# decode_stage_hs

`config.mk`:
```
export PLATFORM = sky130hd
export DESIGN_NAME = decode_stage_hs
export DESIGN_NICKNAME = d
export VERILOG_FILES = /design/src/rtl/decode_stage_hs.sv
export SDC_FILE = /design/constraint.sdc
export NUM_CORES = 1
export LEC_CHECK = 0
export CORE_MARGIN = 10
export CORE_UTILIZATION = 50
export CTS_CLUSTER_SIZE = 16
export DETAILED_ROUTE_END_ITERATION = 10
export GPL_ROUTABILITY_DRIVEN = 0
export PLACE_DENSITY = 0.69
export SETUP_SLACK_MARGIN = 0.05
export SLEW_MARGIN = 0
export SYNTH_ARGS = -nofsm -noshare
export SYNTH_HDL_FRONTEND = slang
export SYNTH_SLANG_ARGS = --single-unit
export TNS_END_PERCENT = 20
```
`constraint.sdc`:
```
create_clock -name clk_in -period 4.3 [get_ports clk_in]
set_input_delay 0.645 -clock clk_in [delete_from_list [all_inputs] [get_ports clk_in]]
set_output_delay 0.645 -clock clk_in [all_outputs]
set_load 0.01 [all_outputs]
```
`src/rtl/decode_stage_hs.sv`:
```
// Register-read/decode stage: splits instr, reads a bypassed regfile, registers one output slot.
// Latency: 1 cycle from accept to the output registers; 1 instruction/cycle when unstalled.
// Backpressure: in_ready drops while the slot is held (out_ready=0) or a load-use hazard is pending.
module decode_stage_hs #(
    parameter int DATA_WIDTH     = 16,
    parameter int PC_WIDTH       = 16,
    parameter int OPCODE_WIDTH   = 6,
    parameter int REG_ADDR_WIDTH = 5,
    parameter int IMM_WIDTH      = 16,
    parameter int INSTR_WIDTH    = OPCODE_WIDTH + 2*REG_ADDR_WIDTH + IMM_WIDTH,
    parameter logic [OPCODE_WIDTH-1:0] LOAD_OPCODE_0 = 6'd0,
    parameter logic [OPCODE_WIDTH-1:0] LOAD_OPCODE_1 = 6'd1,
    parameter bit R0_ZERO        = 1'b1
) (
    input  logic                      clk_in,
    input  logic                      RST,
    input  logic                      in_valid,
    output logic                      in_ready,
    input  logic [INSTR_WIDTH-1:0]    instr,
    input  logic [PC_WIDTH-1:0]       pc_in,
    input  logic                      reg_en,
    input  logic [REG_ADDR_WIDTH-1:0] reg_addr,
    input  logic [DATA_WIDTH-1:0]     reg_data,
    input  logic                      flush,
    output logic                      out_valid,
    input  logic                      out_ready,
    output logic [REG_ADDR_WIDTH-1:0] A_addr,
    output logic [REG_ADDR_WIDTH-1:0] B_addr,
    output logic [DATA_WIDTH-1:0]     A,
    output logic [DATA_WIDTH-1:0]     B,
    output logic [DATA_WIDTH-1:0]     imm,
    output logic [OPCODE_WIDTH-1:0]   ctrl,
    output logic [PC_WIDTH-1:0]       pc_out,
    output logic [15:0]               stall_count
);

    localparam int DEPTH = 1 << REG_ADDR_WIDTH;

    logic [DATA_WIDTH-1:0]     rf [DEPTH];
    logic [OPCODE_WIDTH-1:0]   opcode_f;
    logic [REG_ADDR_WIDTH-1:0] reg1_f;
    logic [REG_ADDR_WIDTH-1:0] reg2_f;
    logic [IMM_WIDTH-1:0]      imm_f;
    logic [DATA_WIDTH-1:0]     imm_ext;
    logic [DATA_WIDTH-1:0]     rd_a;
    logic [DATA_WIDTH-1:0]     rd_b;
    logic                      slot_is_load;
    logic                      hazard;
    logic                      accept;
    logic                      wr_ok;

    assign opcode_f = instr[OPCODE_WIDTH-1:0];
    assign reg1_f   = instr[OPCODE_WIDTH +: REG_ADDR_WIDTH];
    assign reg2_f   = instr[OPCODE_WIDTH+REG_ADDR_WIDTH +: REG_ADDR_WIDTH];
    assign imm_f    = instr[INSTR_WIDTH-1 -: IMM_WIDTH];

    generate
        if (IMM_WIDTH < DATA_WIDTH) begin : g_sext
            assign imm_ext = {{(DATA_WIDTH-IMM_WIDTH){imm_f[IMM_WIDTH-1]}}, imm_f};
        end else begin : g_pass
            assign imm_ext = imm_f;
        end
    endgenerate

    assign wr_ok = reg_en && !(R0_ZERO && (reg_addr == '0));

    // Read ports see a same-cycle writeback; a hardwired r0 overrides even the bypass.
    always_comb begin
        rd_a = rf[reg1_f];
        if (reg_en && (reg_addr == reg1_f)) rd_a = reg_data;
        if (R0_ZERO && (reg1_f == '0))      rd_a = '0;
        rd_b = rf[reg2_f];
        if (reg_en && (reg_addr == reg2_f)) rd_b = reg_data;
        if (R0_ZERO && (reg2_f == '0))      rd_b = '0;
    end

    // The load's destination is its own reg1 field, captured as A_addr.
    assign slot_is_load = (ctrl == LOAD_OPCODE_0) || (ctrl == LOAD_OPCODE_1);
    assign hazard   = in_valid && out_valid && slot_is_load &&
                      ((reg1_f == A_addr) || (reg2_f == A_addr));
    assign in_ready = !hazard && (!out_valid || out_ready);
    assign accept   = in_valid && in_ready && !flush;

    always_ff @(posedge clk_in) begin
        if (RST) begin
            for (int i = 0; i < DEPTH; i++) rf[i] <= '0;
        end else if (wr_ok) begin
            rf[reg_addr] <= reg_data;
        end
    end

    always_ff @(posedge clk_in) begin
        if (RST) begin
            out_valid <= 1'b0;
            A_addr    <= '0;
            B_addr    <= '0;
            A         <= '0;
            B         <= '0;
            imm       <= '0;
            ctrl      <= '0;
            pc_out    <= '0;
        end else if (flush) begin
            out_valid <= 1'b0;
        end else if (accept) begin
            out_valid <= 1'b1;
            A_addr    <= reg1_f;
            B_addr    <= reg2_f;
            A         <= rd_a;
            B         <= rd_b;
            imm       <= imm_ext;
            ctrl      <= opcode_f;
            pc_out    <= pc_in;
        end else if (out_ready && out_valid) begin
            out_valid <= 1'b0;
        end
    end

    always_ff @(posedge clk_in) begin
        if (RST) begin
            stall_count <= '0;
        end else if (hazard && !flush && (stall_count != 16'hFFFF)) begin
            stall_count <= stall_count + 16'd1;
        end
    end

endmodule

```
# datapath_seq

**src/rtl/datapath_seq.sv**
```systemverilog
// Command sequencer driving the lab 5 datapath through read / execute / writeback states.
// Define DATAPATH_SEQ_SIGNEXT_EN to sign-extend cmd_imm onto datapath_in (default: zero-extend).
module datapath_seq #(
    parameter int IMM_W = 8
) (
    input  logic             clk,
    input  logic             reset,
    input  logic             cmd_valid,
    output logic             cmd_ready,
    input  logic [2:0]       cmd_op,
    input  logic [2:0]       cmd_rd,
    input  logic [2:0]       cmd_rn,
    input  logic [2:0]       cmd_rm,
    input  logic [1:0]       cmd_shift,
    input  logic [IMM_W-1:0] cmd_imm,
    output logic [2:0]       readnum,
    output logic [2:0]       writenum,
    output logic             write,
    output logic             vsel,
    output logic             loada,
    output logic             loadb,
    output logic             asel,
    output logic             bsel,
    output logic             loadc,
    output logic             loads,
    output logic [1:0]       shift,
    output logic [1:0]       ALUop,
    output logic [15:0]      datapath_in,
    output logic             busy,
    output logic             done,
    output logic             err
);
    typedef enum logic [2:0] {
        S_IDLE, S_GETA, S_GETB, S_EXEC, S_WIMM, S_WRITE, S_DONE
    } state_t;

    localparam logic [2:0] OP_MOVI = 3'b000;
    localparam logic [2:0] OP_MOV  = 3'b001;
    localparam logic [2:0] OP_ADD  = 3'b010;
    localparam logic [2:0] OP_CMP  = 3'b011;
    localparam logic [2:0] OP_AND  = 3'b100;
    localparam logic [2:0] OP_MVN  = 3'b101;

    state_t           state_q, state_d;
    logic [2:0]       op_q, op_d, rd_q, rd_d, rn_q, rn_d, rm_q, rm_d;
    logic [1:0]       shift_q, shift_d;
    logic [IMM_W-1:0] imm_q, imm_d;
    logic             accept;
    logic             ext_bit;

    assign accept    = cmd_valid && (state_q == S_IDLE);
    assign cmd_ready = (state_q == S_IDLE) && !reset;
    assign busy      = (state_q != S_IDLE);

    always_comb begin
        state_d = state_q;
        op_d    = op_q;
        rd_d    = rd_q;
        rn_d    = rn_q;
        rm_d    = rm_q;
        shift_d = shift_q;
        imm_d   = imm_q;
        case (state_q)
            S_IDLE: if (accept) begin
                op_d    = cmd_op;
                rd_d    = cmd_rd;
                rn_d    = cmd_rn;
                rm_d    = cmd_rm;
                shift_d = cmd_shift;
                imm_d   = cmd_imm;
                case (cmd_op)
                    OP_MOVI:                 state_d = S_WIMM;
                    OP_ADD, OP_CMP, OP_AND:  state_d = S_GETA;
                    OP_MOV, OP_MVN:          state_d = S_GETB;
                    default:                 state_d = S_DONE;
                endcase
            end
            S_GETA:  state_d = S_GETB;
            S_GETB:  state_d = S_EXEC;
            S_EXEC:  state_d = (op_q == OP_CMP) ? S_DONE : S_WRITE;
            S_WIMM:  state_d = S_DONE;
            S_WRITE: state_d = S_DONE;
            S_DONE:  state_d = S_IDLE;
            default: state_d = S_IDLE;
        endcase
    end

    always_ff @(posedge clk or posedge reset) begin
        if (reset) begin
            state_q <= S_IDLE;
            op_q    <= '0;
            rd_q    <= '0;
            rn_q    <= '0;
            rm_q    <= '0;
            shift_q <= '0;
            imm_q   <= '0;
        end else begin
            state_q <= state_d;
            op_q    <= op_d;
            rd_q    <= rd_d;
            rn_q    <= rn_d;
            rm_q    <= rm_d;
            shift_q <= shift_d;
            imm_q   <= imm_d;
        end
    end

    // Controls depend only on registered state and latched fields, never on cmd_* inputs.
    always_comb begin
        readnum  = 3'd0;
        writenum = 3'd0;
        write    = 1'b0;
        vsel     = 1'b0;
        loada    = 1'b0;
        loadb    = 1'b0;
        asel     = 1'b0;
        bsel     = 1'b0;
        loadc    = 1'b0;
        loads    = 1'b0;
        shift    = 2'b00;
        ALUop    = 2'b00;
        done     = 1'b0;
        err      = 1'b0;
        case (state_q)
            S_GETA: begin
                readnum = rn_q;
                loada   = 1'b1;
            end
            S_GETB: begin
                readnum = rm_q;
                loadb   = 1'b1;
            end
            S_EXEC: begin
                shift = shift_q;
                loadc = 1'b1;
                asel  = (op_q == OP_MOV) || (op_q == OP_MVN);
                loads = (op_q == OP_CMP);
                case (op_q)
                    OP_CMP:  ALUop = 2'b01;
                    OP_AND:  ALUop = 2'b10;
                    OP_MVN:  ALUop = 2'b11;
                    default: ALUop = 2'b00;
                endcase
            end
            S_WIMM: begin
                writenum = rd_q;
                vsel     = 1'b1;
                write    = 1'b1;
            end
            S_WRITE: begin
                writenum = rd_q;
                write    = 1'b1;
            end
            S_DONE: begin
                done = 1'b1;
                err  = (op_q[2:1] == 2'b11);
            end
            default: ;
        endcase
    end

`ifdef DATAPATH_SEQ_SIGNEXT_EN
    assign ext_bit = imm_q[IMM_W-1];
`else
    assign ext_bit = 1'b0;
`endif

    // Per-bit generate avoids a zero-width replication when IMM_W is 16.
    for (genvar gi = 0; gi < 16; gi++) begin : g_ext
        if (gi < IMM_W) begin : g_imm
            assign datapath_in[gi] = imm_q[gi];
        end else begin : g_pad
            assign datapath_in[gi] = ext_bit;
        end
    end
endmodule

```
**config.mk**
```make
export PLATFORM = sky130hd
export DESIGN_NAME = datapath_seq
export DESIGN_NICKNAME = d
export VERILOG_FILES = /design/src/rtl/datapath_seq.sv
export SDC_FILE = /design/constraint.sdc
export NUM_CORES = 1
export LEC_CHECK = 0
export CAP_MARGIN = 10
export CORE_AREA = 2 2 57 112
export DETAILED_ROUTE_END_ITERATION = 12
export DIE_AREA = 0 0 59 114
export PLACE_DENSITY = 0.49
export SETUP_SLACK_MARGIN = 0.4
export SLEW_MARGIN = 5
export SYNTH_ARGS = -nofsm -noshare
export SYNTH_HDL_FRONTEND = slang
export SYNTH_SLANG_ARGS = --single-unit
```
**constraint.sdc**
```tcl
create_clock -name clk -period 1.9 [get_ports clk]
set_input_delay 0.38 -clock clk [delete_from_list [all_inputs] [get_ports clk]]
set_output_delay 0.38 -clock clk [all_outputs]
set_load 0.1 [all_outputs]
```
# uart_rx_deserializer

$ cat src/rtl/uart_rx_deserializer.sv
// UART receive engine: synchronizes rxd, deserializes frames and holds one result for a
// valid/ready consumer. Define UART_RX_MAJORITY_EN for 3-sample majority voting per bit.
module uart_rx_deserializer #(
    parameter int unsigned DATA_WIDTH = 8,
    parameter int unsigned OVERSAMPLE = 16,
    parameter int unsigned DIV_WIDTH  = 16
) (
    input  logic                  clk,
    input  logic                  rst_n,
    input  logic [DIV_WIDTH-1:0]  baud_div,
    input  logic [3:0]            data_bits,
    input  logic                  parity_en,
    input  logic                  parity_odd,
    input  logic                  two_stop,
    input  logic                  rxd,
    output logic [DATA_WIDTH-1:0] rx_data,
    output logic                  rx_valid,
    input  logic                  rx_ready,
    output logic                  parity_err,
    output logic                  framing_err,
    output logic                  break_err,
    output logic                  overrun_err
);
    localparam int unsigned OS_W = $clog2(OVERSAMPLE);
    localparam int unsigned HALF = OVERSAMPLE / 2;
    localparam logic [OS_W-1:0] OS_LAST = OS_W'(OVERSAMPLE - 1);
    localparam logic [3:0] DW4 = 4'(DATA_WIDTH);
`ifdef UART_RX_MAJORITY_EN
    // Decision is made on the third of the three votes.
    localparam logic [OS_W-1:0] SAMPLE_PT = OS_W'(HALF);
`else
    localparam logic [OS_W-1:0] SAMPLE_PT = OS_W'(HALF - 1);
`endif

    typedef enum logic [2:0] {
        StIdle, StStart, StData, StParity, StStop, StBrkWait
    } state_e;

    state_e state_q, state_d;

    // Input synchronizer; resets to the idle level so reset release is not a start edge.
    logic [1:0] sync_q;
    logic       rxs_prev_q;
    logic       rxs;
    logic       fall;

    assign rxs  = sync_q[1];
    assign fall = rxs_prev_q & ~rxs;

    always_ff @(posedge clk or negedge rst_n) begin
        if (!rst_n) begin
            sync_q     <= 2'b11;
            rxs_prev_q <= 1'b1;
        end else begin
            sync_q     <= {sync_q[0], rxd};
            rxs_prev_q <= rxs;
        end
    end

    // Free-running divider; the load flag makes the count read as baud_div out of reset.
    logic [DIV_WIDTH-1:0] div_cnt_q;
    logic [DIV_WIDTH-1:0] div_cur;
    logic                 div_load_q;
    logic                 tick;

    assign div_cur = div_load_q ? baud_div : div_cnt_q;
    assign tick    = (div_cur == '0);

    always_ff @(posedge clk or negedge rst_n) begin
        if (!rst_n) begin
            div_cnt_q  <= '0;
            div_load_q <= 1'b1;
        end else begin
            div_load_q <= 1'b0;
            div_cnt_q  <= tick ? baud_div : div_cur - DIV_WIDTH'(1);
        end
    end

    logic [OS_W-1:0] os_cnt_q, os_cnt_d;
    logic            in_frame;
    logic            sample_evt;
    logic            bit_val;

    assign in_frame   = (state_q == StStart) || (state_q == StData) ||
                        (state_q == StParity) || (state_q == StStop);
    assign sample_evt = tick && in_frame && (os_cnt_q == SAMPLE_PT);

`ifdef UART_RX_MAJORITY_EN
    logic [1:0] maj_q;

    always_ff @(posedge clk or negedge rst_n) begin
        if (!rst_n) begin
            maj_q <= 2'b11;
        end else if (tick) begin
            maj_q <= {maj_q[0], rxs};
        end
    end

    assign bit_val = (maj_q[1] & maj_q[0]) | (maj_q[1] & rxs) | (maj_q[0] & rxs);
`else
    assign bit_val = rxs;
`endif

    // Per-frame configuration and deserializer state.
    logic [3:0]            nbits_q, nbits_d;
    logic                  par_en_q, par_en_d;
    logic                  par_odd_q, par_odd_d;
    logic                  two_stop_q, two_stop_d;
    logic [3:0]            bit_cnt_q, bit_cnt_d;
    logic [DATA_WIDTH-1:0] shift_q, shift_d;
    logic                  par_bit_q, par_bit_d;
    logic                  stop_low_q, stop_low_d;
    logic                  stop_idx_q, stop_idx_d;

    logic last_data;
    logic last_stop;
    logic is_break;
    logic complete;

    assign last_data = (bit_cnt_q == nbits_q - 4'd1);
    assign last_stop = ~two_stop_q | stop_idx_q;
    assign is_break  = (state_q == StStop) && !stop_idx_q && !bit_val && (shift_q == '0) &&
                       !(par_en_q && par_bit_q);

    // Holding register.
    logic [DATA_WIDTH-1:0] data_q, data_d;
    logic                  valid_q, valid_d;
    logic                  perr_q, perr_d;
    logic                  ferr_q, ferr_d;
    logic                  berr_q, berr_d;
    logic                  ovr_q, ovr_d;

    always_ff @(posedge clk or negedge rst_n) begin
        if (!rst_n) begin
            state_q <= StIdle;
        end else begin
            state_q <= state_d;
        end
    end

    always_comb begin
        state_d = state_q;
        case (state_q)
            StIdle:    if (fall) state_d = StStart;
            StStart:   if (sample_evt) state_d = bit_val ? StIdle : StData;
            StData:    if (sample_evt && last_data) state_d = par_en_q ? StParity : StStop;
            StParity:  if (sample_evt) state_d = StStop;
            StStop: begin
                if (sample_evt) begin
                    if (is_break) begin
                        state_d = StBrkWait;
                    end else if (last_stop) begin
                        state_d = StIdle;
                    end
                end
            end
            StBrkWait: if (rxs) state_d = StIdle;
            default:   state_d = StIdle;
        endcase
    end

    always_comb begin
        os_cnt_d   = os_cnt_q;
        nbits_d    = nbits_q;
        par_en_d   = par_en_q;
        par_odd_d  = par_odd_q;
        two_stop_d = two_stop_q;
        bit_cnt_d  = bit_cnt_q;
        shift_d    = shift_q;
        par_bit_d  = par_bit_q;
        stop_low_d = stop_low_q;
        stop_idx_d = stop_idx_q;
        complete   = 1'b0;

        if (state_q == StIdle) begin
            if (fall) begin
                os_cnt_d   = '0;
                nbits_d    = (data_bits >= 4'd5 && data_bits <= DW4) ? data_bits : DW4;
                par_en_d   = parity_en;
                par_odd_d  = parity_odd;
                two_stop_d = two_stop;
                bit_cnt_d  = '0;
                shift_d    = '0;
                par_bit_d  = 1'b0;
                stop_low_d = 1'b0;
                stop_idx_d = 1'b0;
            end
        end else if (tick) begin
            os_cnt_d = (os_cnt_q == OS_LAST) ? '0 : os_cnt_q + OS_W'(1);
        end

        if (sample_evt) begin
            case (state_q)
                StData: begin
                    shift_d   = {bit_val, shift_q[DATA_WIDTH-1:1]};
                    bit_cnt_d = bit_cnt_q + 4'd1;
                end
                StParity: par_bit_d = bit_val;
                StStop: begin
                    stop_low_d = stop_low_q | ~bit_val;
                    stop_idx_d = 1'b1;
                    complete   = is_break | last_stop;
                end
                default: ;
            endcase
        end

        data_d  = data_q;
        valid_d = valid_q;
        perr_d  = perr_q;
        ferr_d  = ferr_q;
        berr_d  = berr_q;
        ovr_d   = 1'b0;
        if (valid_q && rx_ready) begin
            valid_d = 1'b0;
        end
        if (complete) begin
            if (!valid_q || rx_ready) begin
                // Data arrives at the top of the shifter; realign to bit 0.
                data_d  = shift_q >> (DW4 - nbits_q);
                perr_d  = par_en_q & (par_bit_q ^ (^shift_q) ^ par_odd_q);
                ferr_d  = stop_low_q | ~bit_val;
                berr_d  = is_break;
                valid_d = 1'b1;
            end else begin
                ovr_d = 1'b1;
            end
        end
    end

    always_ff @(posedge clk or negedge rst_n) begin
        if (!rst_n) begin
            os_cnt_q   <= '0;
            nbits_q    <= DW4;
            par_en_q   <= 1'b0;
            par_odd_q  <= 1'b0;
            two_stop_q <= 1'b0;
            bit_cnt_q  <= '0;
            shift_q    <= '0;
            par_bit_q  <= 1'b0;
            stop_low_q <= 1'b0;
            stop_idx_q <= 1'b0;
            data_q     <= '0;
            valid_q    <= 1'b0;
            perr_q     <= 1'b0;
            ferr_q     <= 1'b0;
            berr_q     <= 1'b0;
            ovr_q      <= 1'b0;
        end else begin
            os_cnt_q   <= os_cnt_d;
            nbits_q    <= nbits_d;
            par_en_q   <= par_en_d;
            par_odd_q  <= par_odd_d;
            two_stop_q <= two_stop_d;
            bit_cnt_q  <= bit_cnt_d;
            shift_q    <= shift_d;
            par_bit_q  <= par_bit_d;
            stop_low_q <= stop_low_d;
            stop_idx_q <= stop_idx_d;
            data_q     <= data_d;
            valid_q    <= valid_d;
            perr_q     <= perr_d;
            ferr_q     <= ferr_d;
            berr_q     <= berr_d;
            ovr_q      <= ovr_d;
        end
    end

    assign rx_data     = data_q;
    assign rx_valid    = valid_q;
    assign parity_err  = perr_q;
    assign framing_err = ferr_q;
    assign break_err   = berr_q;
    assign overrun_err = ovr_q;

endmodule
$ cat config.mk
export PLATFORM = sky130hd
export DESIGN_NAME = uart_rx_deserializer
export DESIGN_NICKNAME = d
export VERILOG_FILES = /design/src/rtl/uart_rx_deserializer.sv
export SDC_FILE = /design/constraint.sdc
export NUM_CORES = 1
export LEC_CHECK = 0
export ABC_AREA = 1
export CORE_MARGIN = 2
export CORE_UTILIZATION = 45
export CTS_CLUSTER_DIAMETER = 40
export DETAILED_ROUTE_END_ITERATION = 16
export PLACE_DENSITY = 0.78
export RECOVER_POWER = 25
export SKIP_LAST_GASP = 1
export SLEW_MARGIN = 40
export SYNTH_ARGS = -nofsm -noshare
export SYNTH_HDL_FRONTEND = slang
export SYNTH_SLANG_ARGS = --single-unit
$ cat constraint.sdc
create_clock -name clk -period 4.25 [get_ports clk]
set_clock_uncertainty 0.15 [all_clocks]
set_input_delay 0.85 -clock clk [delete_from_list [all_inputs] [get_ports clk]]
set_output_delay 0.85 -clock clk [all_outputs]
set_load 0.05 [all_outputs]
# matmul_ctrl

--- config.mk ---
export PLATFORM = sky130hd
export DESIGN_NAME = matmul_ctrl
export DESIGN_NICKNAME = d
export VERILOG_FILES = /design/src/rtl/matmul_ctrl.sv
export SDC_FILE = /design/constraint.sdc
export NUM_CORES = 1
export LEC_CHECK = 0
export ABC_AREA = 1
export CAP_MARGIN = 25
export CORE_MARGIN = 4
export CORE_UTILIZATION = 55
export CTS_BUF_LIST = sky130_fd_sc_hd__clkbuf_8
export CTS_CLUSTER_SIZE = 20
export DETAILED_ROUTE_END_ITERATION = 8
export PLACE_DENSITY = 0.81
export RECOVER_POWER = 100
export SLEW_MARGIN = 40
export SYNTH_ARGS = -nofsm -noshare
export SYNTH_HDL_FRONTEND = slang
export SYNTH_SLANG_ARGS = --single-unit
--- constraint.sdc ---
create_clock -name clk -period 10.9 [get_ports clk]
set_clock_uncertainty 0.2 [all_clocks]
set_input_delay 2.18 -clock clk [delete_from_list [all_inputs] [get_ports clk]]
set_output_delay 2.18 -clock clk [all_outputs]
set_load 0.005 [all_outputs]
--- src/rtl/matmul_ctrl.sv ---
// Sequential matrix-multiply controller: reads shape/base parameters and byte
// operands from a single-port data memory, accumulates dot products, and writes 16-bit results.
module matmul_ctrl #(
  parameter int DATA_WIDTH = 8,
  parameter int ADDR_WIDTH = 8
) (
  input  logic                    clk,
  input  logic                    rst_n,
  input  logic                    start,
  output logic                    busy,
  output logic                    done,
  output logic [ADDR_WIDTH-1:0]   mem_r_addr,
  input  logic [DATA_WIDTH-1:0]   mem_r_data,
  output logic                    mem_we,
  output logic [ADDR_WIDTH-1:0]   mem_w_addr,
  output logic [2*DATA_WIDTH-1:0] mem_w_data
);

  localparam int ACC_W = 2 * DATA_WIDTH;

  typedef enum logic [3:0] {
    IDLE  = 4'd0,
    PARAM = 4'd1,
    CLR   = 4'd2,
    RD_A  = 4'd3,
    CAP_A = 4'd4,
    RD_B  = 4'd5,
    CAP_B = 4'd6,
    WR    = 4'd7,
    FIN   = 4'd8
  } state_t;

  state_t                  state_r, state_nxt_s;
  logic [3:0]              pcnt_r, pcnt_nxt_s;
  logic [DATA_WIDTH-1:0]   m_r, m_nxt_s;
  logic [DATA_WIDTH-1:0]   n_r, n_nxt_s;
  logic [DATA_WIDTH-1:0]   l_r, l_nxt_s;
  logic [ADDR_WIDTH-1:0]   a_base_r, a_base_nxt_s;
  logic [ADDR_WIDTH-1:0]   c_base_r, c_base_nxt_s;
  logic [ADDR_WIDTH-1:0]   b_base_s;
  logic [DATA_WIDTH-1:0]   i_r, i_nxt_s;
  logic [DATA_WIDTH-1:0]   j_r, j_nxt_s;
  logic [DATA_WIDTH-1:0]   k_r, k_nxt_s;
  logic [DATA_WIDTH:0]     i_inc_s, j_inc_s, k_inc_s;
  logic [DATA_WIDTH-1:0]   a_byte_r, a_byte_nxt_s;
  logic [ACC_W-1:0]        acc_r, acc_nxt_s;
  logic [ACC_W-1:0]        prod_s;
  logic                    busy_r, done_r, we_r;
  logic [ADDR_WIDTH-1:0]   r_addr_r, r_addr_nxt_s;
  logic [ADDR_WIDTH-1:0]   w_addr_r, w_addr_nxt_s;
  logic [ACC_W-1:0]        w_data_r, w_data_nxt_s;

  // Fixed parameter-block addresses, fetched in this order: m, n, l, A base, C base.
  function automatic logic [ADDR_WIDTH-1:0] param_addr(input logic [2:0] idx);
    logic [7:0] a;
    case (idx)
      3'd0:    a = 8'd0;
      3'd1:    a = 8'd2;
      3'd2:    a = 8'd4;
      3'd3:    a = 8'd12;
      3'd4:    a = 8'd14;
      default: a = 8'd0;
    endcase
    return ADDR_WIDTH'(a);
  endfunction

  // base + (row*stride + col), optionally doubled for 16-bit results; wraps at the address width.
  function automatic logic [ADDR_WIDTH-1:0] addr_calc(
    input logic [ADDR_WIDTH-1:0] base,
    input logic [DATA_WIDTH-1:0] row,
    input logic [DATA_WIDTH-1:0] stride,
    input logic [DATA_WIDTH-1:0] col,
    input logic                  dbl
  );
    logic [31:0] off;
    logic [31:0] off2;
    off  = 32'(row) * 32'(stride) + 32'(col);
    off2 = dbl ? {off[30:0], 1'b0} : off;
    return base + off2[ADDR_WIDTH-1:0];
  endfunction

  assign b_base_s = addr_calc(a_base_r, m_r, n_r, {DATA_WIDTH{1'b0}}, 1'b0);
  assign prod_s   = ACC_W'(a_byte_r) * ACC_W'(mem_r_data);
  assign i_inc_s  = {1'b0, i_r} + {{DATA_WIDTH{1'b0}}, 1'b1};
  assign j_inc_s  = {1'b0, j_r} + {{DATA_WIDTH{1'b0}}, 1'b1};
  assign k_inc_s  = {1'b0, k_r} + {{DATA_WIDTH{1'b0}}, 1'b1};

  // Next-state, loop-counter and output-register computation.
  always_comb begin
    state_nxt_s  = state_r;
    pcnt_nxt_s   = pcnt_r;
    m_nxt_s      = m_r;
    n_nxt_s      = n_r;
    l_nxt_s      = l_r;
    a_base_nxt_s = a_base_r;
    c_base_nxt_s = c_base_r;
    i_nxt_s      = i_r;
    j_nxt_s      = j_r;
    k_nxt_s      = k_r;
    a_byte_nxt_s = a_byte_r;
    acc_nxt_s    = acc_r;
    r_addr_nxt_s = r_addr_r;
    w_addr_nxt_s = w_addr_r;
    w_data_nxt_s = w_data_r;
    case (state_r)
      IDLE: begin
        if (start) begin
          state_nxt_s  = PARAM;
          pcnt_nxt_s   = 4'd0;
          r_addr_nxt_s = param_addr(3'd0);
        end else begin
          state_nxt_s  = IDLE;
        end
      end
      PARAM: begin
        // Odd sub-cycles capture the byte requested in the preceding even sub-cycle.
        if (pcnt_r[0]) begin
          case (pcnt_r[3:1])
            3'd0:    m_nxt_s      = mem_r_data;
            3'd1:    n_nxt_s      = mem_r_data;
            3'd2:    l_nxt_s      = mem_r_data;
            3'd3:    a_base_nxt_s = ADDR_WIDTH'(mem_r_data);
            3'd4:    c_base_nxt_s = ADDR_WIDTH'(mem_r_data);
            default: m_nxt_s      = m_r;
          endcase
        end else begin
          m_nxt_s = m_r;
        end
        if (pcnt_r == 4'd9) begin
          i_nxt_s = {DATA_WIDTH{1'b0}};
          j_nxt_s = {DATA_WIDTH{1'b0}};
          if ((m_r == '0) || (n_r == '0) || (l_r == '0)) begin
            state_nxt_s = FIN;
          end else begin
            state_nxt_s = CLR;
          end
        end else begin
          pcnt_nxt_s = pcnt_r + 4'd1;
          if (pcnt_r[0]) begin
            r_addr_nxt_s = param_addr(pcnt_r[3:1] + 3'd1);
          end else begin
            r_addr_nxt_s = r_addr_r;
          end
        end
      end
      CLR: begin
        acc_nxt_s    = {ACC_W{1'b0}};
        k_nxt_s      = {DATA_WIDTH{1'b0}};
        r_addr_nxt_s = addr_calc(a_base_r, i_r, n_r, {DATA_WIDTH{1'b0}}, 1'b0);
        state_nxt_s  = RD_A;
      end
      RD_A: begin
        state_nxt_s = CAP_A;
      end
      CAP_A: begin
        a_byte_nxt_s = mem_r_data;
        r_addr_nxt_s = addr_calc(b_base_s, k_r, l_r, j_r, 1'b0);
        state_nxt_s  = RD_B;
      end
      RD_B: begin
        state_nxt_s = CAP_B;
      end
      CAP_B: begin
        acc_nxt_s = acc_r + prod_s;
        if (k_inc_s < {1'b0, n_r}) begin
          k_nxt_s      = k_inc_s[DATA_WIDTH-1:0];
          r_addr_nxt_s = addr_calc(a_base_r, i_r, n_r, k_inc_s[DATA_WIDTH-1:0], 1'b0);
          state_nxt_s  = RD_A;
        end else begin
          w_addr_nxt_s = addr_calc(c_base_r, i_r, l_r, j_r, 1'b1);
          w_data_nxt_s = acc_r + prod_s;
          state_nxt_s  = WR;
        end
      end
      WR: begin
        if (j_inc_s < {1'b0, l_r}) begin
          j_nxt_s     = j_inc_s[DATA_WIDTH-1:0];
          state_nxt_s = CLR;
        end else begin
          j_nxt_s = {DATA_WIDTH{1'b0}};
          if (i_inc_s < {1'b0, m_r}) begin
            i_nxt_s     = i_inc_s[DATA_WIDTH-1:0];
            state_nxt_s = CLR;
          end else begin
            state_nxt_s = FIN;
          end
        end
      end
      FIN: begin
        state_nxt_s = IDLE;
      end
      default: begin
        state_nxt_s = IDLE;
      end
    endcase
  end

  // State, datapath and registered outputs; outputs reflect the state being entered.
  always_ff @(posedge clk or negedge rst_n) begin
    if (!rst_n) begin
      state_r  <= IDLE;
      pcnt_r   <= 4'd0;
      m_r      <= {DATA_WIDTH{1'b0}};
      n_r      <= {DATA_WIDTH{1'b0}};
      l_r      <= {DATA_WIDTH{1'b0}};
      a_base_r <= {ADDR_WIDTH{1'b0}};
      c_base_r <= {ADDR_WIDTH{1'b0}};
      i_r      <= {DATA_WIDTH{1'b0}};
      j_r      <= {DATA_WIDTH{1'b0}};
      k_r      <= {DATA_WIDTH{1'b0}};
      a_byte_r <= {DATA_WIDTH{1'b0}};
      acc_r    <= {ACC_W{1'b0}};
      busy_r   <= 1'b0;
      done_r   <= 1'b0;
      we_r     <= 1'b0;
      r_addr_r <= {ADDR_WIDTH{1'b0}};
      w_addr_r <= {ADDR_WIDTH{1'b0}};
      w_data_r <= {ACC_W{1'b0}};
    end else begin
      state_r  <= state_nxt_s;
      pcnt_r   <= pcnt_nxt_s;
      m_r      <= m_nxt_s;
      n_r      <= n_nxt_s;
      l_r      <= l_nxt_s;
      a_base_r <= a_base_nxt_s;
      c_base_r <= c_base_nxt_s;
      i_r      <= i_nxt_s;
      j_r      <= j_nxt_s;
      k_r      <= k_nxt_s;
      a_byte_r <= a_byte_nxt_s;
      acc_r    <= acc_nxt_s;
      busy_r   <= (state_nxt_s != IDLE);
      done_r   <= (state_nxt_s == FIN);
      we_r     <= (state_nxt_s == WR);
      r_addr_r <= r_addr_nxt_s;
      w_addr_r <= w_addr_nxt_s;
      w_data_r <= w_data_nxt_s;
    end
  end

  assign busy       = busy_r;
  assign done       = done_r;
  assign mem_we     = we_r;
  assign mem_r_addr = r_addr_r;
  assign mem_w_addr = w_addr_r;
  assign mem_w_data = w_data_r;

endmodule


==> notes/layouts.md <==
Pictures saved along the way, in no particular order.

Routed clock nets over the placement.
shot_01.png
Bar = 100 um.
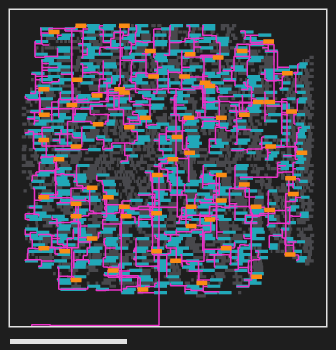
shot_02.png
Bar = 50 um.
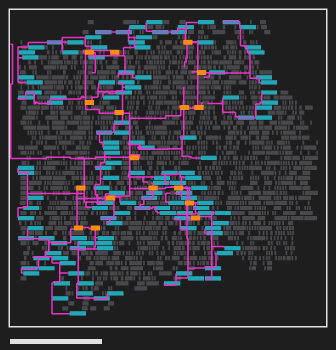
shot_03.png
Bar = 20 um.
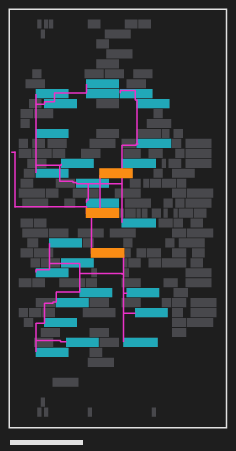
shot_04.png
Bar = 20 um.
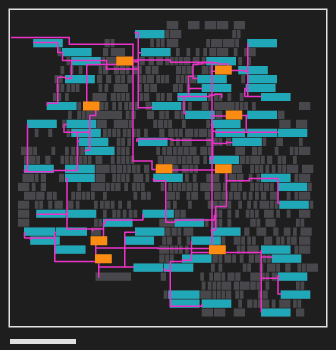
- uart_rx_deserializer = shot_04.png
- matmul_ctrl = shot_02.png
- decode_stage_hs = shot_01.png
- datapath_seq = shot_03.png

Key to shot_03.png:
Key: clock wires = magenta [length 290 um]; clock-net drivers = orange [count 3]; flip-flops = cyan [count 25]
There are 4 routed clock nets.

**matmul_ctrl: cells by drive strength**

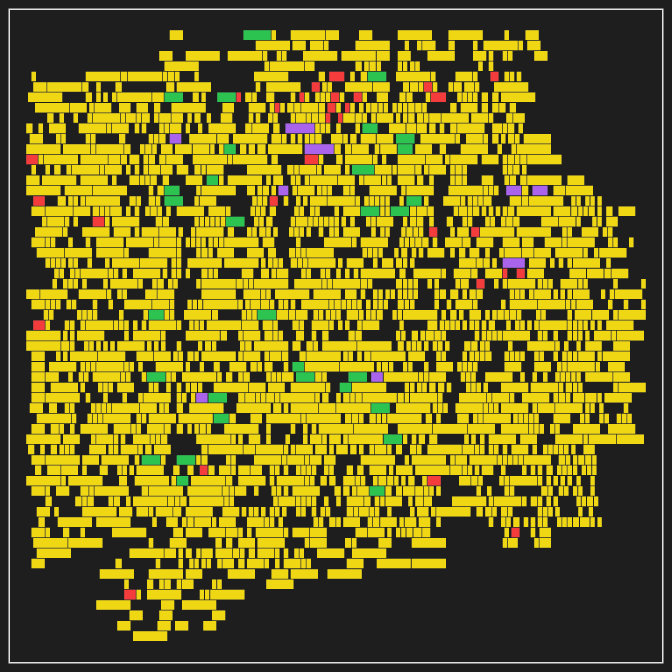
Key: x1 and smaller = yellow [cells 1866]; x6 and larger = green [cells 31]; x2 = red [cells 29]; x3 and x4 = purple [cells 9]

==> reports/metrics.cfg, matmul_ctrl <==
[setup_path]
worst-endpoint-arrival_ns = 6.74
ff2ff_path_depth = 24
crit_startpoint = mem_r_data[1]

[status]
failed_checks = capacitance limit, slew limit
run_status = complete, but fails checks

[synthesis]
ys_top_logic_family = adder cells
synthFlopType = sky130_fd_sc_hd__dfrtp_1
synth.cellmix.xorXnorShare_pct = 4.31
synth.cellmix.simpleShare_pct = 20.3
ys_chip_area_um2 = 14600
count_of_library_flops_with_an_enable_pin = 0
yosysWarnings = 0
synth.top_cells.by_area = sky130_fd_sc_hd__dfrtp_1 (22%), sky130_fd_sc_hd__fa_1 (17%), sky130_fd_sc_hd__nand2_1 (13%)
syn_area_um2 = 14600

[global_route]
antenna_violations_before_repair = 1
gr-usage-met3_pct = 4.39
grt_overflow = 0
first_global_vias = 12680

[cts]
tritoncts_clock_tree = done
root_buffer = sky130_fd_sc_hd__clkbuf_8
ctsHtreeMaxLevel = 4
post_cts_resized = 0
cts_inserted_buffers = 17
clockBufferDepth = 2

[place]
placedInstanceArea_um2 = 15200

[min_path]
min_delay_worst_endpoint = mem_r_addr[3]$_DFFE_PN0P_
timing.hold.worst.start = mem_r_addr[3]$_DFFE_PN0P_

[die]
floorplan.die.width_um = 171

[layout]
area_growth_pct = 5.50
total_inserted_antenna_cells = 0

[detailed_routing]
highest_layer = met5
totalWireLength_um = 36100
detailroute.via_count = 12202
ant_nets = 0
remaining_drc_errors = 0

[job]
warning_count = 27
max-cap-violations = 2

[sta]
worst_slew_margin_rel_pct = -144
number_of_pins_with_negative_max_slew_slack_in_the_final_report = 116

-- matmul_ctrl: area by class of cell --
cell class | instances | area, um2
Timing Repair Buffer | 48 | 467
Sequential cell | 131 | 3280
Tap cell | 335 | 419
Clock inverter | 15 | 154
Multi-Input combinational cell | 1250 | 9120
Inverter | 474 | 1780
Fill cell | 2393 | 10700
Clock buffer | 17 | 234
-- matmul_ctrl: cell families (layout without fill, tap and decap cells) --
family | count (synthesis) | after routing
flip-flops | 131 | 131
AND-OR/OR-AND | 198 | 198
multiplexers | 1 | 1
buffers and inverters | 541 | 554
XOR/XNOR | 72 | 72
AND/OR/NAND/NOR | 702 | 702
adder cells (fa/ha/maj) | 277 | 277
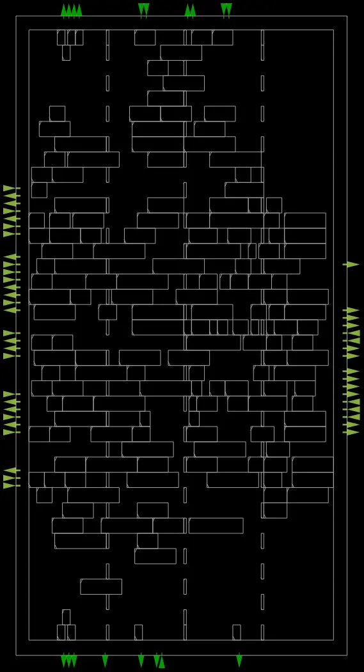
**Above:** datapath_seq (cell outlines without signal wires).
register share of the cell area: 24.9%
tapcell count: 63
fillcell total: 549
number of cells in the finished layout apart from fillers: 238
core region area: 5910 um2

==> reports/metrics.cfg, datapath_seq <==
[setup_path]
regToRegEndpoint = rm_q[0]$_DFFE_PP0P_
critical_path.top_delay_family = flip-flops
ff2ff_path_depth = 5
worstPathMaxFanout = 4
worst-r2r-setup-slack_ns = 0.10
setup.worst_path.start_class = flop

[layout]
clock_buffer_count = 3
total_inserted_antenna_cells = 0
layout_top_cell_excl_fill_tap = sky130_fd_sc_hd__buf_12
stdcell_area_um2 = 2530
finish.utilization_pct = 42.9
inverters_excl_clock = 4

[cts]
post_cts_resized = 9
cts-hold-fix-buffers = 0
worst_skew_pair.late_latency_ns = 0.25
clockBufferDepth = 2
clkSlewWorstSetupHoldPaths_ns = 0.06

[synthesis]
synth.cellmix.simpleShare_pct = 11.4
ys_seq_share_pct = 46.4
ys_top_logic_family = multiplexers
syn_area_um2 = 1350

[status]
run_status = complete, no violations

[detailed_routing]
ant_nets = 0

[min_path]
timing.hold.worst.start = shift_q[0]$_DFFE_PP0P_

[die]
placement_rows = 40
io_pins = 63

[global_route]
first_global_vias = 1031
grt.total_usage_pct = 9.13

==> datapath_seq: metal layers <==
| layer | vias up | global-route usage (%) | share of wire [%] |
|---|---|---|---|
| met5 | - | 0 | 0 |
| met1 | 495 | 11.3 | 39 |
| met3 | 2 | 2.38 | 8.7 |
| met4 | 0 | 2.27 | 0.45 |
| met2 | 45 | 15.4 | 52 |
| li1 | 484 | - | - |
==> datapath_seq: synth_stat cells (all sizes together) <==
master,instances
nand3,1
o41ai,2
mux2,23
a21oi,3
buf,13
a22o,3
and3,1
a31oi,1
xnor2,1
nor3b,3
mux2i,1
a21o,1
and2,5
conb,1
or3,1
nor2b,1
nand3b,1
nand2,2
nor2,8
dfrtp,25
nor3,2
inv,4
==> datapath_seq: registers in the layout (all words and copies together), names as in the netlist <==
name / count
imm_q: 8
op_q: 3
rd_q: 3
rm_q: 3
rn_q: 3
state_q: 3
shift_q: 2
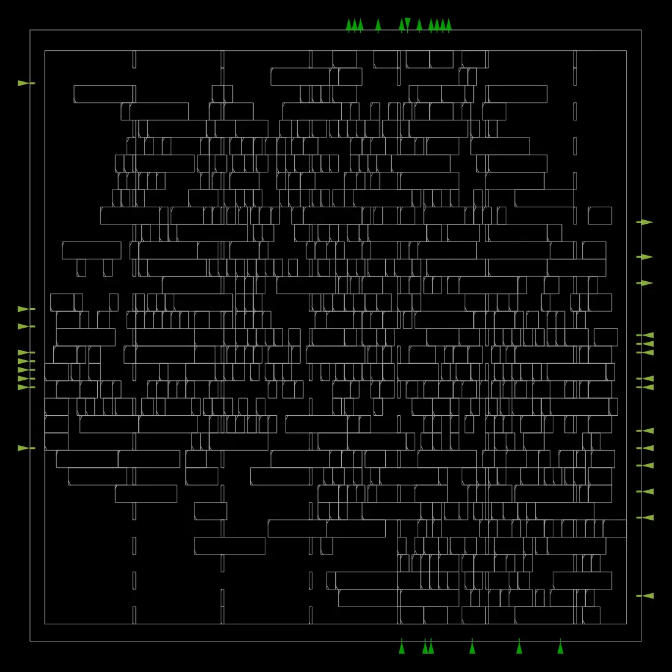
**Above:** uart_rx_deserializer (cell outlines without signal wires).
register share of the cell area: 35.1%
number of cells in the finished layout apart from fillers: 686
tapcell count: 105

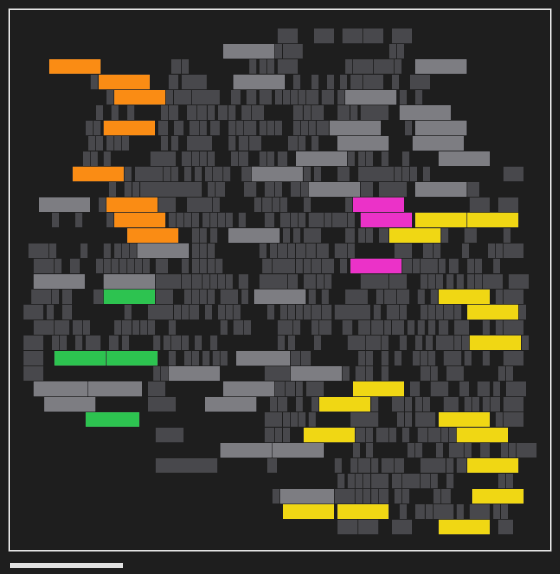
**Above:** uart_rx_deserializer (sequential cells colored by netlist name).
Bar = 20 um. Other sequential cells in the stronger gray, the rest of the logic in the fainter gray.
Key: `nbits_q` = green [sequential cells 4]; `shift_q` = orange [sequential cells 8, where top left]; `div_cnt_q` = yellow [sequential cells 16]; `state_q` = magenta [sequential cells 3]

==> reports/metrics.cfg, uart_rx_deserializer <==
[status]
run_status = complete, but fails checks
failed_checks = capacitance limit, slew limit

[sta]
number_of_pins_with_negative_max_slew_slack_in_the_final_report = 36
layout_setup_ws_ns = 1.26
timing.final.hold_violations = 0
finalClockPeriodUsage_pct = 70.4
worst_slew_margin_rel_pct = -24.1

[job]
max-cap-violations = 1

[layout]
layout.cells.largest_class = logic gates
clock_buffer_count = 10
post_route_cells_drive_above_1_share_pct = 7.40
stdcell_area_um2 = 4440

[synthesis]
synth.avg_cell_area_um2 = 7.04

[place]
place_inst = 670

[setup_path]
cp.required_ns = 4.34
cpMaxStageDelayCell = sky130_fd_sc_hd__clkdlybuf4s50_1

[detailed_routing]
totalWireLength_um = 8410

[uart_rx_deserializer: worst min-delay path by stage]
stage / from / endpoint / slack (ns) / cells past startpoint
floorplan: sync_q[0]$_DFF_PN1_ / sync_q[1]$_DFF_PN1_ / 0.20 / 0
global placement: sync_q[0]$_DFF_PN1_ / sync_q[1]$_DFF_PN1_ / 0.20 / 0
detailed placement: sync_q[0]$_DFF_PN1_ / sync_q[1]$_DFF_PN1_ / 0.20 / 0
CTS: sync_q[0]$_DFF_PN1_ / sync_q[1]$_DFF_PN1_ / 0.21 / 0
global route: sync_q[0]$_DFF_PN1_ / sync_q[1]$_DFF_PN1_ / 0.22 / 0
finish: sync_q[0]$_DFF_PN1_ / sync_q[1]$_DFF_PN1_ / 0.21 / 0
[uart_rx_deserializer: stage by stage]
step           hold WS [ns]  util (%)
2_1_floorplan         0.195         -
3_3_place_gp          0.196      51.8
3_5_place_dp          0.197      51.8
4_1_cts               0.207      54.4
5_1_grt               0.223      54.4
6_report              0.211      54.4
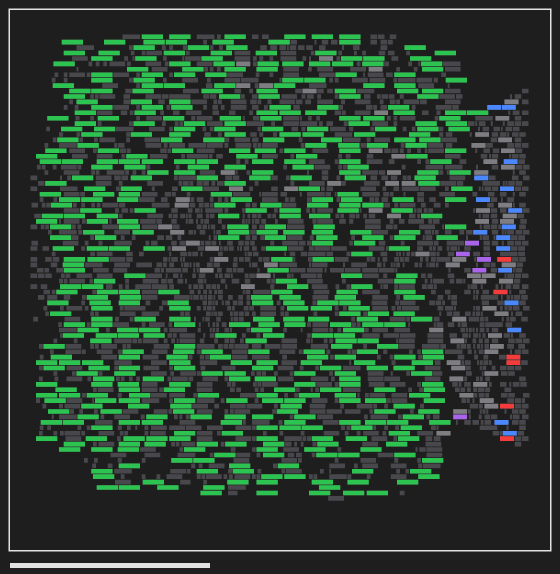
**Above:** decode_stage_hs (sequential cells colored by netlist name).
Bar = 100 um. Other sequential cells in the stronger gray, the rest of the logic in the fainter gray.
Key: `imm` = blue [sequential cells 16]; `ctrl` = red [sequential cells 6]; `rf` = green [sequential cells 512]; `B_addr` = purple [sequential cells 5, where right middle]
Another 70 sequential cells are not colored.

==> reports/metrics.cfg, decode_stage_hs <==
[layout]
mi_logic_area_um2 = 13200
area_share_nonclk_buffers_pct = 7.47
post_route_cells_drive_above_1_share_pct = 22.1
largest_reg_flops = 512

[synthesis]
synth.most_common_cell = sky130_fd_sc_hd__edfxtp_1
synth.yosys.num_cells = 2130

[job]
max-cap-violations = 0

[detailed_routing]
ant_nets = 0
totalWireLength_um = 98400

[die]
core_util_floorplan_pct = 50.6

[setup_path]
critical_path.top_delay_family = buffers and inverters
cpMaxStageDelayCell = sky130_fd_sc_hd__buf_8

[place]
detailedPlace.worstSlack_ns = 0.738

[sta]
worst_slew_margin_rel_pct = 8.79
finalSetupViolCount = 0
tightest_slew_ns = 1.36
finalCriticalPeriod_ns = 3.41

[cts]
root_buffer = sky130_fd_sc_hd__clkbuf_16
worst_skew_pair.late_latency_ns = 0.61
cts_post_setup_buffers_inserted = 0

[status]
run_status = complete, no violations

[min_path]
min-delay-path-class = in -> reg

decode_stage_hs: logic make-up (layout without fill, tap and decap cells):
kind of cell             after synthesis  count (layout)  share of synthesized area [%]
flip-flops                           609             609                           55.2
other                                  1              17                         0.0120
multiplexers                         403             403                           24.1
XOR/XNOR                              21              21                          0.587
AND/OR/NAND/NOR                      737             737                           13.7
AND-OR/OR-AND                        144             144                           3.43
buffers and inverters                214             418                           2.92
adder cells (fa/ha/maj)                1               1                         0.0399
decode_stage_hs: path summary, 6_finish.rpt:
check                                       startpoint                endpoint  slack (ns)  cells after the start
worst max-delay path                         instr[11]                in_ready        0.89                      6
worst min-delay path                               RST  B_addr[0]$_SDFFE_PP0P_        0.47                      2
worst min register to register      A[14]$_SDFFE_PP0P_      A[14]$_SDFFE_PP0P_        0.48                      1
worst max register to register  out_valid$_SDFFE_PP0P_      A[12]$_SDFFE_PP0P_        1.71                      7

# id_queue

**id_queue: cell outlines without signal wires**

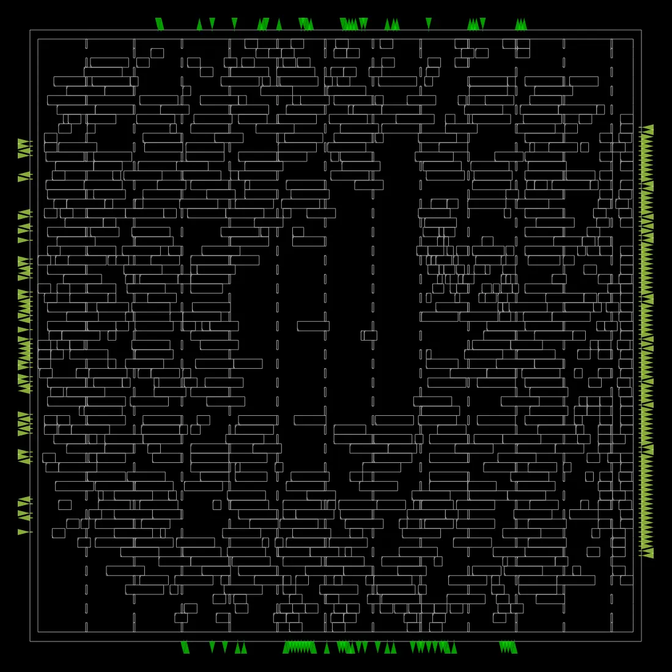

--- src/rtl/id_queue.sv ---
// IF->ID instruction buffer: DEPTH-entry FIFO of {instr, pc}, head pre-split into MIPS fields (ID_QUEUE_CLASS_EN adds out_class).
// Latency: an entry pushed at edge N is visible on out_* after edge N; no same-cycle bypass.
// Backpressure: in_ready = !full, independent of out_ready (no push-through when full); flush drops everything.
module id_queue #(
    parameter int DEPTH = 4,
    parameter int PC_W  = 32
) (
    input  logic                    clk,
    input  logic                    rst_n,
    input  logic                    flush,
    input  logic                    in_valid,
    output logic                    in_ready,
    input  logic [31:0]             in_instr,
    input  logic [PC_W-1:0]         in_pc,
    output logic                    out_valid,
    input  logic                    out_ready,
    output logic [31:0]             out_instr,
    output logic [PC_W-1:0]         out_pc,
    output logic [5:0]              out_opcode,
    output logic [4:0]              out_rs,
    output logic [4:0]              out_rt,
    output logic [4:0]              out_rd,
    output logic [4:0]              out_shamt,
    output logic [5:0]              out_funct,
    output logic [15:0]             out_imm,
    output logic [25:0]             out_ins_index,
`ifdef ID_QUEUE_CLASS_EN
    output logic [2:0]              out_class,
`endif
    output logic [$clog2(DEPTH):0]  count
);
    localparam int AW = $clog2(DEPTH);
    localparam int CW = AW + 1;

    typedef struct packed {
        logic [31:0]     instr;
        logic [PC_W-1:0] pc;
    } entry_t;

    entry_t        mem [DEPTH];
    logic [AW-1:0] wr_ptr;
    logic [AW-1:0] rd_ptr;
    logic          push;
    logic          pop;
    entry_t        head;

    assign in_ready  = (count != CW'(DEPTH));
    assign out_valid = (count != '0);
    assign push      = in_valid && in_ready && !flush;
    assign pop       = out_valid && out_ready && !flush;

    // Storage is deliberately not reset; out_* are masked by out_valid instead.
    always_ff @(posedge clk) begin
        if (push) begin
            mem[wr_ptr] <= '{instr: in_instr, pc: in_pc};
        end
    end

    always_ff @(posedge clk or negedge rst_n) begin
        if (!rst_n) begin
            wr_ptr <= '0;
            rd_ptr <= '0;
            count  <= '0;
        end else if (flush) begin
            wr_ptr <= '0;
            rd_ptr <= '0;
            count  <= '0;
        end else begin
            if (push) begin
                wr_ptr <= wr_ptr + AW'(1);
            end
            if (pop) begin
                rd_ptr <= rd_ptr + AW'(1);
            end
            if (push && !pop) begin
                count <= count + CW'(1);
            end else if (pop && !push) begin
                count <= count - CW'(1);
            end
        end
    end

    always_comb begin
        head = mem[rd_ptr];
        if (!out_valid) begin
            head = '0;
        end
    end

    assign out_instr     = head.instr;
    assign out_pc        = head.pc;
    assign out_opcode    = head.instr[31:26];
    assign out_rs        = head.instr[25:21];
    assign out_rt        = head.instr[20:16];
    assign out_rd        = head.instr[15:11];
    assign out_shamt     = head.instr[10:6];
    assign out_funct     = head.instr[5:0];
    assign out_imm       = head.instr[15:0];
    assign out_ins_index = head.instr[25:0];

`ifdef ID_QUEUE_CLASS_EN
    // One-hot: bit0 R-type, bit1 I-type, bit2 J-type (j/jal).
    always_comb begin
        out_class = 3'b000;
        if (out_valid) begin
            case (out_opcode)
                6'h00:        out_class = 3'b001;
                6'h02, 6'h03: out_class = 3'b100;
                default:      out_class = 3'b010;
            endcase
        end
    end
`endif

endmodule
--- config.mk ---
export PLATFORM = sky130hd
export DESIGN_NAME = id_queue
export DESIGN_NICKNAME = d
export VERILOG_FILES = /design/src/rtl/id_queue.sv
export SDC_FILE = /design/constraint.sdc
export NUM_CORES = 1
export LEC_CHECK = 0
export CAP_MARGIN = 20
export CORE_MARGIN = 2
export CORE_UTILIZATION = 36
export CTS_CLUSTER_SIZE = 28
export DETAILED_ROUTE_END_ITERATION = 7
export PLACE_DENSITY_LB_ADDON = 0.2
export SYNTH_ARGS = -nofsm -noshare
export SYNTH_HDL_FRONTEND = slang
export SYNTH_SLANG_ARGS = --single-unit
--- constraint.sdc ---
create_clock -name clk -period 8.49 [get_ports clk]
set_input_delay 0.849 -clock clk [delete_from_list [all_inputs] [get_ports clk]]
set_output_delay 0.849 -clock clk [all_outputs]
set_load 0.1 [all_outputs]
# product_accumulator

<file path="src/rtl/product_accumulator.sv">
// Accumulates a frame of signed products from the sequential multiplier and
// presents the full-precision frame sum over a valid/ready output handshake.
//
// Ports:
//   clk, reset (async, active-low)
//   product_in, last_src, valid_src, ready_src : term input handshake
//   sum_out, term_count, valid_dst, ready_dst  : frame sum output handshake
module product_accumulator #(
  parameter int NUMBITS  = 16,
  parameter int NUMTERMS = 4,
  localparam int ACCBITS = 2*NUMBITS + $clog2(NUMTERMS),
  localparam int CNTBITS = $clog2(NUMTERMS+1)
) (
  input  logic                      clk,
  input  logic                      reset,
  input  logic signed [2*NUMBITS-1:0] product_in,
  input  logic                      last_src,
  input  logic                      valid_src,
  output logic                      ready_src,
  output logic signed [ACCBITS-1:0] sum_out,
  output logic [CNTBITS-1:0]        term_count,
  output logic                      valid_dst,
  input  logic                      ready_dst
);

  localparam int GUARD = ACCBITS - 2*NUMBITS;
  localparam logic [CNTBITS-1:0] MAXCNT = CNTBITS'(NUMTERMS);

  typedef enum logic {
    ACCUM,
    HOLD
  } state_t;

  state_t state, state_nxt;

  logic signed [ACCBITS-1:0] acc, acc_nxt;
  logic signed [ACCBITS-1:0] sum_nxt;
  logic signed [ACCBITS-1:0] term_ext;
  logic [CNTBITS-1:0]        count, count_nxt;
  logic [CNTBITS-1:0]        count_inc;
  logic [CNTBITS-1:0]        tc_nxt;
  logic                      accept;

  // Handshake flags come straight from the state register, so neither
  // valid_src nor ready_dst reaches the opposite side combinationally.
  assign ready_src = (state == ACCUM);
  assign valid_dst = (state == HOLD);
  assign accept    = valid_src & ready_src;

  assign term_ext  = {{GUARD{product_in[2*NUMBITS-1]}}, product_in};
  assign count_inc = count + CNTBITS'(1);

  always_comb begin
    state_nxt = state;
    acc_nxt   = acc;
    count_nxt = count;
    sum_nxt   = sum_out;
    tc_nxt    = term_count;
    unique case (state)
      ACCUM: begin
        if (accept) begin
          acc_nxt   = acc + term_ext;
          count_nxt = count_inc;
          // The closing term lands directly in the output registers so
          // the sum is presented the cycle after its accept edge.
          if (last_src || count_inc == MAXCNT) begin
            sum_nxt   = acc_nxt;
            tc_nxt    = count_inc;
            state_nxt = HOLD;
          end
        end
      end
      HOLD: begin
        if (ready_dst) begin
          state_nxt = ACCUM;
          acc_nxt   = '0;
          count_nxt = '0;
        end
      end
    endcase
  end

  always_ff @(posedge clk or negedge reset) begin
    if (!reset) begin
      state      <= ACCUM;
      acc        <= '0;
      count      <= '0;
      sum_out    <= '0;
      term_count <= '0;
    end else begin
      state      <= state_nxt;
      acc        <= acc_nxt;
      count      <= count_nxt;
      sum_out    <= sum_nxt;
      term_count <= tc_nxt;
    end
  end

endmodule

</file>
<file path="config.mk">
export PLATFORM = sky130hd
export DESIGN_NAME = product_accumulator
export DESIGN_NICKNAME = d
export VERILOG_FILES = /design/src/rtl/product_accumulator.sv
export SDC_FILE = /design/constraint.sdc
export NUM_CORES = 1
export LEC_CHECK = 0
export ABC_CLOCK_PERIOD_IN_PS = 5800
export CAP_MARGIN = 20
export CORE_AREA = 10 10 114 116
export CTS_CLUSTER_SIZE = 10
export DETAILED_ROUTE_END_ITERATION = 6
export DIE_AREA = 0 0 124 126
export MAX_ROUTING_LAYER = met4
export PLACE_DENSITY = 0.67
export SLEW_MARGIN = 20
export SYNTH_ARGS = -nofsm -noshare
export SYNTH_HDL_FRONTEND = slang
export SYNTH_SLANG_ARGS = --single-unit
</file>
<file path="constraint.sdc">
create_clock -name clk -period 5.8 [get_ports clk]
set_input_delay 1.16 -clock clk [delete_from_list [all_inputs] [get_ports clk]]
set_output_delay 1.16 -clock clk [all_outputs]
set_load 0.05 [all_outputs]
</file>
# tl_width_downsizer

File: src/rtl/tl_width_downsizer.sv
// TileLink-UL width downsizer: splits wide A beats into narrow slices and
// merges narrow D AccessAckData beats back into wide beats.
module tl_width_downsizer #(
    parameter int IN_BYTES  = 32,
    parameter int OUT_BYTES = 8,
    parameter int ADDR_W    = 36,
    parameter int SOURCE_W  = 2,
    parameter int SIZE_W    = 3
) (
    input  logic                  clock,
    input  logic                  reset,
    output logic                  auto_in_a_ready,
    input  logic                  auto_in_a_valid,
    input  logic [2:0]            auto_in_a_bits_opcode,
    input  logic [SIZE_W-1:0]     auto_in_a_bits_size,
    input  logic [SOURCE_W-1:0]   auto_in_a_bits_source,
    input  logic [ADDR_W-1:0]     auto_in_a_bits_address,
    input  logic [IN_BYTES-1:0]   auto_in_a_bits_mask,
    input  logic [8*IN_BYTES-1:0] auto_in_a_bits_data,
    input  logic                  auto_in_d_ready,
    output logic                  auto_in_d_valid,
    output logic [2:0]            auto_in_d_bits_opcode,
    output logic [SIZE_W-1:0]     auto_in_d_bits_size,
    output logic [SOURCE_W-1:0]   auto_in_d_bits_source,
    output logic                  auto_in_d_bits_denied,
    output logic [8*IN_BYTES-1:0] auto_in_d_bits_data,
    output logic                  auto_in_d_bits_corrupt,
    input  logic                  auto_out_a_ready,
    output logic                  auto_out_a_valid,
    output logic [2:0]            auto_out_a_bits_opcode,
    output logic [SIZE_W-1:0]     auto_out_a_bits_size,
    output logic [SOURCE_W-1:0]   auto_out_a_bits_source,
    output logic [ADDR_W-1:0]     auto_out_a_bits_address,
    output logic [OUT_BYTES-1:0]  auto_out_a_bits_mask,
    output logic [8*OUT_BYTES-1:0] auto_out_a_bits_data,
    output logic                  auto_out_d_ready,
    input  logic                  auto_out_d_valid,
    input  logic [2:0]            auto_out_d_bits_opcode,
    input  logic [SIZE_W-1:0]     auto_out_d_bits_size,
    input  logic [SOURCE_W-1:0]   auto_out_d_bits_source,
    input  logic                  auto_out_d_bits_denied,
    input  logic [8*OUT_BYTES-1:0] auto_out_d_bits_data,
    input  logic                  auto_out_d_bits_corrupt
);

    localparam int R       = IN_BYTES / OUT_BYTES;
    localparam int LOG_IN  = $clog2(IN_BYTES);
    localparam int LOG_OUT = $clog2(OUT_BYTES);
    localparam int LW      = (R > 1) ? $clog2(R) : 1;
    localparam int OW      = 8 * OUT_BYTES;
    localparam int IW      = 8 * IN_BYTES;
    localparam int NSRC    = 1 << SOURCE_W;

    localparam logic [2:0] OP_GET      = 3'd4;
    localparam logic [2:0] OP_ACK_DATA = 3'd1;

    // Number of narrow slices per wide beat, minus one.
    function automatic logic [LW-1:0] nm1_of(input logic [SIZE_W-1:0] size);
        if (int'(size) >= LOG_IN) return LW'(R - 1);
        if (int'(size) <= LOG_OUT) return '0;
        return LW'((1 << (int'(size) - LOG_OUT)) - 1);
    endfunction

    function automatic logic [LW-1:0] lane0_of(input logic [SIZE_W-1:0] size,
                                               input logic [ADDR_W-1:0] addr);
        if (R == 1 || int'(size) >= LOG_IN) return '0;
        return LW'(addr >> LOG_OUT);
    endfunction

    logic [LW-1:0] a_idx_q, a_idx_d;
    logic [LW-1:0] a_l0, a_nm1, a_lane;
    logic          a_is_get, a_last, a_fire, a_full_mask;

    logic [LW-1:0] tbl_l0_q  [NSRC];
    logic [LW-1:0] tbl_nm1_q [NSRC];

    always_comb begin
        a_is_get    = (auto_in_a_bits_opcode == OP_GET);
        a_l0        = lane0_of(auto_in_a_bits_size, auto_in_a_bits_address);
        a_nm1       = a_is_get ? '0 : nm1_of(auto_in_a_bits_size);
        a_lane      = a_l0 + a_idx_q;
        a_last      = (a_idx_q == a_nm1);
        a_fire      = auto_in_a_valid && auto_out_a_ready;
        a_full_mask = a_is_get && (int'(auto_in_a_bits_size) >= LOG_OUT);
        a_idx_d     = a_idx_q;
        if (a_fire) begin
            a_idx_d = a_last ? '0 : a_idx_q + LW'(1);
        end
    end

    assign auto_out_a_valid        = auto_in_a_valid;
    assign auto_in_a_ready         = auto_out_a_ready && a_last;
    assign auto_out_a_bits_opcode  = auto_in_a_bits_opcode;
    assign auto_out_a_bits_size    = auto_in_a_bits_size;
    assign auto_out_a_bits_source  = auto_in_a_bits_source;
    assign auto_out_a_bits_address = auto_in_a_bits_address;
    assign auto_out_a_bits_data    = auto_in_a_bits_data[a_lane*OW +: OW];
    assign auto_out_a_bits_mask    = a_full_mask ? '1
                                   : auto_in_a_bits_mask[a_lane*OUT_BYTES +: OUT_BYTES];

    // A split counter and per-source lane table, filled when a Get is issued.
    always_ff @(posedge clock) begin
        if (reset) begin
            a_idx_q <= '0;
            for (int i = 0; i < NSRC; i++) begin
                tbl_l0_q[i]  <= '0;
                tbl_nm1_q[i] <= '0;
            end
        end else begin
            a_idx_q <= a_idx_d;
            if (a_fire && a_last && a_is_get) begin
                tbl_l0_q[auto_in_a_bits_source]  <= a_l0;
                tbl_nm1_q[auto_in_a_bits_source] <= nm1_of(auto_in_a_bits_size);
            end
        end
    end

    if (R == 1) begin : g_pass
        assign auto_out_d_ready       = auto_in_d_ready;
        assign auto_in_d_valid        = auto_out_d_valid;
        assign auto_in_d_bits_opcode  = auto_out_d_bits_opcode;
        assign auto_in_d_bits_size    = auto_out_d_bits_size;
        assign auto_in_d_bits_source  = auto_out_d_bits_source;
        assign auto_in_d_bits_denied  = auto_out_d_bits_denied;
        assign auto_in_d_bits_data    = auto_out_d_bits_data;
        assign auto_in_d_bits_corrupt = auto_out_d_bits_corrupt;
    end else begin : g_merge
        logic [IW-1:0]       buf_data_q, buf_data_d;
        logic [2:0]          buf_op_q, buf_op_d;
        logic [SIZE_W-1:0]   buf_size_q, buf_size_d;
        logic [SOURCE_W-1:0] buf_src_q, buf_src_d;
        logic                buf_den_q, buf_den_d;
        logic                buf_cor_q, buf_cor_d;
        logic                full_q, full_d;
        logic [LW-1:0]       d_cnt_q, d_cnt_d;
        logic [LW-1:0]       d_lane, d_nm1;
        logic                d_fire, d_release;

        always_comb begin
            d_fire     = auto_out_d_valid && (!full_q || auto_in_d_ready);
            d_release  = full_q && auto_in_d_ready;
            d_nm1      = tbl_nm1_q[auto_out_d_bits_source];
            d_lane     = tbl_l0_q[auto_out_d_bits_source] + d_cnt_q;
            buf_data_d = buf_data_q;
            buf_op_d   = buf_op_q;
            buf_size_d = buf_size_q;
            buf_src_d  = buf_src_q;
            buf_den_d  = buf_den_q;
            buf_cor_d  = buf_cor_q;
            d_cnt_d    = d_cnt_q;
            full_d     = full_q && !d_release;
            if (d_fire) begin
                buf_op_d   = auto_out_d_bits_opcode;
                buf_size_d = auto_out_d_bits_size;
                buf_src_d  = auto_out_d_bits_source;
                // First beat of a wide beat starts from a clean buffer.
                if (d_cnt_q == '0) begin
                    buf_data_d = '0;
                    buf_den_d  = auto_out_d_bits_denied;
                    buf_cor_d  = auto_out_d_bits_corrupt;
                end else begin
                    buf_den_d  = buf_den_q | auto_out_d_bits_denied;
                    buf_cor_d  = buf_cor_q | auto_out_d_bits_corrupt;
                end
                if (auto_out_d_bits_opcode == OP_ACK_DATA) begin
                    buf_data_d[d_lane*OW +: OW] = auto_out_d_bits_data;
                    if (d_cnt_q == d_nm1) begin
                        full_d  = 1'b1;
                        d_cnt_d = '0;
                    end else begin
                        d_cnt_d = d_cnt_q + LW'(1);
                    end
                end else begin
                    full_d  = 1'b1;
                    d_cnt_d = '0;
                end
            end
        end

        always_ff @(posedge clock) begin
            if (reset) begin
                full_q     <= 1'b0;
                d_cnt_q    <= '0;
                buf_data_q <= '0;
                buf_op_q   <= '0;
                buf_size_q <= '0;
                buf_src_q  <= '0;
                buf_den_q  <= 1'b0;
                buf_cor_q  <= 1'b0;
            end else begin
                full_q     <= full_d;
                d_cnt_q    <= d_cnt_d;
                buf_data_q <= buf_data_d;
                buf_op_q   <= buf_op_d;
                buf_size_q <= buf_size_d;
                buf_src_q  <= buf_src_d;
                buf_den_q  <= buf_den_d;
                buf_cor_q  <= buf_cor_d;
            end
        end

        assign auto_out_d_ready       = !full_q || auto_in_d_ready;
        assign auto_in_d_valid        = full_q;
        assign auto_in_d_bits_opcode  = buf_op_q;
        assign auto_in_d_bits_size    = buf_size_q;
        assign auto_in_d_bits_source  = buf_src_q;
        assign auto_in_d_bits_denied  = buf_den_q;
        assign auto_in_d_bits_data    = buf_data_q;
        assign auto_in_d_bits_corrupt = buf_cor_q;
    end

endmodule
File: config.mk
export PLATFORM = sky130hd
export DESIGN_NAME = tl_width_downsizer
export DESIGN_NICKNAME = d
export VERILOG_FILES = /design/src/rtl/tl_width_downsizer.sv
export SDC_FILE = /design/constraint.sdc
export NUM_CORES = 1
export LEC_CHECK = 0
export ABC_AREA = 1
export CORE_AREA = 2 2 314 316
export CTS_CLUSTER_SIZE = 12
export DETAILED_ROUTE_END_ITERATION = 6
export DIE_AREA = 0 0 316 318
export PLACE_DENSITY = 0.45
export SYNTH_ARGS = -nofsm -noshare
export SYNTH_HDL_FRONTEND = slang
export SYNTH_SLANG_ARGS = --single-unit
File: constraint.sdc
create_clock -name clock -period 3.63 [get_ports clock]
set_input_delay 0.9075 -clock clock [delete_from_list [all_inputs] [get_ports clock]]
set_output_delay 0.9075 -clock clock [all_outputs]
set_load 0.01 [all_outputs]
# mem_access_unit_flat

==> src/rtl/mem_access_unit_if.sv <==
// rtl/mem_access_unit_if.sv - req/ack data-memory bus between the memory stage and data memory
interface mem_access_unit_if;
  logic        mem_req;
  logic        mem_we;
  logic        mem_sel;
  logic [31:0] mem_addr;
  logic [31:0] mem_wdata;
  logic        mem_ack;
  logic [31:0] mem_rdata;

  modport master (
    output mem_req, mem_we, mem_sel, mem_addr, mem_wdata,
    input  mem_ack, mem_rdata
  );

  modport slave (
    input  mem_req, mem_we, mem_sel, mem_addr, mem_wdata,
    output mem_ack, mem_rdata
  );
endinterface

==> src/rtl/mem_access_unit.sv <==
// rtl/mem_access_unit.sv - MEM stage: issues req/ack memory transactions, stalls upstream, feeds MEM/WB
module mem_access_unit #(
  parameter int TIMEOUT = 255
) (
  input  logic        clk,
  input  logic        rst_n,
  input  logic        RegWrite_in,
  input  logic        MemWrite_in,
  input  logic        MemRead_in,
  input  logic        MemToReg_in,
  input  logic        MemSrc_in,
  input  logic        ret_in,
  input  logic [4:0]  DestReg_in,
  input  logic [31:0] EX_in,
  input  logic [31:0] MemWrite_data_in,
  mem_access_unit_if.master bus,
  output logic        stall,
  output logic        RegWrite_out,
  output logic        MemToReg_out,
  output logic        ret_out,
  output logic [4:0]  DestReg_out,
  output logic [31:0] EX_out,
  output logic [31:0] Mem_data_out,
  output logic        mem_err
);

  localparam int CW = (TIMEOUT > 1) ? $clog2(TIMEOUT) : 1;
  localparam logic [CW-1:0] CNT_LAST = CW'((TIMEOUT > 0) ? TIMEOUT - 1 : 0);

  typedef enum logic {IDLE, BUSY} state_t;

  state_t state_q, state_d;
  logic [CW-1:0] cnt_q, cnt_d;

  logic        h_regwrite_q, h_regwrite_d;
  logic        h_memwrite_q, h_memwrite_d;
  logic        h_memread_q,  h_memread_d;
  logic        h_memtoreg_q, h_memtoreg_d;
  logic        h_memsrc_q,   h_memsrc_d;
  logic        h_ret_q,      h_ret_d;
  logic [4:0]  h_dest_q,     h_dest_d;
  logic [31:0] h_ex_q,       h_ex_d;
  logic [31:0] h_wdata_q,    h_wdata_d;

  logic        mem_req_q, mem_req_d;
  logic        regwrite_out_q, regwrite_out_d;
  logic        memtoreg_out_q, memtoreg_out_d;
  logic        ret_out_q,      ret_out_d;
  logic [4:0]  dest_out_q,     dest_out_d;
  logic [31:0] ex_out_q,       ex_out_d;
  logic [31:0] mdata_out_q,    mdata_out_d;
  logic        mem_err_q,      mem_err_d;
  logic        stall_c;

  logic mem_op;
  logic timeout_hit;
  logic hold_is_read;

  // Write wins when both MemRead and MemWrite are set.
  assign mem_op       = MemRead_in | MemWrite_in;
  assign hold_is_read = h_memread_q & ~h_memwrite_q;
  assign timeout_hit  = (TIMEOUT != 0) && (cnt_q == CNT_LAST);

  always_ff @(posedge clk) begin
    if (!rst_n) begin
      state_q        <= IDLE;
      cnt_q          <= '0;
      h_regwrite_q   <= 1'b0;
      h_memwrite_q   <= 1'b0;
      h_memread_q    <= 1'b0;
      h_memtoreg_q   <= 1'b0;
      h_memsrc_q     <= 1'b0;
      h_ret_q        <= 1'b0;
      h_dest_q       <= '0;
      h_ex_q         <= '0;
      h_wdata_q      <= '0;
      mem_req_q      <= 1'b0;
      regwrite_out_q <= 1'b0;
      memtoreg_out_q <= 1'b0;
      ret_out_q      <= 1'b0;
      dest_out_q     <= '0;
      ex_out_q       <= '0;
      mdata_out_q    <= '0;
      mem_err_q      <= 1'b0;
    end else begin
      state_q        <= state_d;
      cnt_q          <= cnt_d;
      h_regwrite_q   <= h_regwrite_d;
      h_memwrite_q   <= h_memwrite_d;
      h_memread_q    <= h_memread_d;
      h_memtoreg_q   <= h_memtoreg_d;
      h_memsrc_q     <= h_memsrc_d;
      h_ret_q        <= h_ret_d;
      h_dest_q       <= h_dest_d;
      h_ex_q         <= h_ex_d;
      h_wdata_q      <= h_wdata_d;
      mem_req_q      <= mem_req_d;
      regwrite_out_q <= regwrite_out_d;
      memtoreg_out_q <= memtoreg_out_d;
      ret_out_q      <= ret_out_d;
      dest_out_q     <= dest_out_d;
      ex_out_q       <= ex_out_d;
      mdata_out_q    <= mdata_out_d;
      mem_err_q      <= mem_err_d;
    end
  end

  always_comb begin
    state_d = state_q;
    case (state_q)
      IDLE:    if (mem_op) state_d = BUSY;
      BUSY:    if (bus.mem_ack || timeout_hit) state_d = IDLE;
      default: state_d = IDLE;
    endcase
  end

  // MEM/WB fields default to a bubble; only passthrough or a completed ack fill them.
  always_comb begin
    stall_c        = 1'b0;
    cnt_d          = cnt_q;
    h_regwrite_d   = h_regwrite_q;
    h_memwrite_d   = h_memwrite_q;
    h_memread_d    = h_memread_q;
    h_memtoreg_d   = h_memtoreg_q;
    h_memsrc_d     = h_memsrc_q;
    h_ret_d        = h_ret_q;
    h_dest_d       = h_dest_q;
    h_ex_d         = h_ex_q;
    h_wdata_d      = h_wdata_q;
    mem_req_d      = mem_req_q;
    regwrite_out_d = 1'b0;
    memtoreg_out_d = 1'b0;
    ret_out_d      = 1'b0;
    dest_out_d     = '0;
    ex_out_d       = '0;
    mdata_out_d    = '0;
    mem_err_d      = 1'b0;
    case (state_q)
      IDLE: begin
        if (mem_op) begin
          stall_c      = 1'b1;
          h_regwrite_d = RegWrite_in;
          h_memwrite_d = MemWrite_in;
          h_memread_d  = MemRead_in;
          h_memtoreg_d = MemToReg_in;
          h_memsrc_d   = MemSrc_in;
          h_ret_d      = ret_in;
          h_dest_d     = DestReg_in;
          h_ex_d       = EX_in;
          h_wdata_d    = MemWrite_data_in;
          mem_req_d    = 1'b1;
          cnt_d        = '0;
        end else begin
          regwrite_out_d = RegWrite_in;
          memtoreg_out_d = MemToReg_in;
          ret_out_d      = ret_in;
          dest_out_d     = DestReg_in;
          ex_out_d       = EX_in;
        end
      end
      BUSY: begin
        // On abort stall drops so the pipeline moves on without the faulting op.
        stall_c = ~bus.mem_ack & ~timeout_hit;
        if (bus.mem_ack) begin
          regwrite_out_d = h_regwrite_q;
          memtoreg_out_d = h_memtoreg_q;
          ret_out_d      = h_ret_q;
          dest_out_d     = h_dest_q;
          ex_out_d       = h_ex_q;
          mdata_out_d    = hold_is_read ? bus.mem_rdata : 32'd0;
          mem_req_d      = 1'b0;
        end else if (timeout_hit) begin
          mem_err_d = 1'b1;
          mem_req_d = 1'b0;
        end else if (cnt_q != '1) begin
          cnt_d = cnt_q + CW'(1);
        end
      end
      default: ;
    endcase
  end

  assign stall         = rst_n & stall_c;
  assign bus.mem_req   = mem_req_q;
  assign bus.mem_we    = h_memwrite_q;
  assign bus.mem_sel   = h_memsrc_q;
  assign bus.mem_addr  = h_ex_q;
  assign bus.mem_wdata = h_wdata_q;
  assign RegWrite_out  = regwrite_out_q;
  assign MemToReg_out  = memtoreg_out_q;
  assign ret_out       = ret_out_q;
  assign DestReg_out   = dest_out_q;
  assign EX_out        = ex_out_q;
  assign Mem_data_out  = mdata_out_q;
  assign mem_err       = mem_err_q;

endmodule

==> src/flat_wrapper.sv <==
// flat-port wrapper written by rule: the top's interface ports become plain ports
module mem_access_unit_flat 
#(
  parameter int TIMEOUT = 255
)
  (clk, rst_n, RegWrite_in, MemWrite_in, MemRead_in, MemToReg_in, MemSrc_in, ret_in, DestReg_in, EX_in, MemWrite_data_in, stall, RegWrite_out, MemToReg_out, ret_out, DestReg_out, EX_out, Mem_data_out, mem_err, bus_mem_req, bus_mem_we, bus_mem_sel, bus_mem_addr, bus_mem_wdata, bus_mem_ack, bus_mem_rdata);
  mem_access_unit_if bus_i ();
  input  logic clk;
  input  logic rst_n;
  input  logic RegWrite_in;
  input  logic MemWrite_in;
  input  logic MemRead_in;
  input  logic MemToReg_in;
  input  logic MemSrc_in;
  input  logic ret_in;
  input  logic [4:0] DestReg_in;
  input  logic [31:0] EX_in;
  input  logic [31:0] MemWrite_data_in;
  output logic stall;
  output logic RegWrite_out;
  output logic MemToReg_out;
  output logic ret_out;
  output logic [4:0] DestReg_out;
  output logic [31:0] EX_out;
  output logic [31:0] Mem_data_out;
  output logic mem_err;
  output wire logic [$bits(bus_i.mem_req)-1:0] bus_mem_req;
  output wire logic [$bits(bus_i.mem_we)-1:0] bus_mem_we;
  output wire logic [$bits(bus_i.mem_sel)-1:0] bus_mem_sel;
  output wire logic [$bits(bus_i.mem_addr)-1:0] bus_mem_addr;
  output wire logic [$bits(bus_i.mem_wdata)-1:0] bus_mem_wdata;
  input wire logic [$bits(bus_i.mem_ack)-1:0] bus_mem_ack;
  input wire logic [$bits(bus_i.mem_rdata)-1:0] bus_mem_rdata;
  assign bus_mem_req = bus_i.mem_req;
  assign bus_mem_we = bus_i.mem_we;
  assign bus_mem_sel = bus_i.mem_sel;
  assign bus_mem_addr = bus_i.mem_addr;
  assign bus_mem_wdata = bus_i.mem_wdata;
  assign bus_i.mem_ack = bus_mem_ack;
  assign bus_i.mem_rdata = bus_mem_rdata;
  mem_access_unit #(.TIMEOUT(TIMEOUT)) u_core (.clk(clk), .rst_n(rst_n), .RegWrite_in(RegWrite_in), .MemWrite_in(MemWrite_in), .MemRead_in(MemRead_in), .MemToReg_in(MemToReg_in), .MemSrc_in(MemSrc_in), .ret_in(ret_in), .DestReg_in(DestReg_in), .EX_in(EX_in), .MemWrite_data_in(MemWrite_data_in), .bus(bus_i), .stall(stall), .RegWrite_out(RegWrite_out), .MemToReg_out(MemToReg_out), .ret_out(ret_out), .DestReg_out(DestReg_out), .EX_out(EX_out), .Mem_data_out(Mem_data_out), .mem_err(mem_err));
endmodule
==> config.mk <==
export PLATFORM = sky130hd
export DESIGN_NAME = mem_access_unit_flat
export DESIGN_NICKNAME = d
export VERILOG_FILES = /design/src/rtl/mem_access_unit_if.sv /design/src/rtl/mem_access_unit.sv /design/src/flat_wrapper.sv
export SDC_FILE = /design/constraint.sdc
export NUM_CORES = 1
export LEC_CHECK = 0
export ABC_AREA = 0
export CAP_MARGIN = 20
export CORE_MARGIN = 1
export CORE_UTILIZATION = 45
export DETAILED_ROUTE_END_ITERATION = 12
export GPL_ROUTABILITY_DRIVEN = 0
export MAX_ROUTING_LAYER = met4
export PLACE_DENSITY_LB_ADDON = 0.15
export SLEW_MARGIN = 10
export SYNTH_ARGS = -nofsm -noshare
export SYNTH_HDL_FRONTEND = slang
export SYNTH_SLANG_ARGS = --single-unit
export TNS_END_PERCENT = 1
==> constraint.sdc <==
create_clock -name clk -period 4.7 [get_ports clk]
set_input_delay 0.47 -clock clk [delete_from_list [all_inputs] [get_ports clk]]
set_output_delay 0.47 -clock clk [all_outputs]
set_load 0.05 [all_outputs]
**mem_access_unit_flat: sequential cells colored by netlist name**

Bar = 20 um. Other sequential cells in the stronger gray, the rest of the logic in the fainter gray.
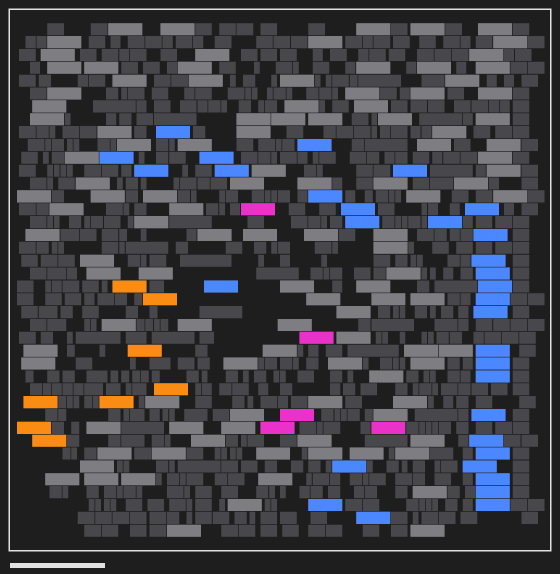
Key: `u_core.cnt_q` = orange [sequential cells 8]; `u_core.DestReg_out` = magenta [sequential cells 5]; `u_core.EX_out` = blue [sequential cells 32]
Another 113 sequential cells are not colored.

==> reports/metrics.cfg, mem_access_unit_flat <==
[status]
run_status = complete, no violations

[layout]
finish.net_count = 941
layout.area.seq_um2 = 3160
post_layout_nonfiller_instances = 1010
seq-cell-share_pct = 35.8
post_route_cells_drive_above_1_share_pct = 6.06
signal_buffers = 256
area_share_nonclk_buffers_pct = 28.8
n_sequential_cell = 158

[setup_path]
ff2ff_path_depth = 4
worst-r2r-setup-slack_ns = 2.25
critical_path.reg2reg.startpoint = u_core.state_q$_SDFF_PN0_

[cts]
ctsHtreeMaxLevel = 4
cts.sinks = 158
cts_post_setup_buffers_inserted = 0

[synthesis]
synth.yosys.num_cells = 597
syn_nets = 709
yosysWarnings = 0
synth_flops = 158

[die]
tapcell.inserted = 168
placement_rows = 40

[sta]
fin_setup_tns_ns = 0
skew_ns = 0.00464

[job]
max-cap-violations = 0

[min_path]
timing.hold.worst.start = u_core.h_memtoreg_q$_SDFFE_PN0P_

[global_route]
first_global_vias = 4740

[detailed_routing]
dr.first_iter.drc_count = 266

[place]
io_buffer_count = 250
hpwl_um = 10500

-- mem_access_unit_flat: logic make-up after synthesis --
family,count (synthesis),share of synthesized area (%)
AND/OR/NAND/NOR,254,21.7
flip-flops,158,55.8
AND-OR/OR-AND,135,17.9
buffers and inverters,46,3.89
multiplexers,2,0.353
adder cells (fa/ha/maj),2,0.441
-- mem_access_unit_flat: critical path, cell delays in order (launching register included) --
cell and delay [ns]:
sky130_fd_sc_hd__dfxtp_1 0.76, sky130_fd_sc_hd__nand4_2 0.25, sky130_fd_sc_hd__nor2_1 0.13, sky130_fd_sc_hd__nand2_1 0.12, sky130_fd_sc_hd__and4_2 0.25, sky130_fd_sc_hd__clkdlybuf4s50_1 0.69
-- mem_access_unit_flat: routing by layer --
layer,share of wire (%),vias up,track usage [%]
met2,53,175,41.6
met5,0,-,-
li1,-,2454,-
met4,2.2,0,9.96
met3,5.7,25,5.45
met1,39,2329,25.4
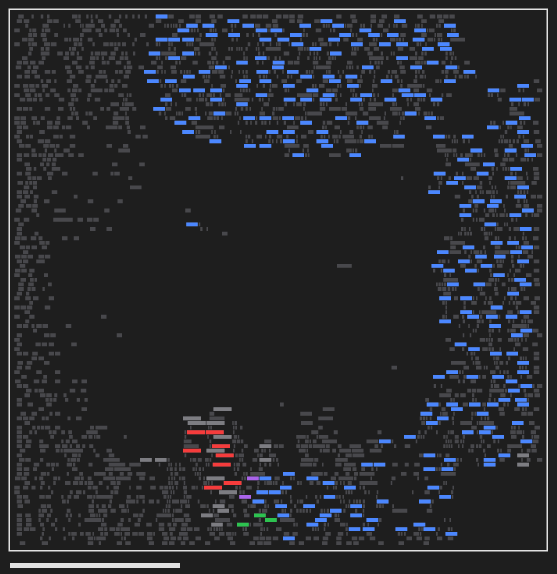
**Above:** tl_width_downsizer (sequential cells colored by netlist name).
Bar = 100 um. Other sequential cells in the stronger gray, the rest of the logic in the fainter gray.
Key: `auto_in_d_bits_source` = purple [sequential cells 2]; `auto_in_d_bits_opcode` = green [sequential cells 3]; `tbl_l0_q` = red [sequential cells 8, where bottom middle]; `auto_in_d_bits_data` = blue [sequential cells 256]
Another 18 sequential cells are not colored.

==> reports/metrics.cfg, tl_width_downsizer <==
[status]
run_status = complete, but fails checks
failed_checks = setup timing

[synthesis]
syn_nets = 2279
count_of_library_flops_with_an_enable_pin = 16
synthFlopType = sky130_fd_sc_hd__dfxtp_1
syn_area_um2 = 13800

[sta]
finalSetupViolCount = 68
layout_setup_ws_ns = -0.263

[setup_path]
cpMaxStageDelayCell = sky130_fd_sc_hd__o211ai_1

[cts]
ctsHtreeMaxLevel = 2
cts-hold-fix-buffers = 0
tritoncts_clock_tree = done

[layout]
largest_reg_flops = 256
mi_logic_area_um2 = 6990
inverters_excl_clock = 30
clock_buffer_count = 56
finish.net_count = 3049

[global_route]
grt_overflow = 0

[die]
die_area_um2 = 100000

[place]
io_buffer_count = 729

[min_path]
timing.hold.worst.start = auto_in_d_bits_data[104]$_SDFFE_PP0P_

[tl_width_downsizer: stage by stage]
stage	hold WS (ns)	cells
floorplan	0.463	1855
global placement	0.446	3852
detailed placement	0.450	3852
CTS	0.459	3936
global route	0.471	3947
finish	0.455	3949
[tl_width_downsizer: routing by layer]
metal | up-vias | track usage, % | routed length, um
met2 | 595 | 29.5 | 43700
met1 | 7336 | 15.3 | 28300
met5 | - | 0 | 111
met3 | 157 | 4.25 | 5550
li1 | 7759 | - | -
met4 | 18 | 7.76 | 3960
[tl_width_downsizer: critical path: cells and delay by family]
family / cells / cell delay (ns)
adder cells (fa/ha/maj): 2 / 0.26
buffers and inverters: 8 / 0.90
AND-OR/OR-AND: 3 / 0.52
AND/OR/NAND/NOR: 1 / 0.09
XOR/XNOR: 2 / 0.26
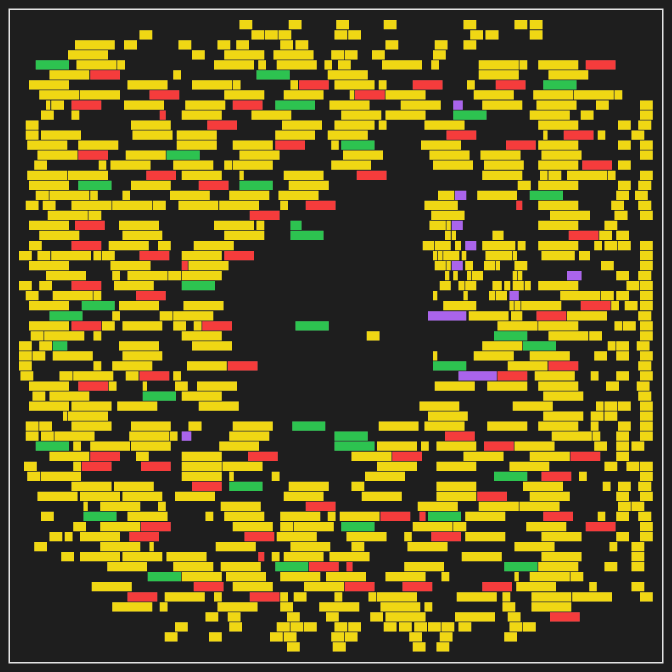
**Above:** id_queue (cells by drive strength).
Key: x2 = red [cells 70]; x3 and x4 = purple [cells 10]; x6 and larger = green [cells 33]; x1 and smaller = yellow [cells 590]

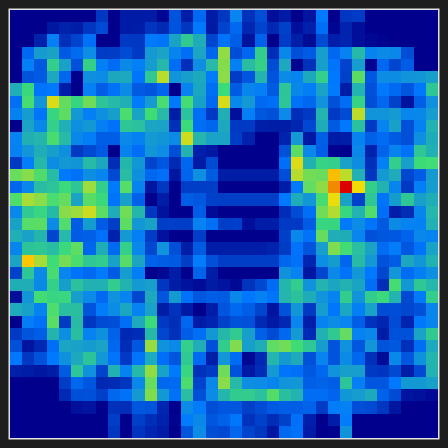
**Above:** id_queue (signal metal coverage by tile).
The die is cut into 35 by 35 equal tiles; dark blue is low, red is high, scaled to the fullest tile. Values are wire area over tile area, all layers added.
13% of the tiles are nearly empty. The emptiest ninth of the die: middle. The fullest tile reaches 0.46. 6.8% of the tiles are over half the peak.

About 'cell outlines without signal wires' of id_queue:
number of placement rows: 63
number of sequential cells in the layout: 263
register share of the cell area: 58.1%
utilization after layout: 46.0%
tapcell count: 390

==> reports/metrics.cfg, id_queue <==
[synthesis]
synth.avg_cell_area_um2 = 20.0
synth_flops = 263
synth_cells = 538
synth.yosys.num_cells = 538

[sta]
timing.final.hold_violations = 0
finalSetupViolCount = 0

[die]
die_area_um2 = 31200
io_pins = 212
core_util_floorplan_pct = 36.4

[setup_path]
worst_setup_path_end_kind = output pin
critical_path.reg2reg.startpoint = count[0]$_DFFE_PN0P_

[job]
max-cap-violations = 0
warning_count = 29

[global_route]
grt_max_degree = 69

[detailed_routing]
initial_drt_pass_iterations = 4

[layout]
layout.area.seq_um2 = 7870

[cts]
root_buffer = sky130_fd_sc_hd__clkbuf_16
clockBufferDepth = 3

[status]
run_status = complete, no violations

-- id_queue: cell usage in the layout, fill, tap and decap left out, drive strengths merged, types with 2 or more instances in the layout --
master and n:
clkbuf 36, ha 4, dfrtp 7, inv 6, and2 69, nor2 7
o21ai 3, bufinv 2, xor2 4, clkdlybuf4s50 211, mux4 64, edfxtp 256
clkinv 10, nand2 5, xnor2 2, clkinvlp 2, nand3 2
-- id_queue: final timing paths --
check / slack, ns / depth (start not counted) / end
max: 3.70 / 4 / out_imm[10]
min: 0.58 / 2 / wr_ptr[1]$_DFFE_PN0P_
max reg2reg: 5.60 / 7 / count[1]$_DFFE_PN0P_
min reg2reg: 0.58 / 2 / wr_ptr[1]$_DFFE_PN0P_
max in group asynchronous: 7.57 / 1 / rd_ptr[0]$_DFFE_PN0P_
min in group asynchronous: 0.60 / 1 / count[2]$_DFFE_PN0P_
-- id_queue: registers in the layout, indices dropped and copies added (netlist names) --
name and flops:
mem 256, count 3, rd_ptr 2, wr_ptr 2
-- id_queue: routing by layer --
metal  global-route usage (%)  wire (um)  vias to the layer above
met1                     16.7       8660                     2729
met2                     22.0       9980                      196
met4                     3.20        311                        0
li1                         -          -                     2310
met3                     4.34       1820                       30
met5                        0          0                        -
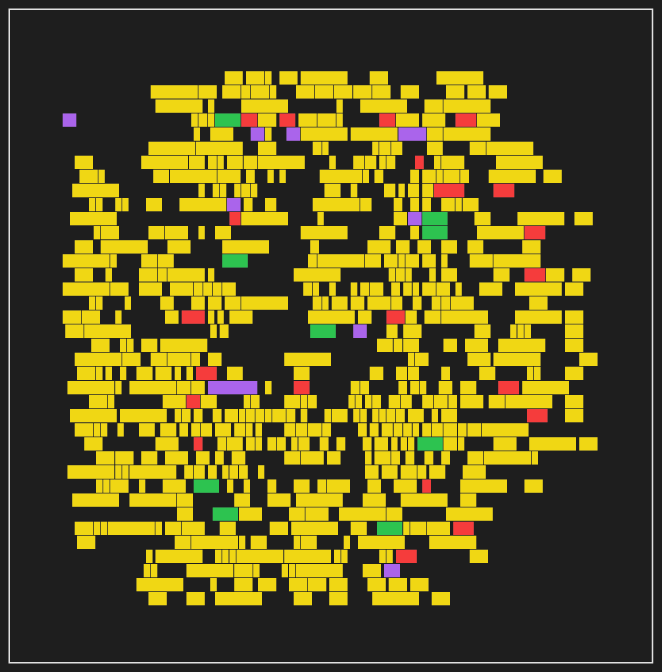
**Above:** product_accumulator (cells by drive strength).
Key: x3 and x4 = purple [cells 9]; x6 and larger = green [cells 9]; x2 = red [cells 21]; x1 and smaller = yellow [cells 528]

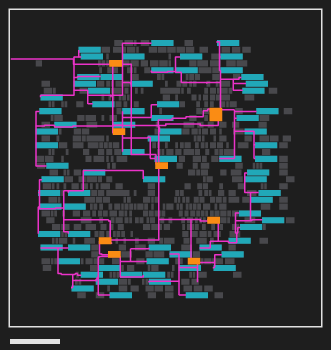
**Above:** product_accumulator (routed clock nets over the placement).
Bar = 20 um.
Key: clock-net drivers = orange [count 9]; clock wires = magenta [length 1120 um]; flip-flops = cyan [count 75]
There are 10 routed clock nets.

==> reports/metrics.cfg, product_accumulator <==
[sta]
grt_setup_unrepaired = false

[layout]
mi_logic_area_um2 = 2600
area_growth_pct = 22.6

[global_route]
use_met2_pct = 25.0
grtUsageMet1_pct = 20.4

[cts]
tritoncts_clock_tree = done
clkSlewWorstSetupHoldPaths_ns = 0.08
worst_skew_pair.late_latency_ns = 0.36
ctsHtreeMaxLevel = 3
post_cts_resized = 0

[detailed_routing]
totalWireLength_um = 11800

[setup_path]
worst_setup_path_end_kind = flop
worst-endpoint-arrival_ns = 4.18

[job]
warning_count = 27

[status]
run_status = complete, no violations

[synthesis]
synth.yosys.num_cells = 495

product_accumulator: per-stage QoR:
stage	hold slack, ns	setup slack, ns	cell area [um2]	util [%]
after floorplan	0.454	2.15	4590	-
after global placement	0.459	1.54	5470	51.1
after detailed placement	0.462	1.50	5470	51.1
after CTS	0.484	1.87	5630	52.6
after global routing	0.497	1.73	5630	52.6
final	0.476	1.87	5630	52.6
product_accumulator: logic make-up after synthesis:
| logic type | after synthesis | share of synthesized area [%] |
|---|---|---|
| fa+ha+maj | 36 | 9.98 |
| mux | 9 | 2.29 |
| flops | 75 | 40.9 |
| xor+xnor | 31 | 6.21 |
| buf+inv | 32 | 2.62 |
| compound gates | 156 | 23.5 |
| simple gates | 156 | 14.5 |
product_accumulator: worst max-delay path: cells and delay by family:
family,cells,cell delay (ns)
compound gates,5,1.39
fa+ha+maj,2,0.69
buf+inv,1,0.40
mux,1,0.26
simple gates,1,0.13
xor+xnor,1,0.13
product_accumulator: per-layer routing:
metal  up-vias  share of wire [%]
met2        80                 47
li1       1909                  -
met1      1855                 47
met3        15                4.5
met5         -                  0
met4         0                1.2
product_accumulator: registers in the layout, summed over array words and instances (netlist names):
signal	flops
sum_out	34
term_count	3
count	3
valid_dst	1
acc	34


==> notes/layouts.md <==
Pictures saved along the way, in no particular order.

Sequential cells colored by netlist name.
Plate I
Bar = 20 um. Other sequential cells in the stronger gray, the rest of the logic in the fainter gray.
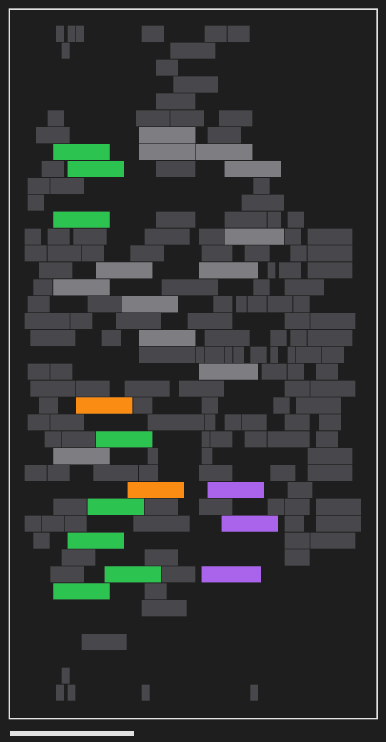
Plate II
Bar = 50 um. Other sequential cells in the stronger gray, the rest of the logic in the fainter gray.
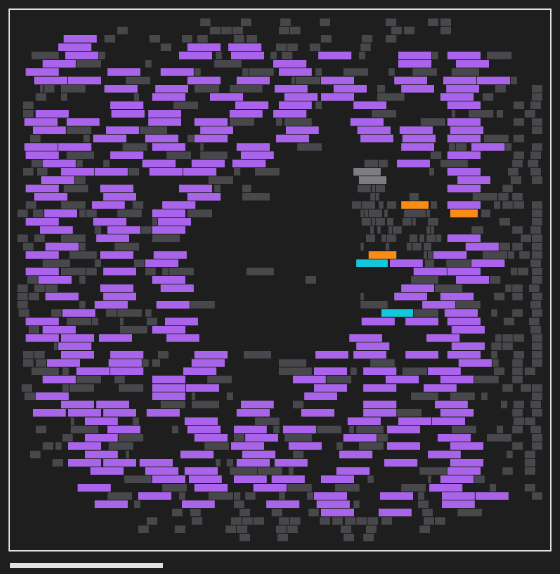
Plate III
Bar = 20 um. Other sequential cells in the stronger gray, the rest of the logic in the fainter gray.
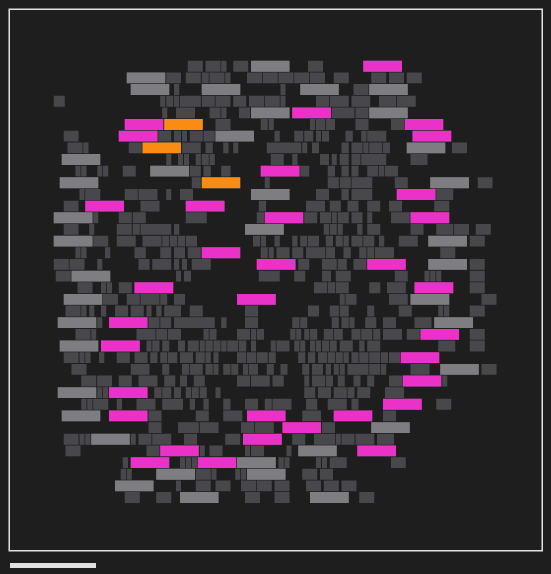
- most sequential cells: Plate II
- fewest sequential cells: Plate I
- product_accumulator = Plate III
- id_queue = Plate II
- datapath_seq = Plate I

Key to Plate III:
Key: `acc` = magenta [sequential cells 34]; `count` = orange [sequential cells 3]


==> screenshots <==
Signal metal coverage by tile.
picture 1
The die is cut into 19 by 19 equal tiles; dark blue is low, red is high, scaled to the fullest tile. Values are wire area over tile area, all layers added.
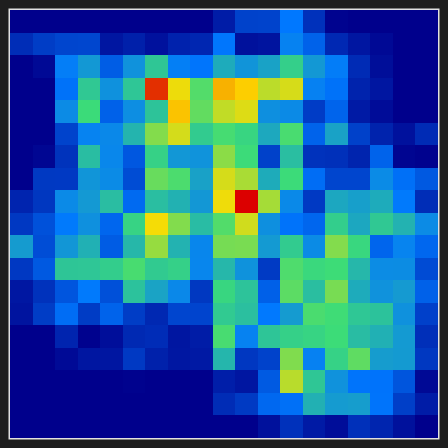
picture 2
The die is cut into 23 by 23 equal tiles; dark blue is low, red is high, scaled to the fullest tile. Values are wire area over tile area, all layers added.
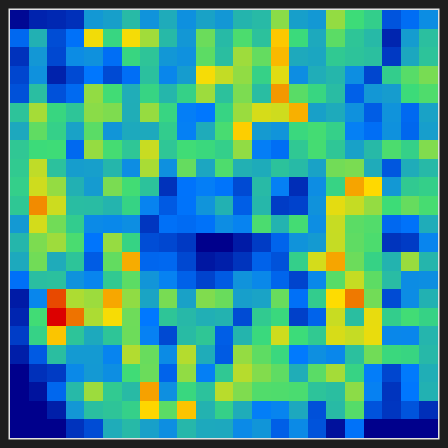
picture 3
The die is cut into 27 by 27 equal tiles; dark blue is low, red is high, scaled to the fullest tile. Values are wire area over tile area, all layers added.
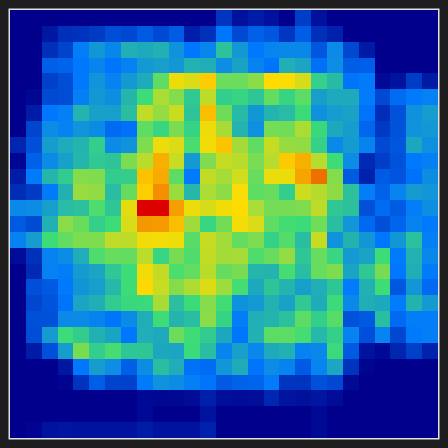
picture 4
The die is cut into 25 by 25 equal tiles; dark blue is low, red is high, scaled to the fullest tile. Values are wire area over tile area, all layers added.
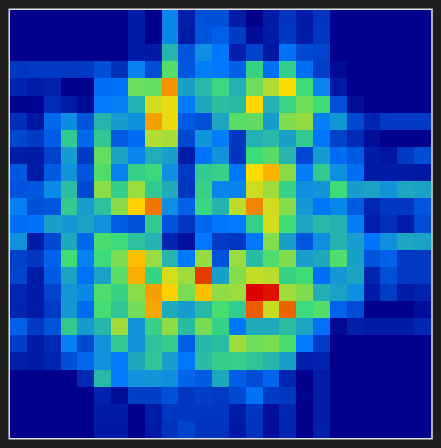
picture 5
The die is cut into 32 by 32 equal tiles; dark blue is low, red is high, scaled to the fullest tile. Values are wire area over tile area, all layers added.
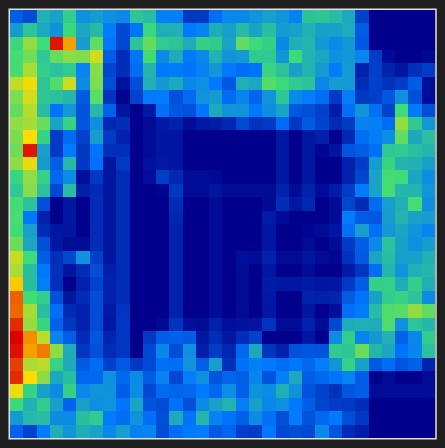
picture 6
The die is cut into 34 by 34 equal tiles; dark blue is low, red is high, scaled to the fullest tile. Values are wire area over tile area, all layers added.
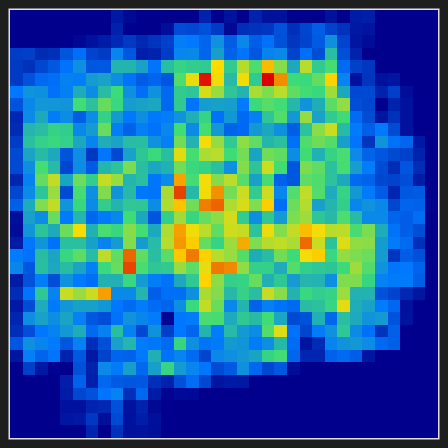
- decode_stage_hs = picture 3
- product_accumulator = picture 4
- uart_rx_deserializer = picture 1
- mem_access_unit_flat = picture 2
- tl_width_downsizer = picture 5
- matmul_ctrl = picture 6

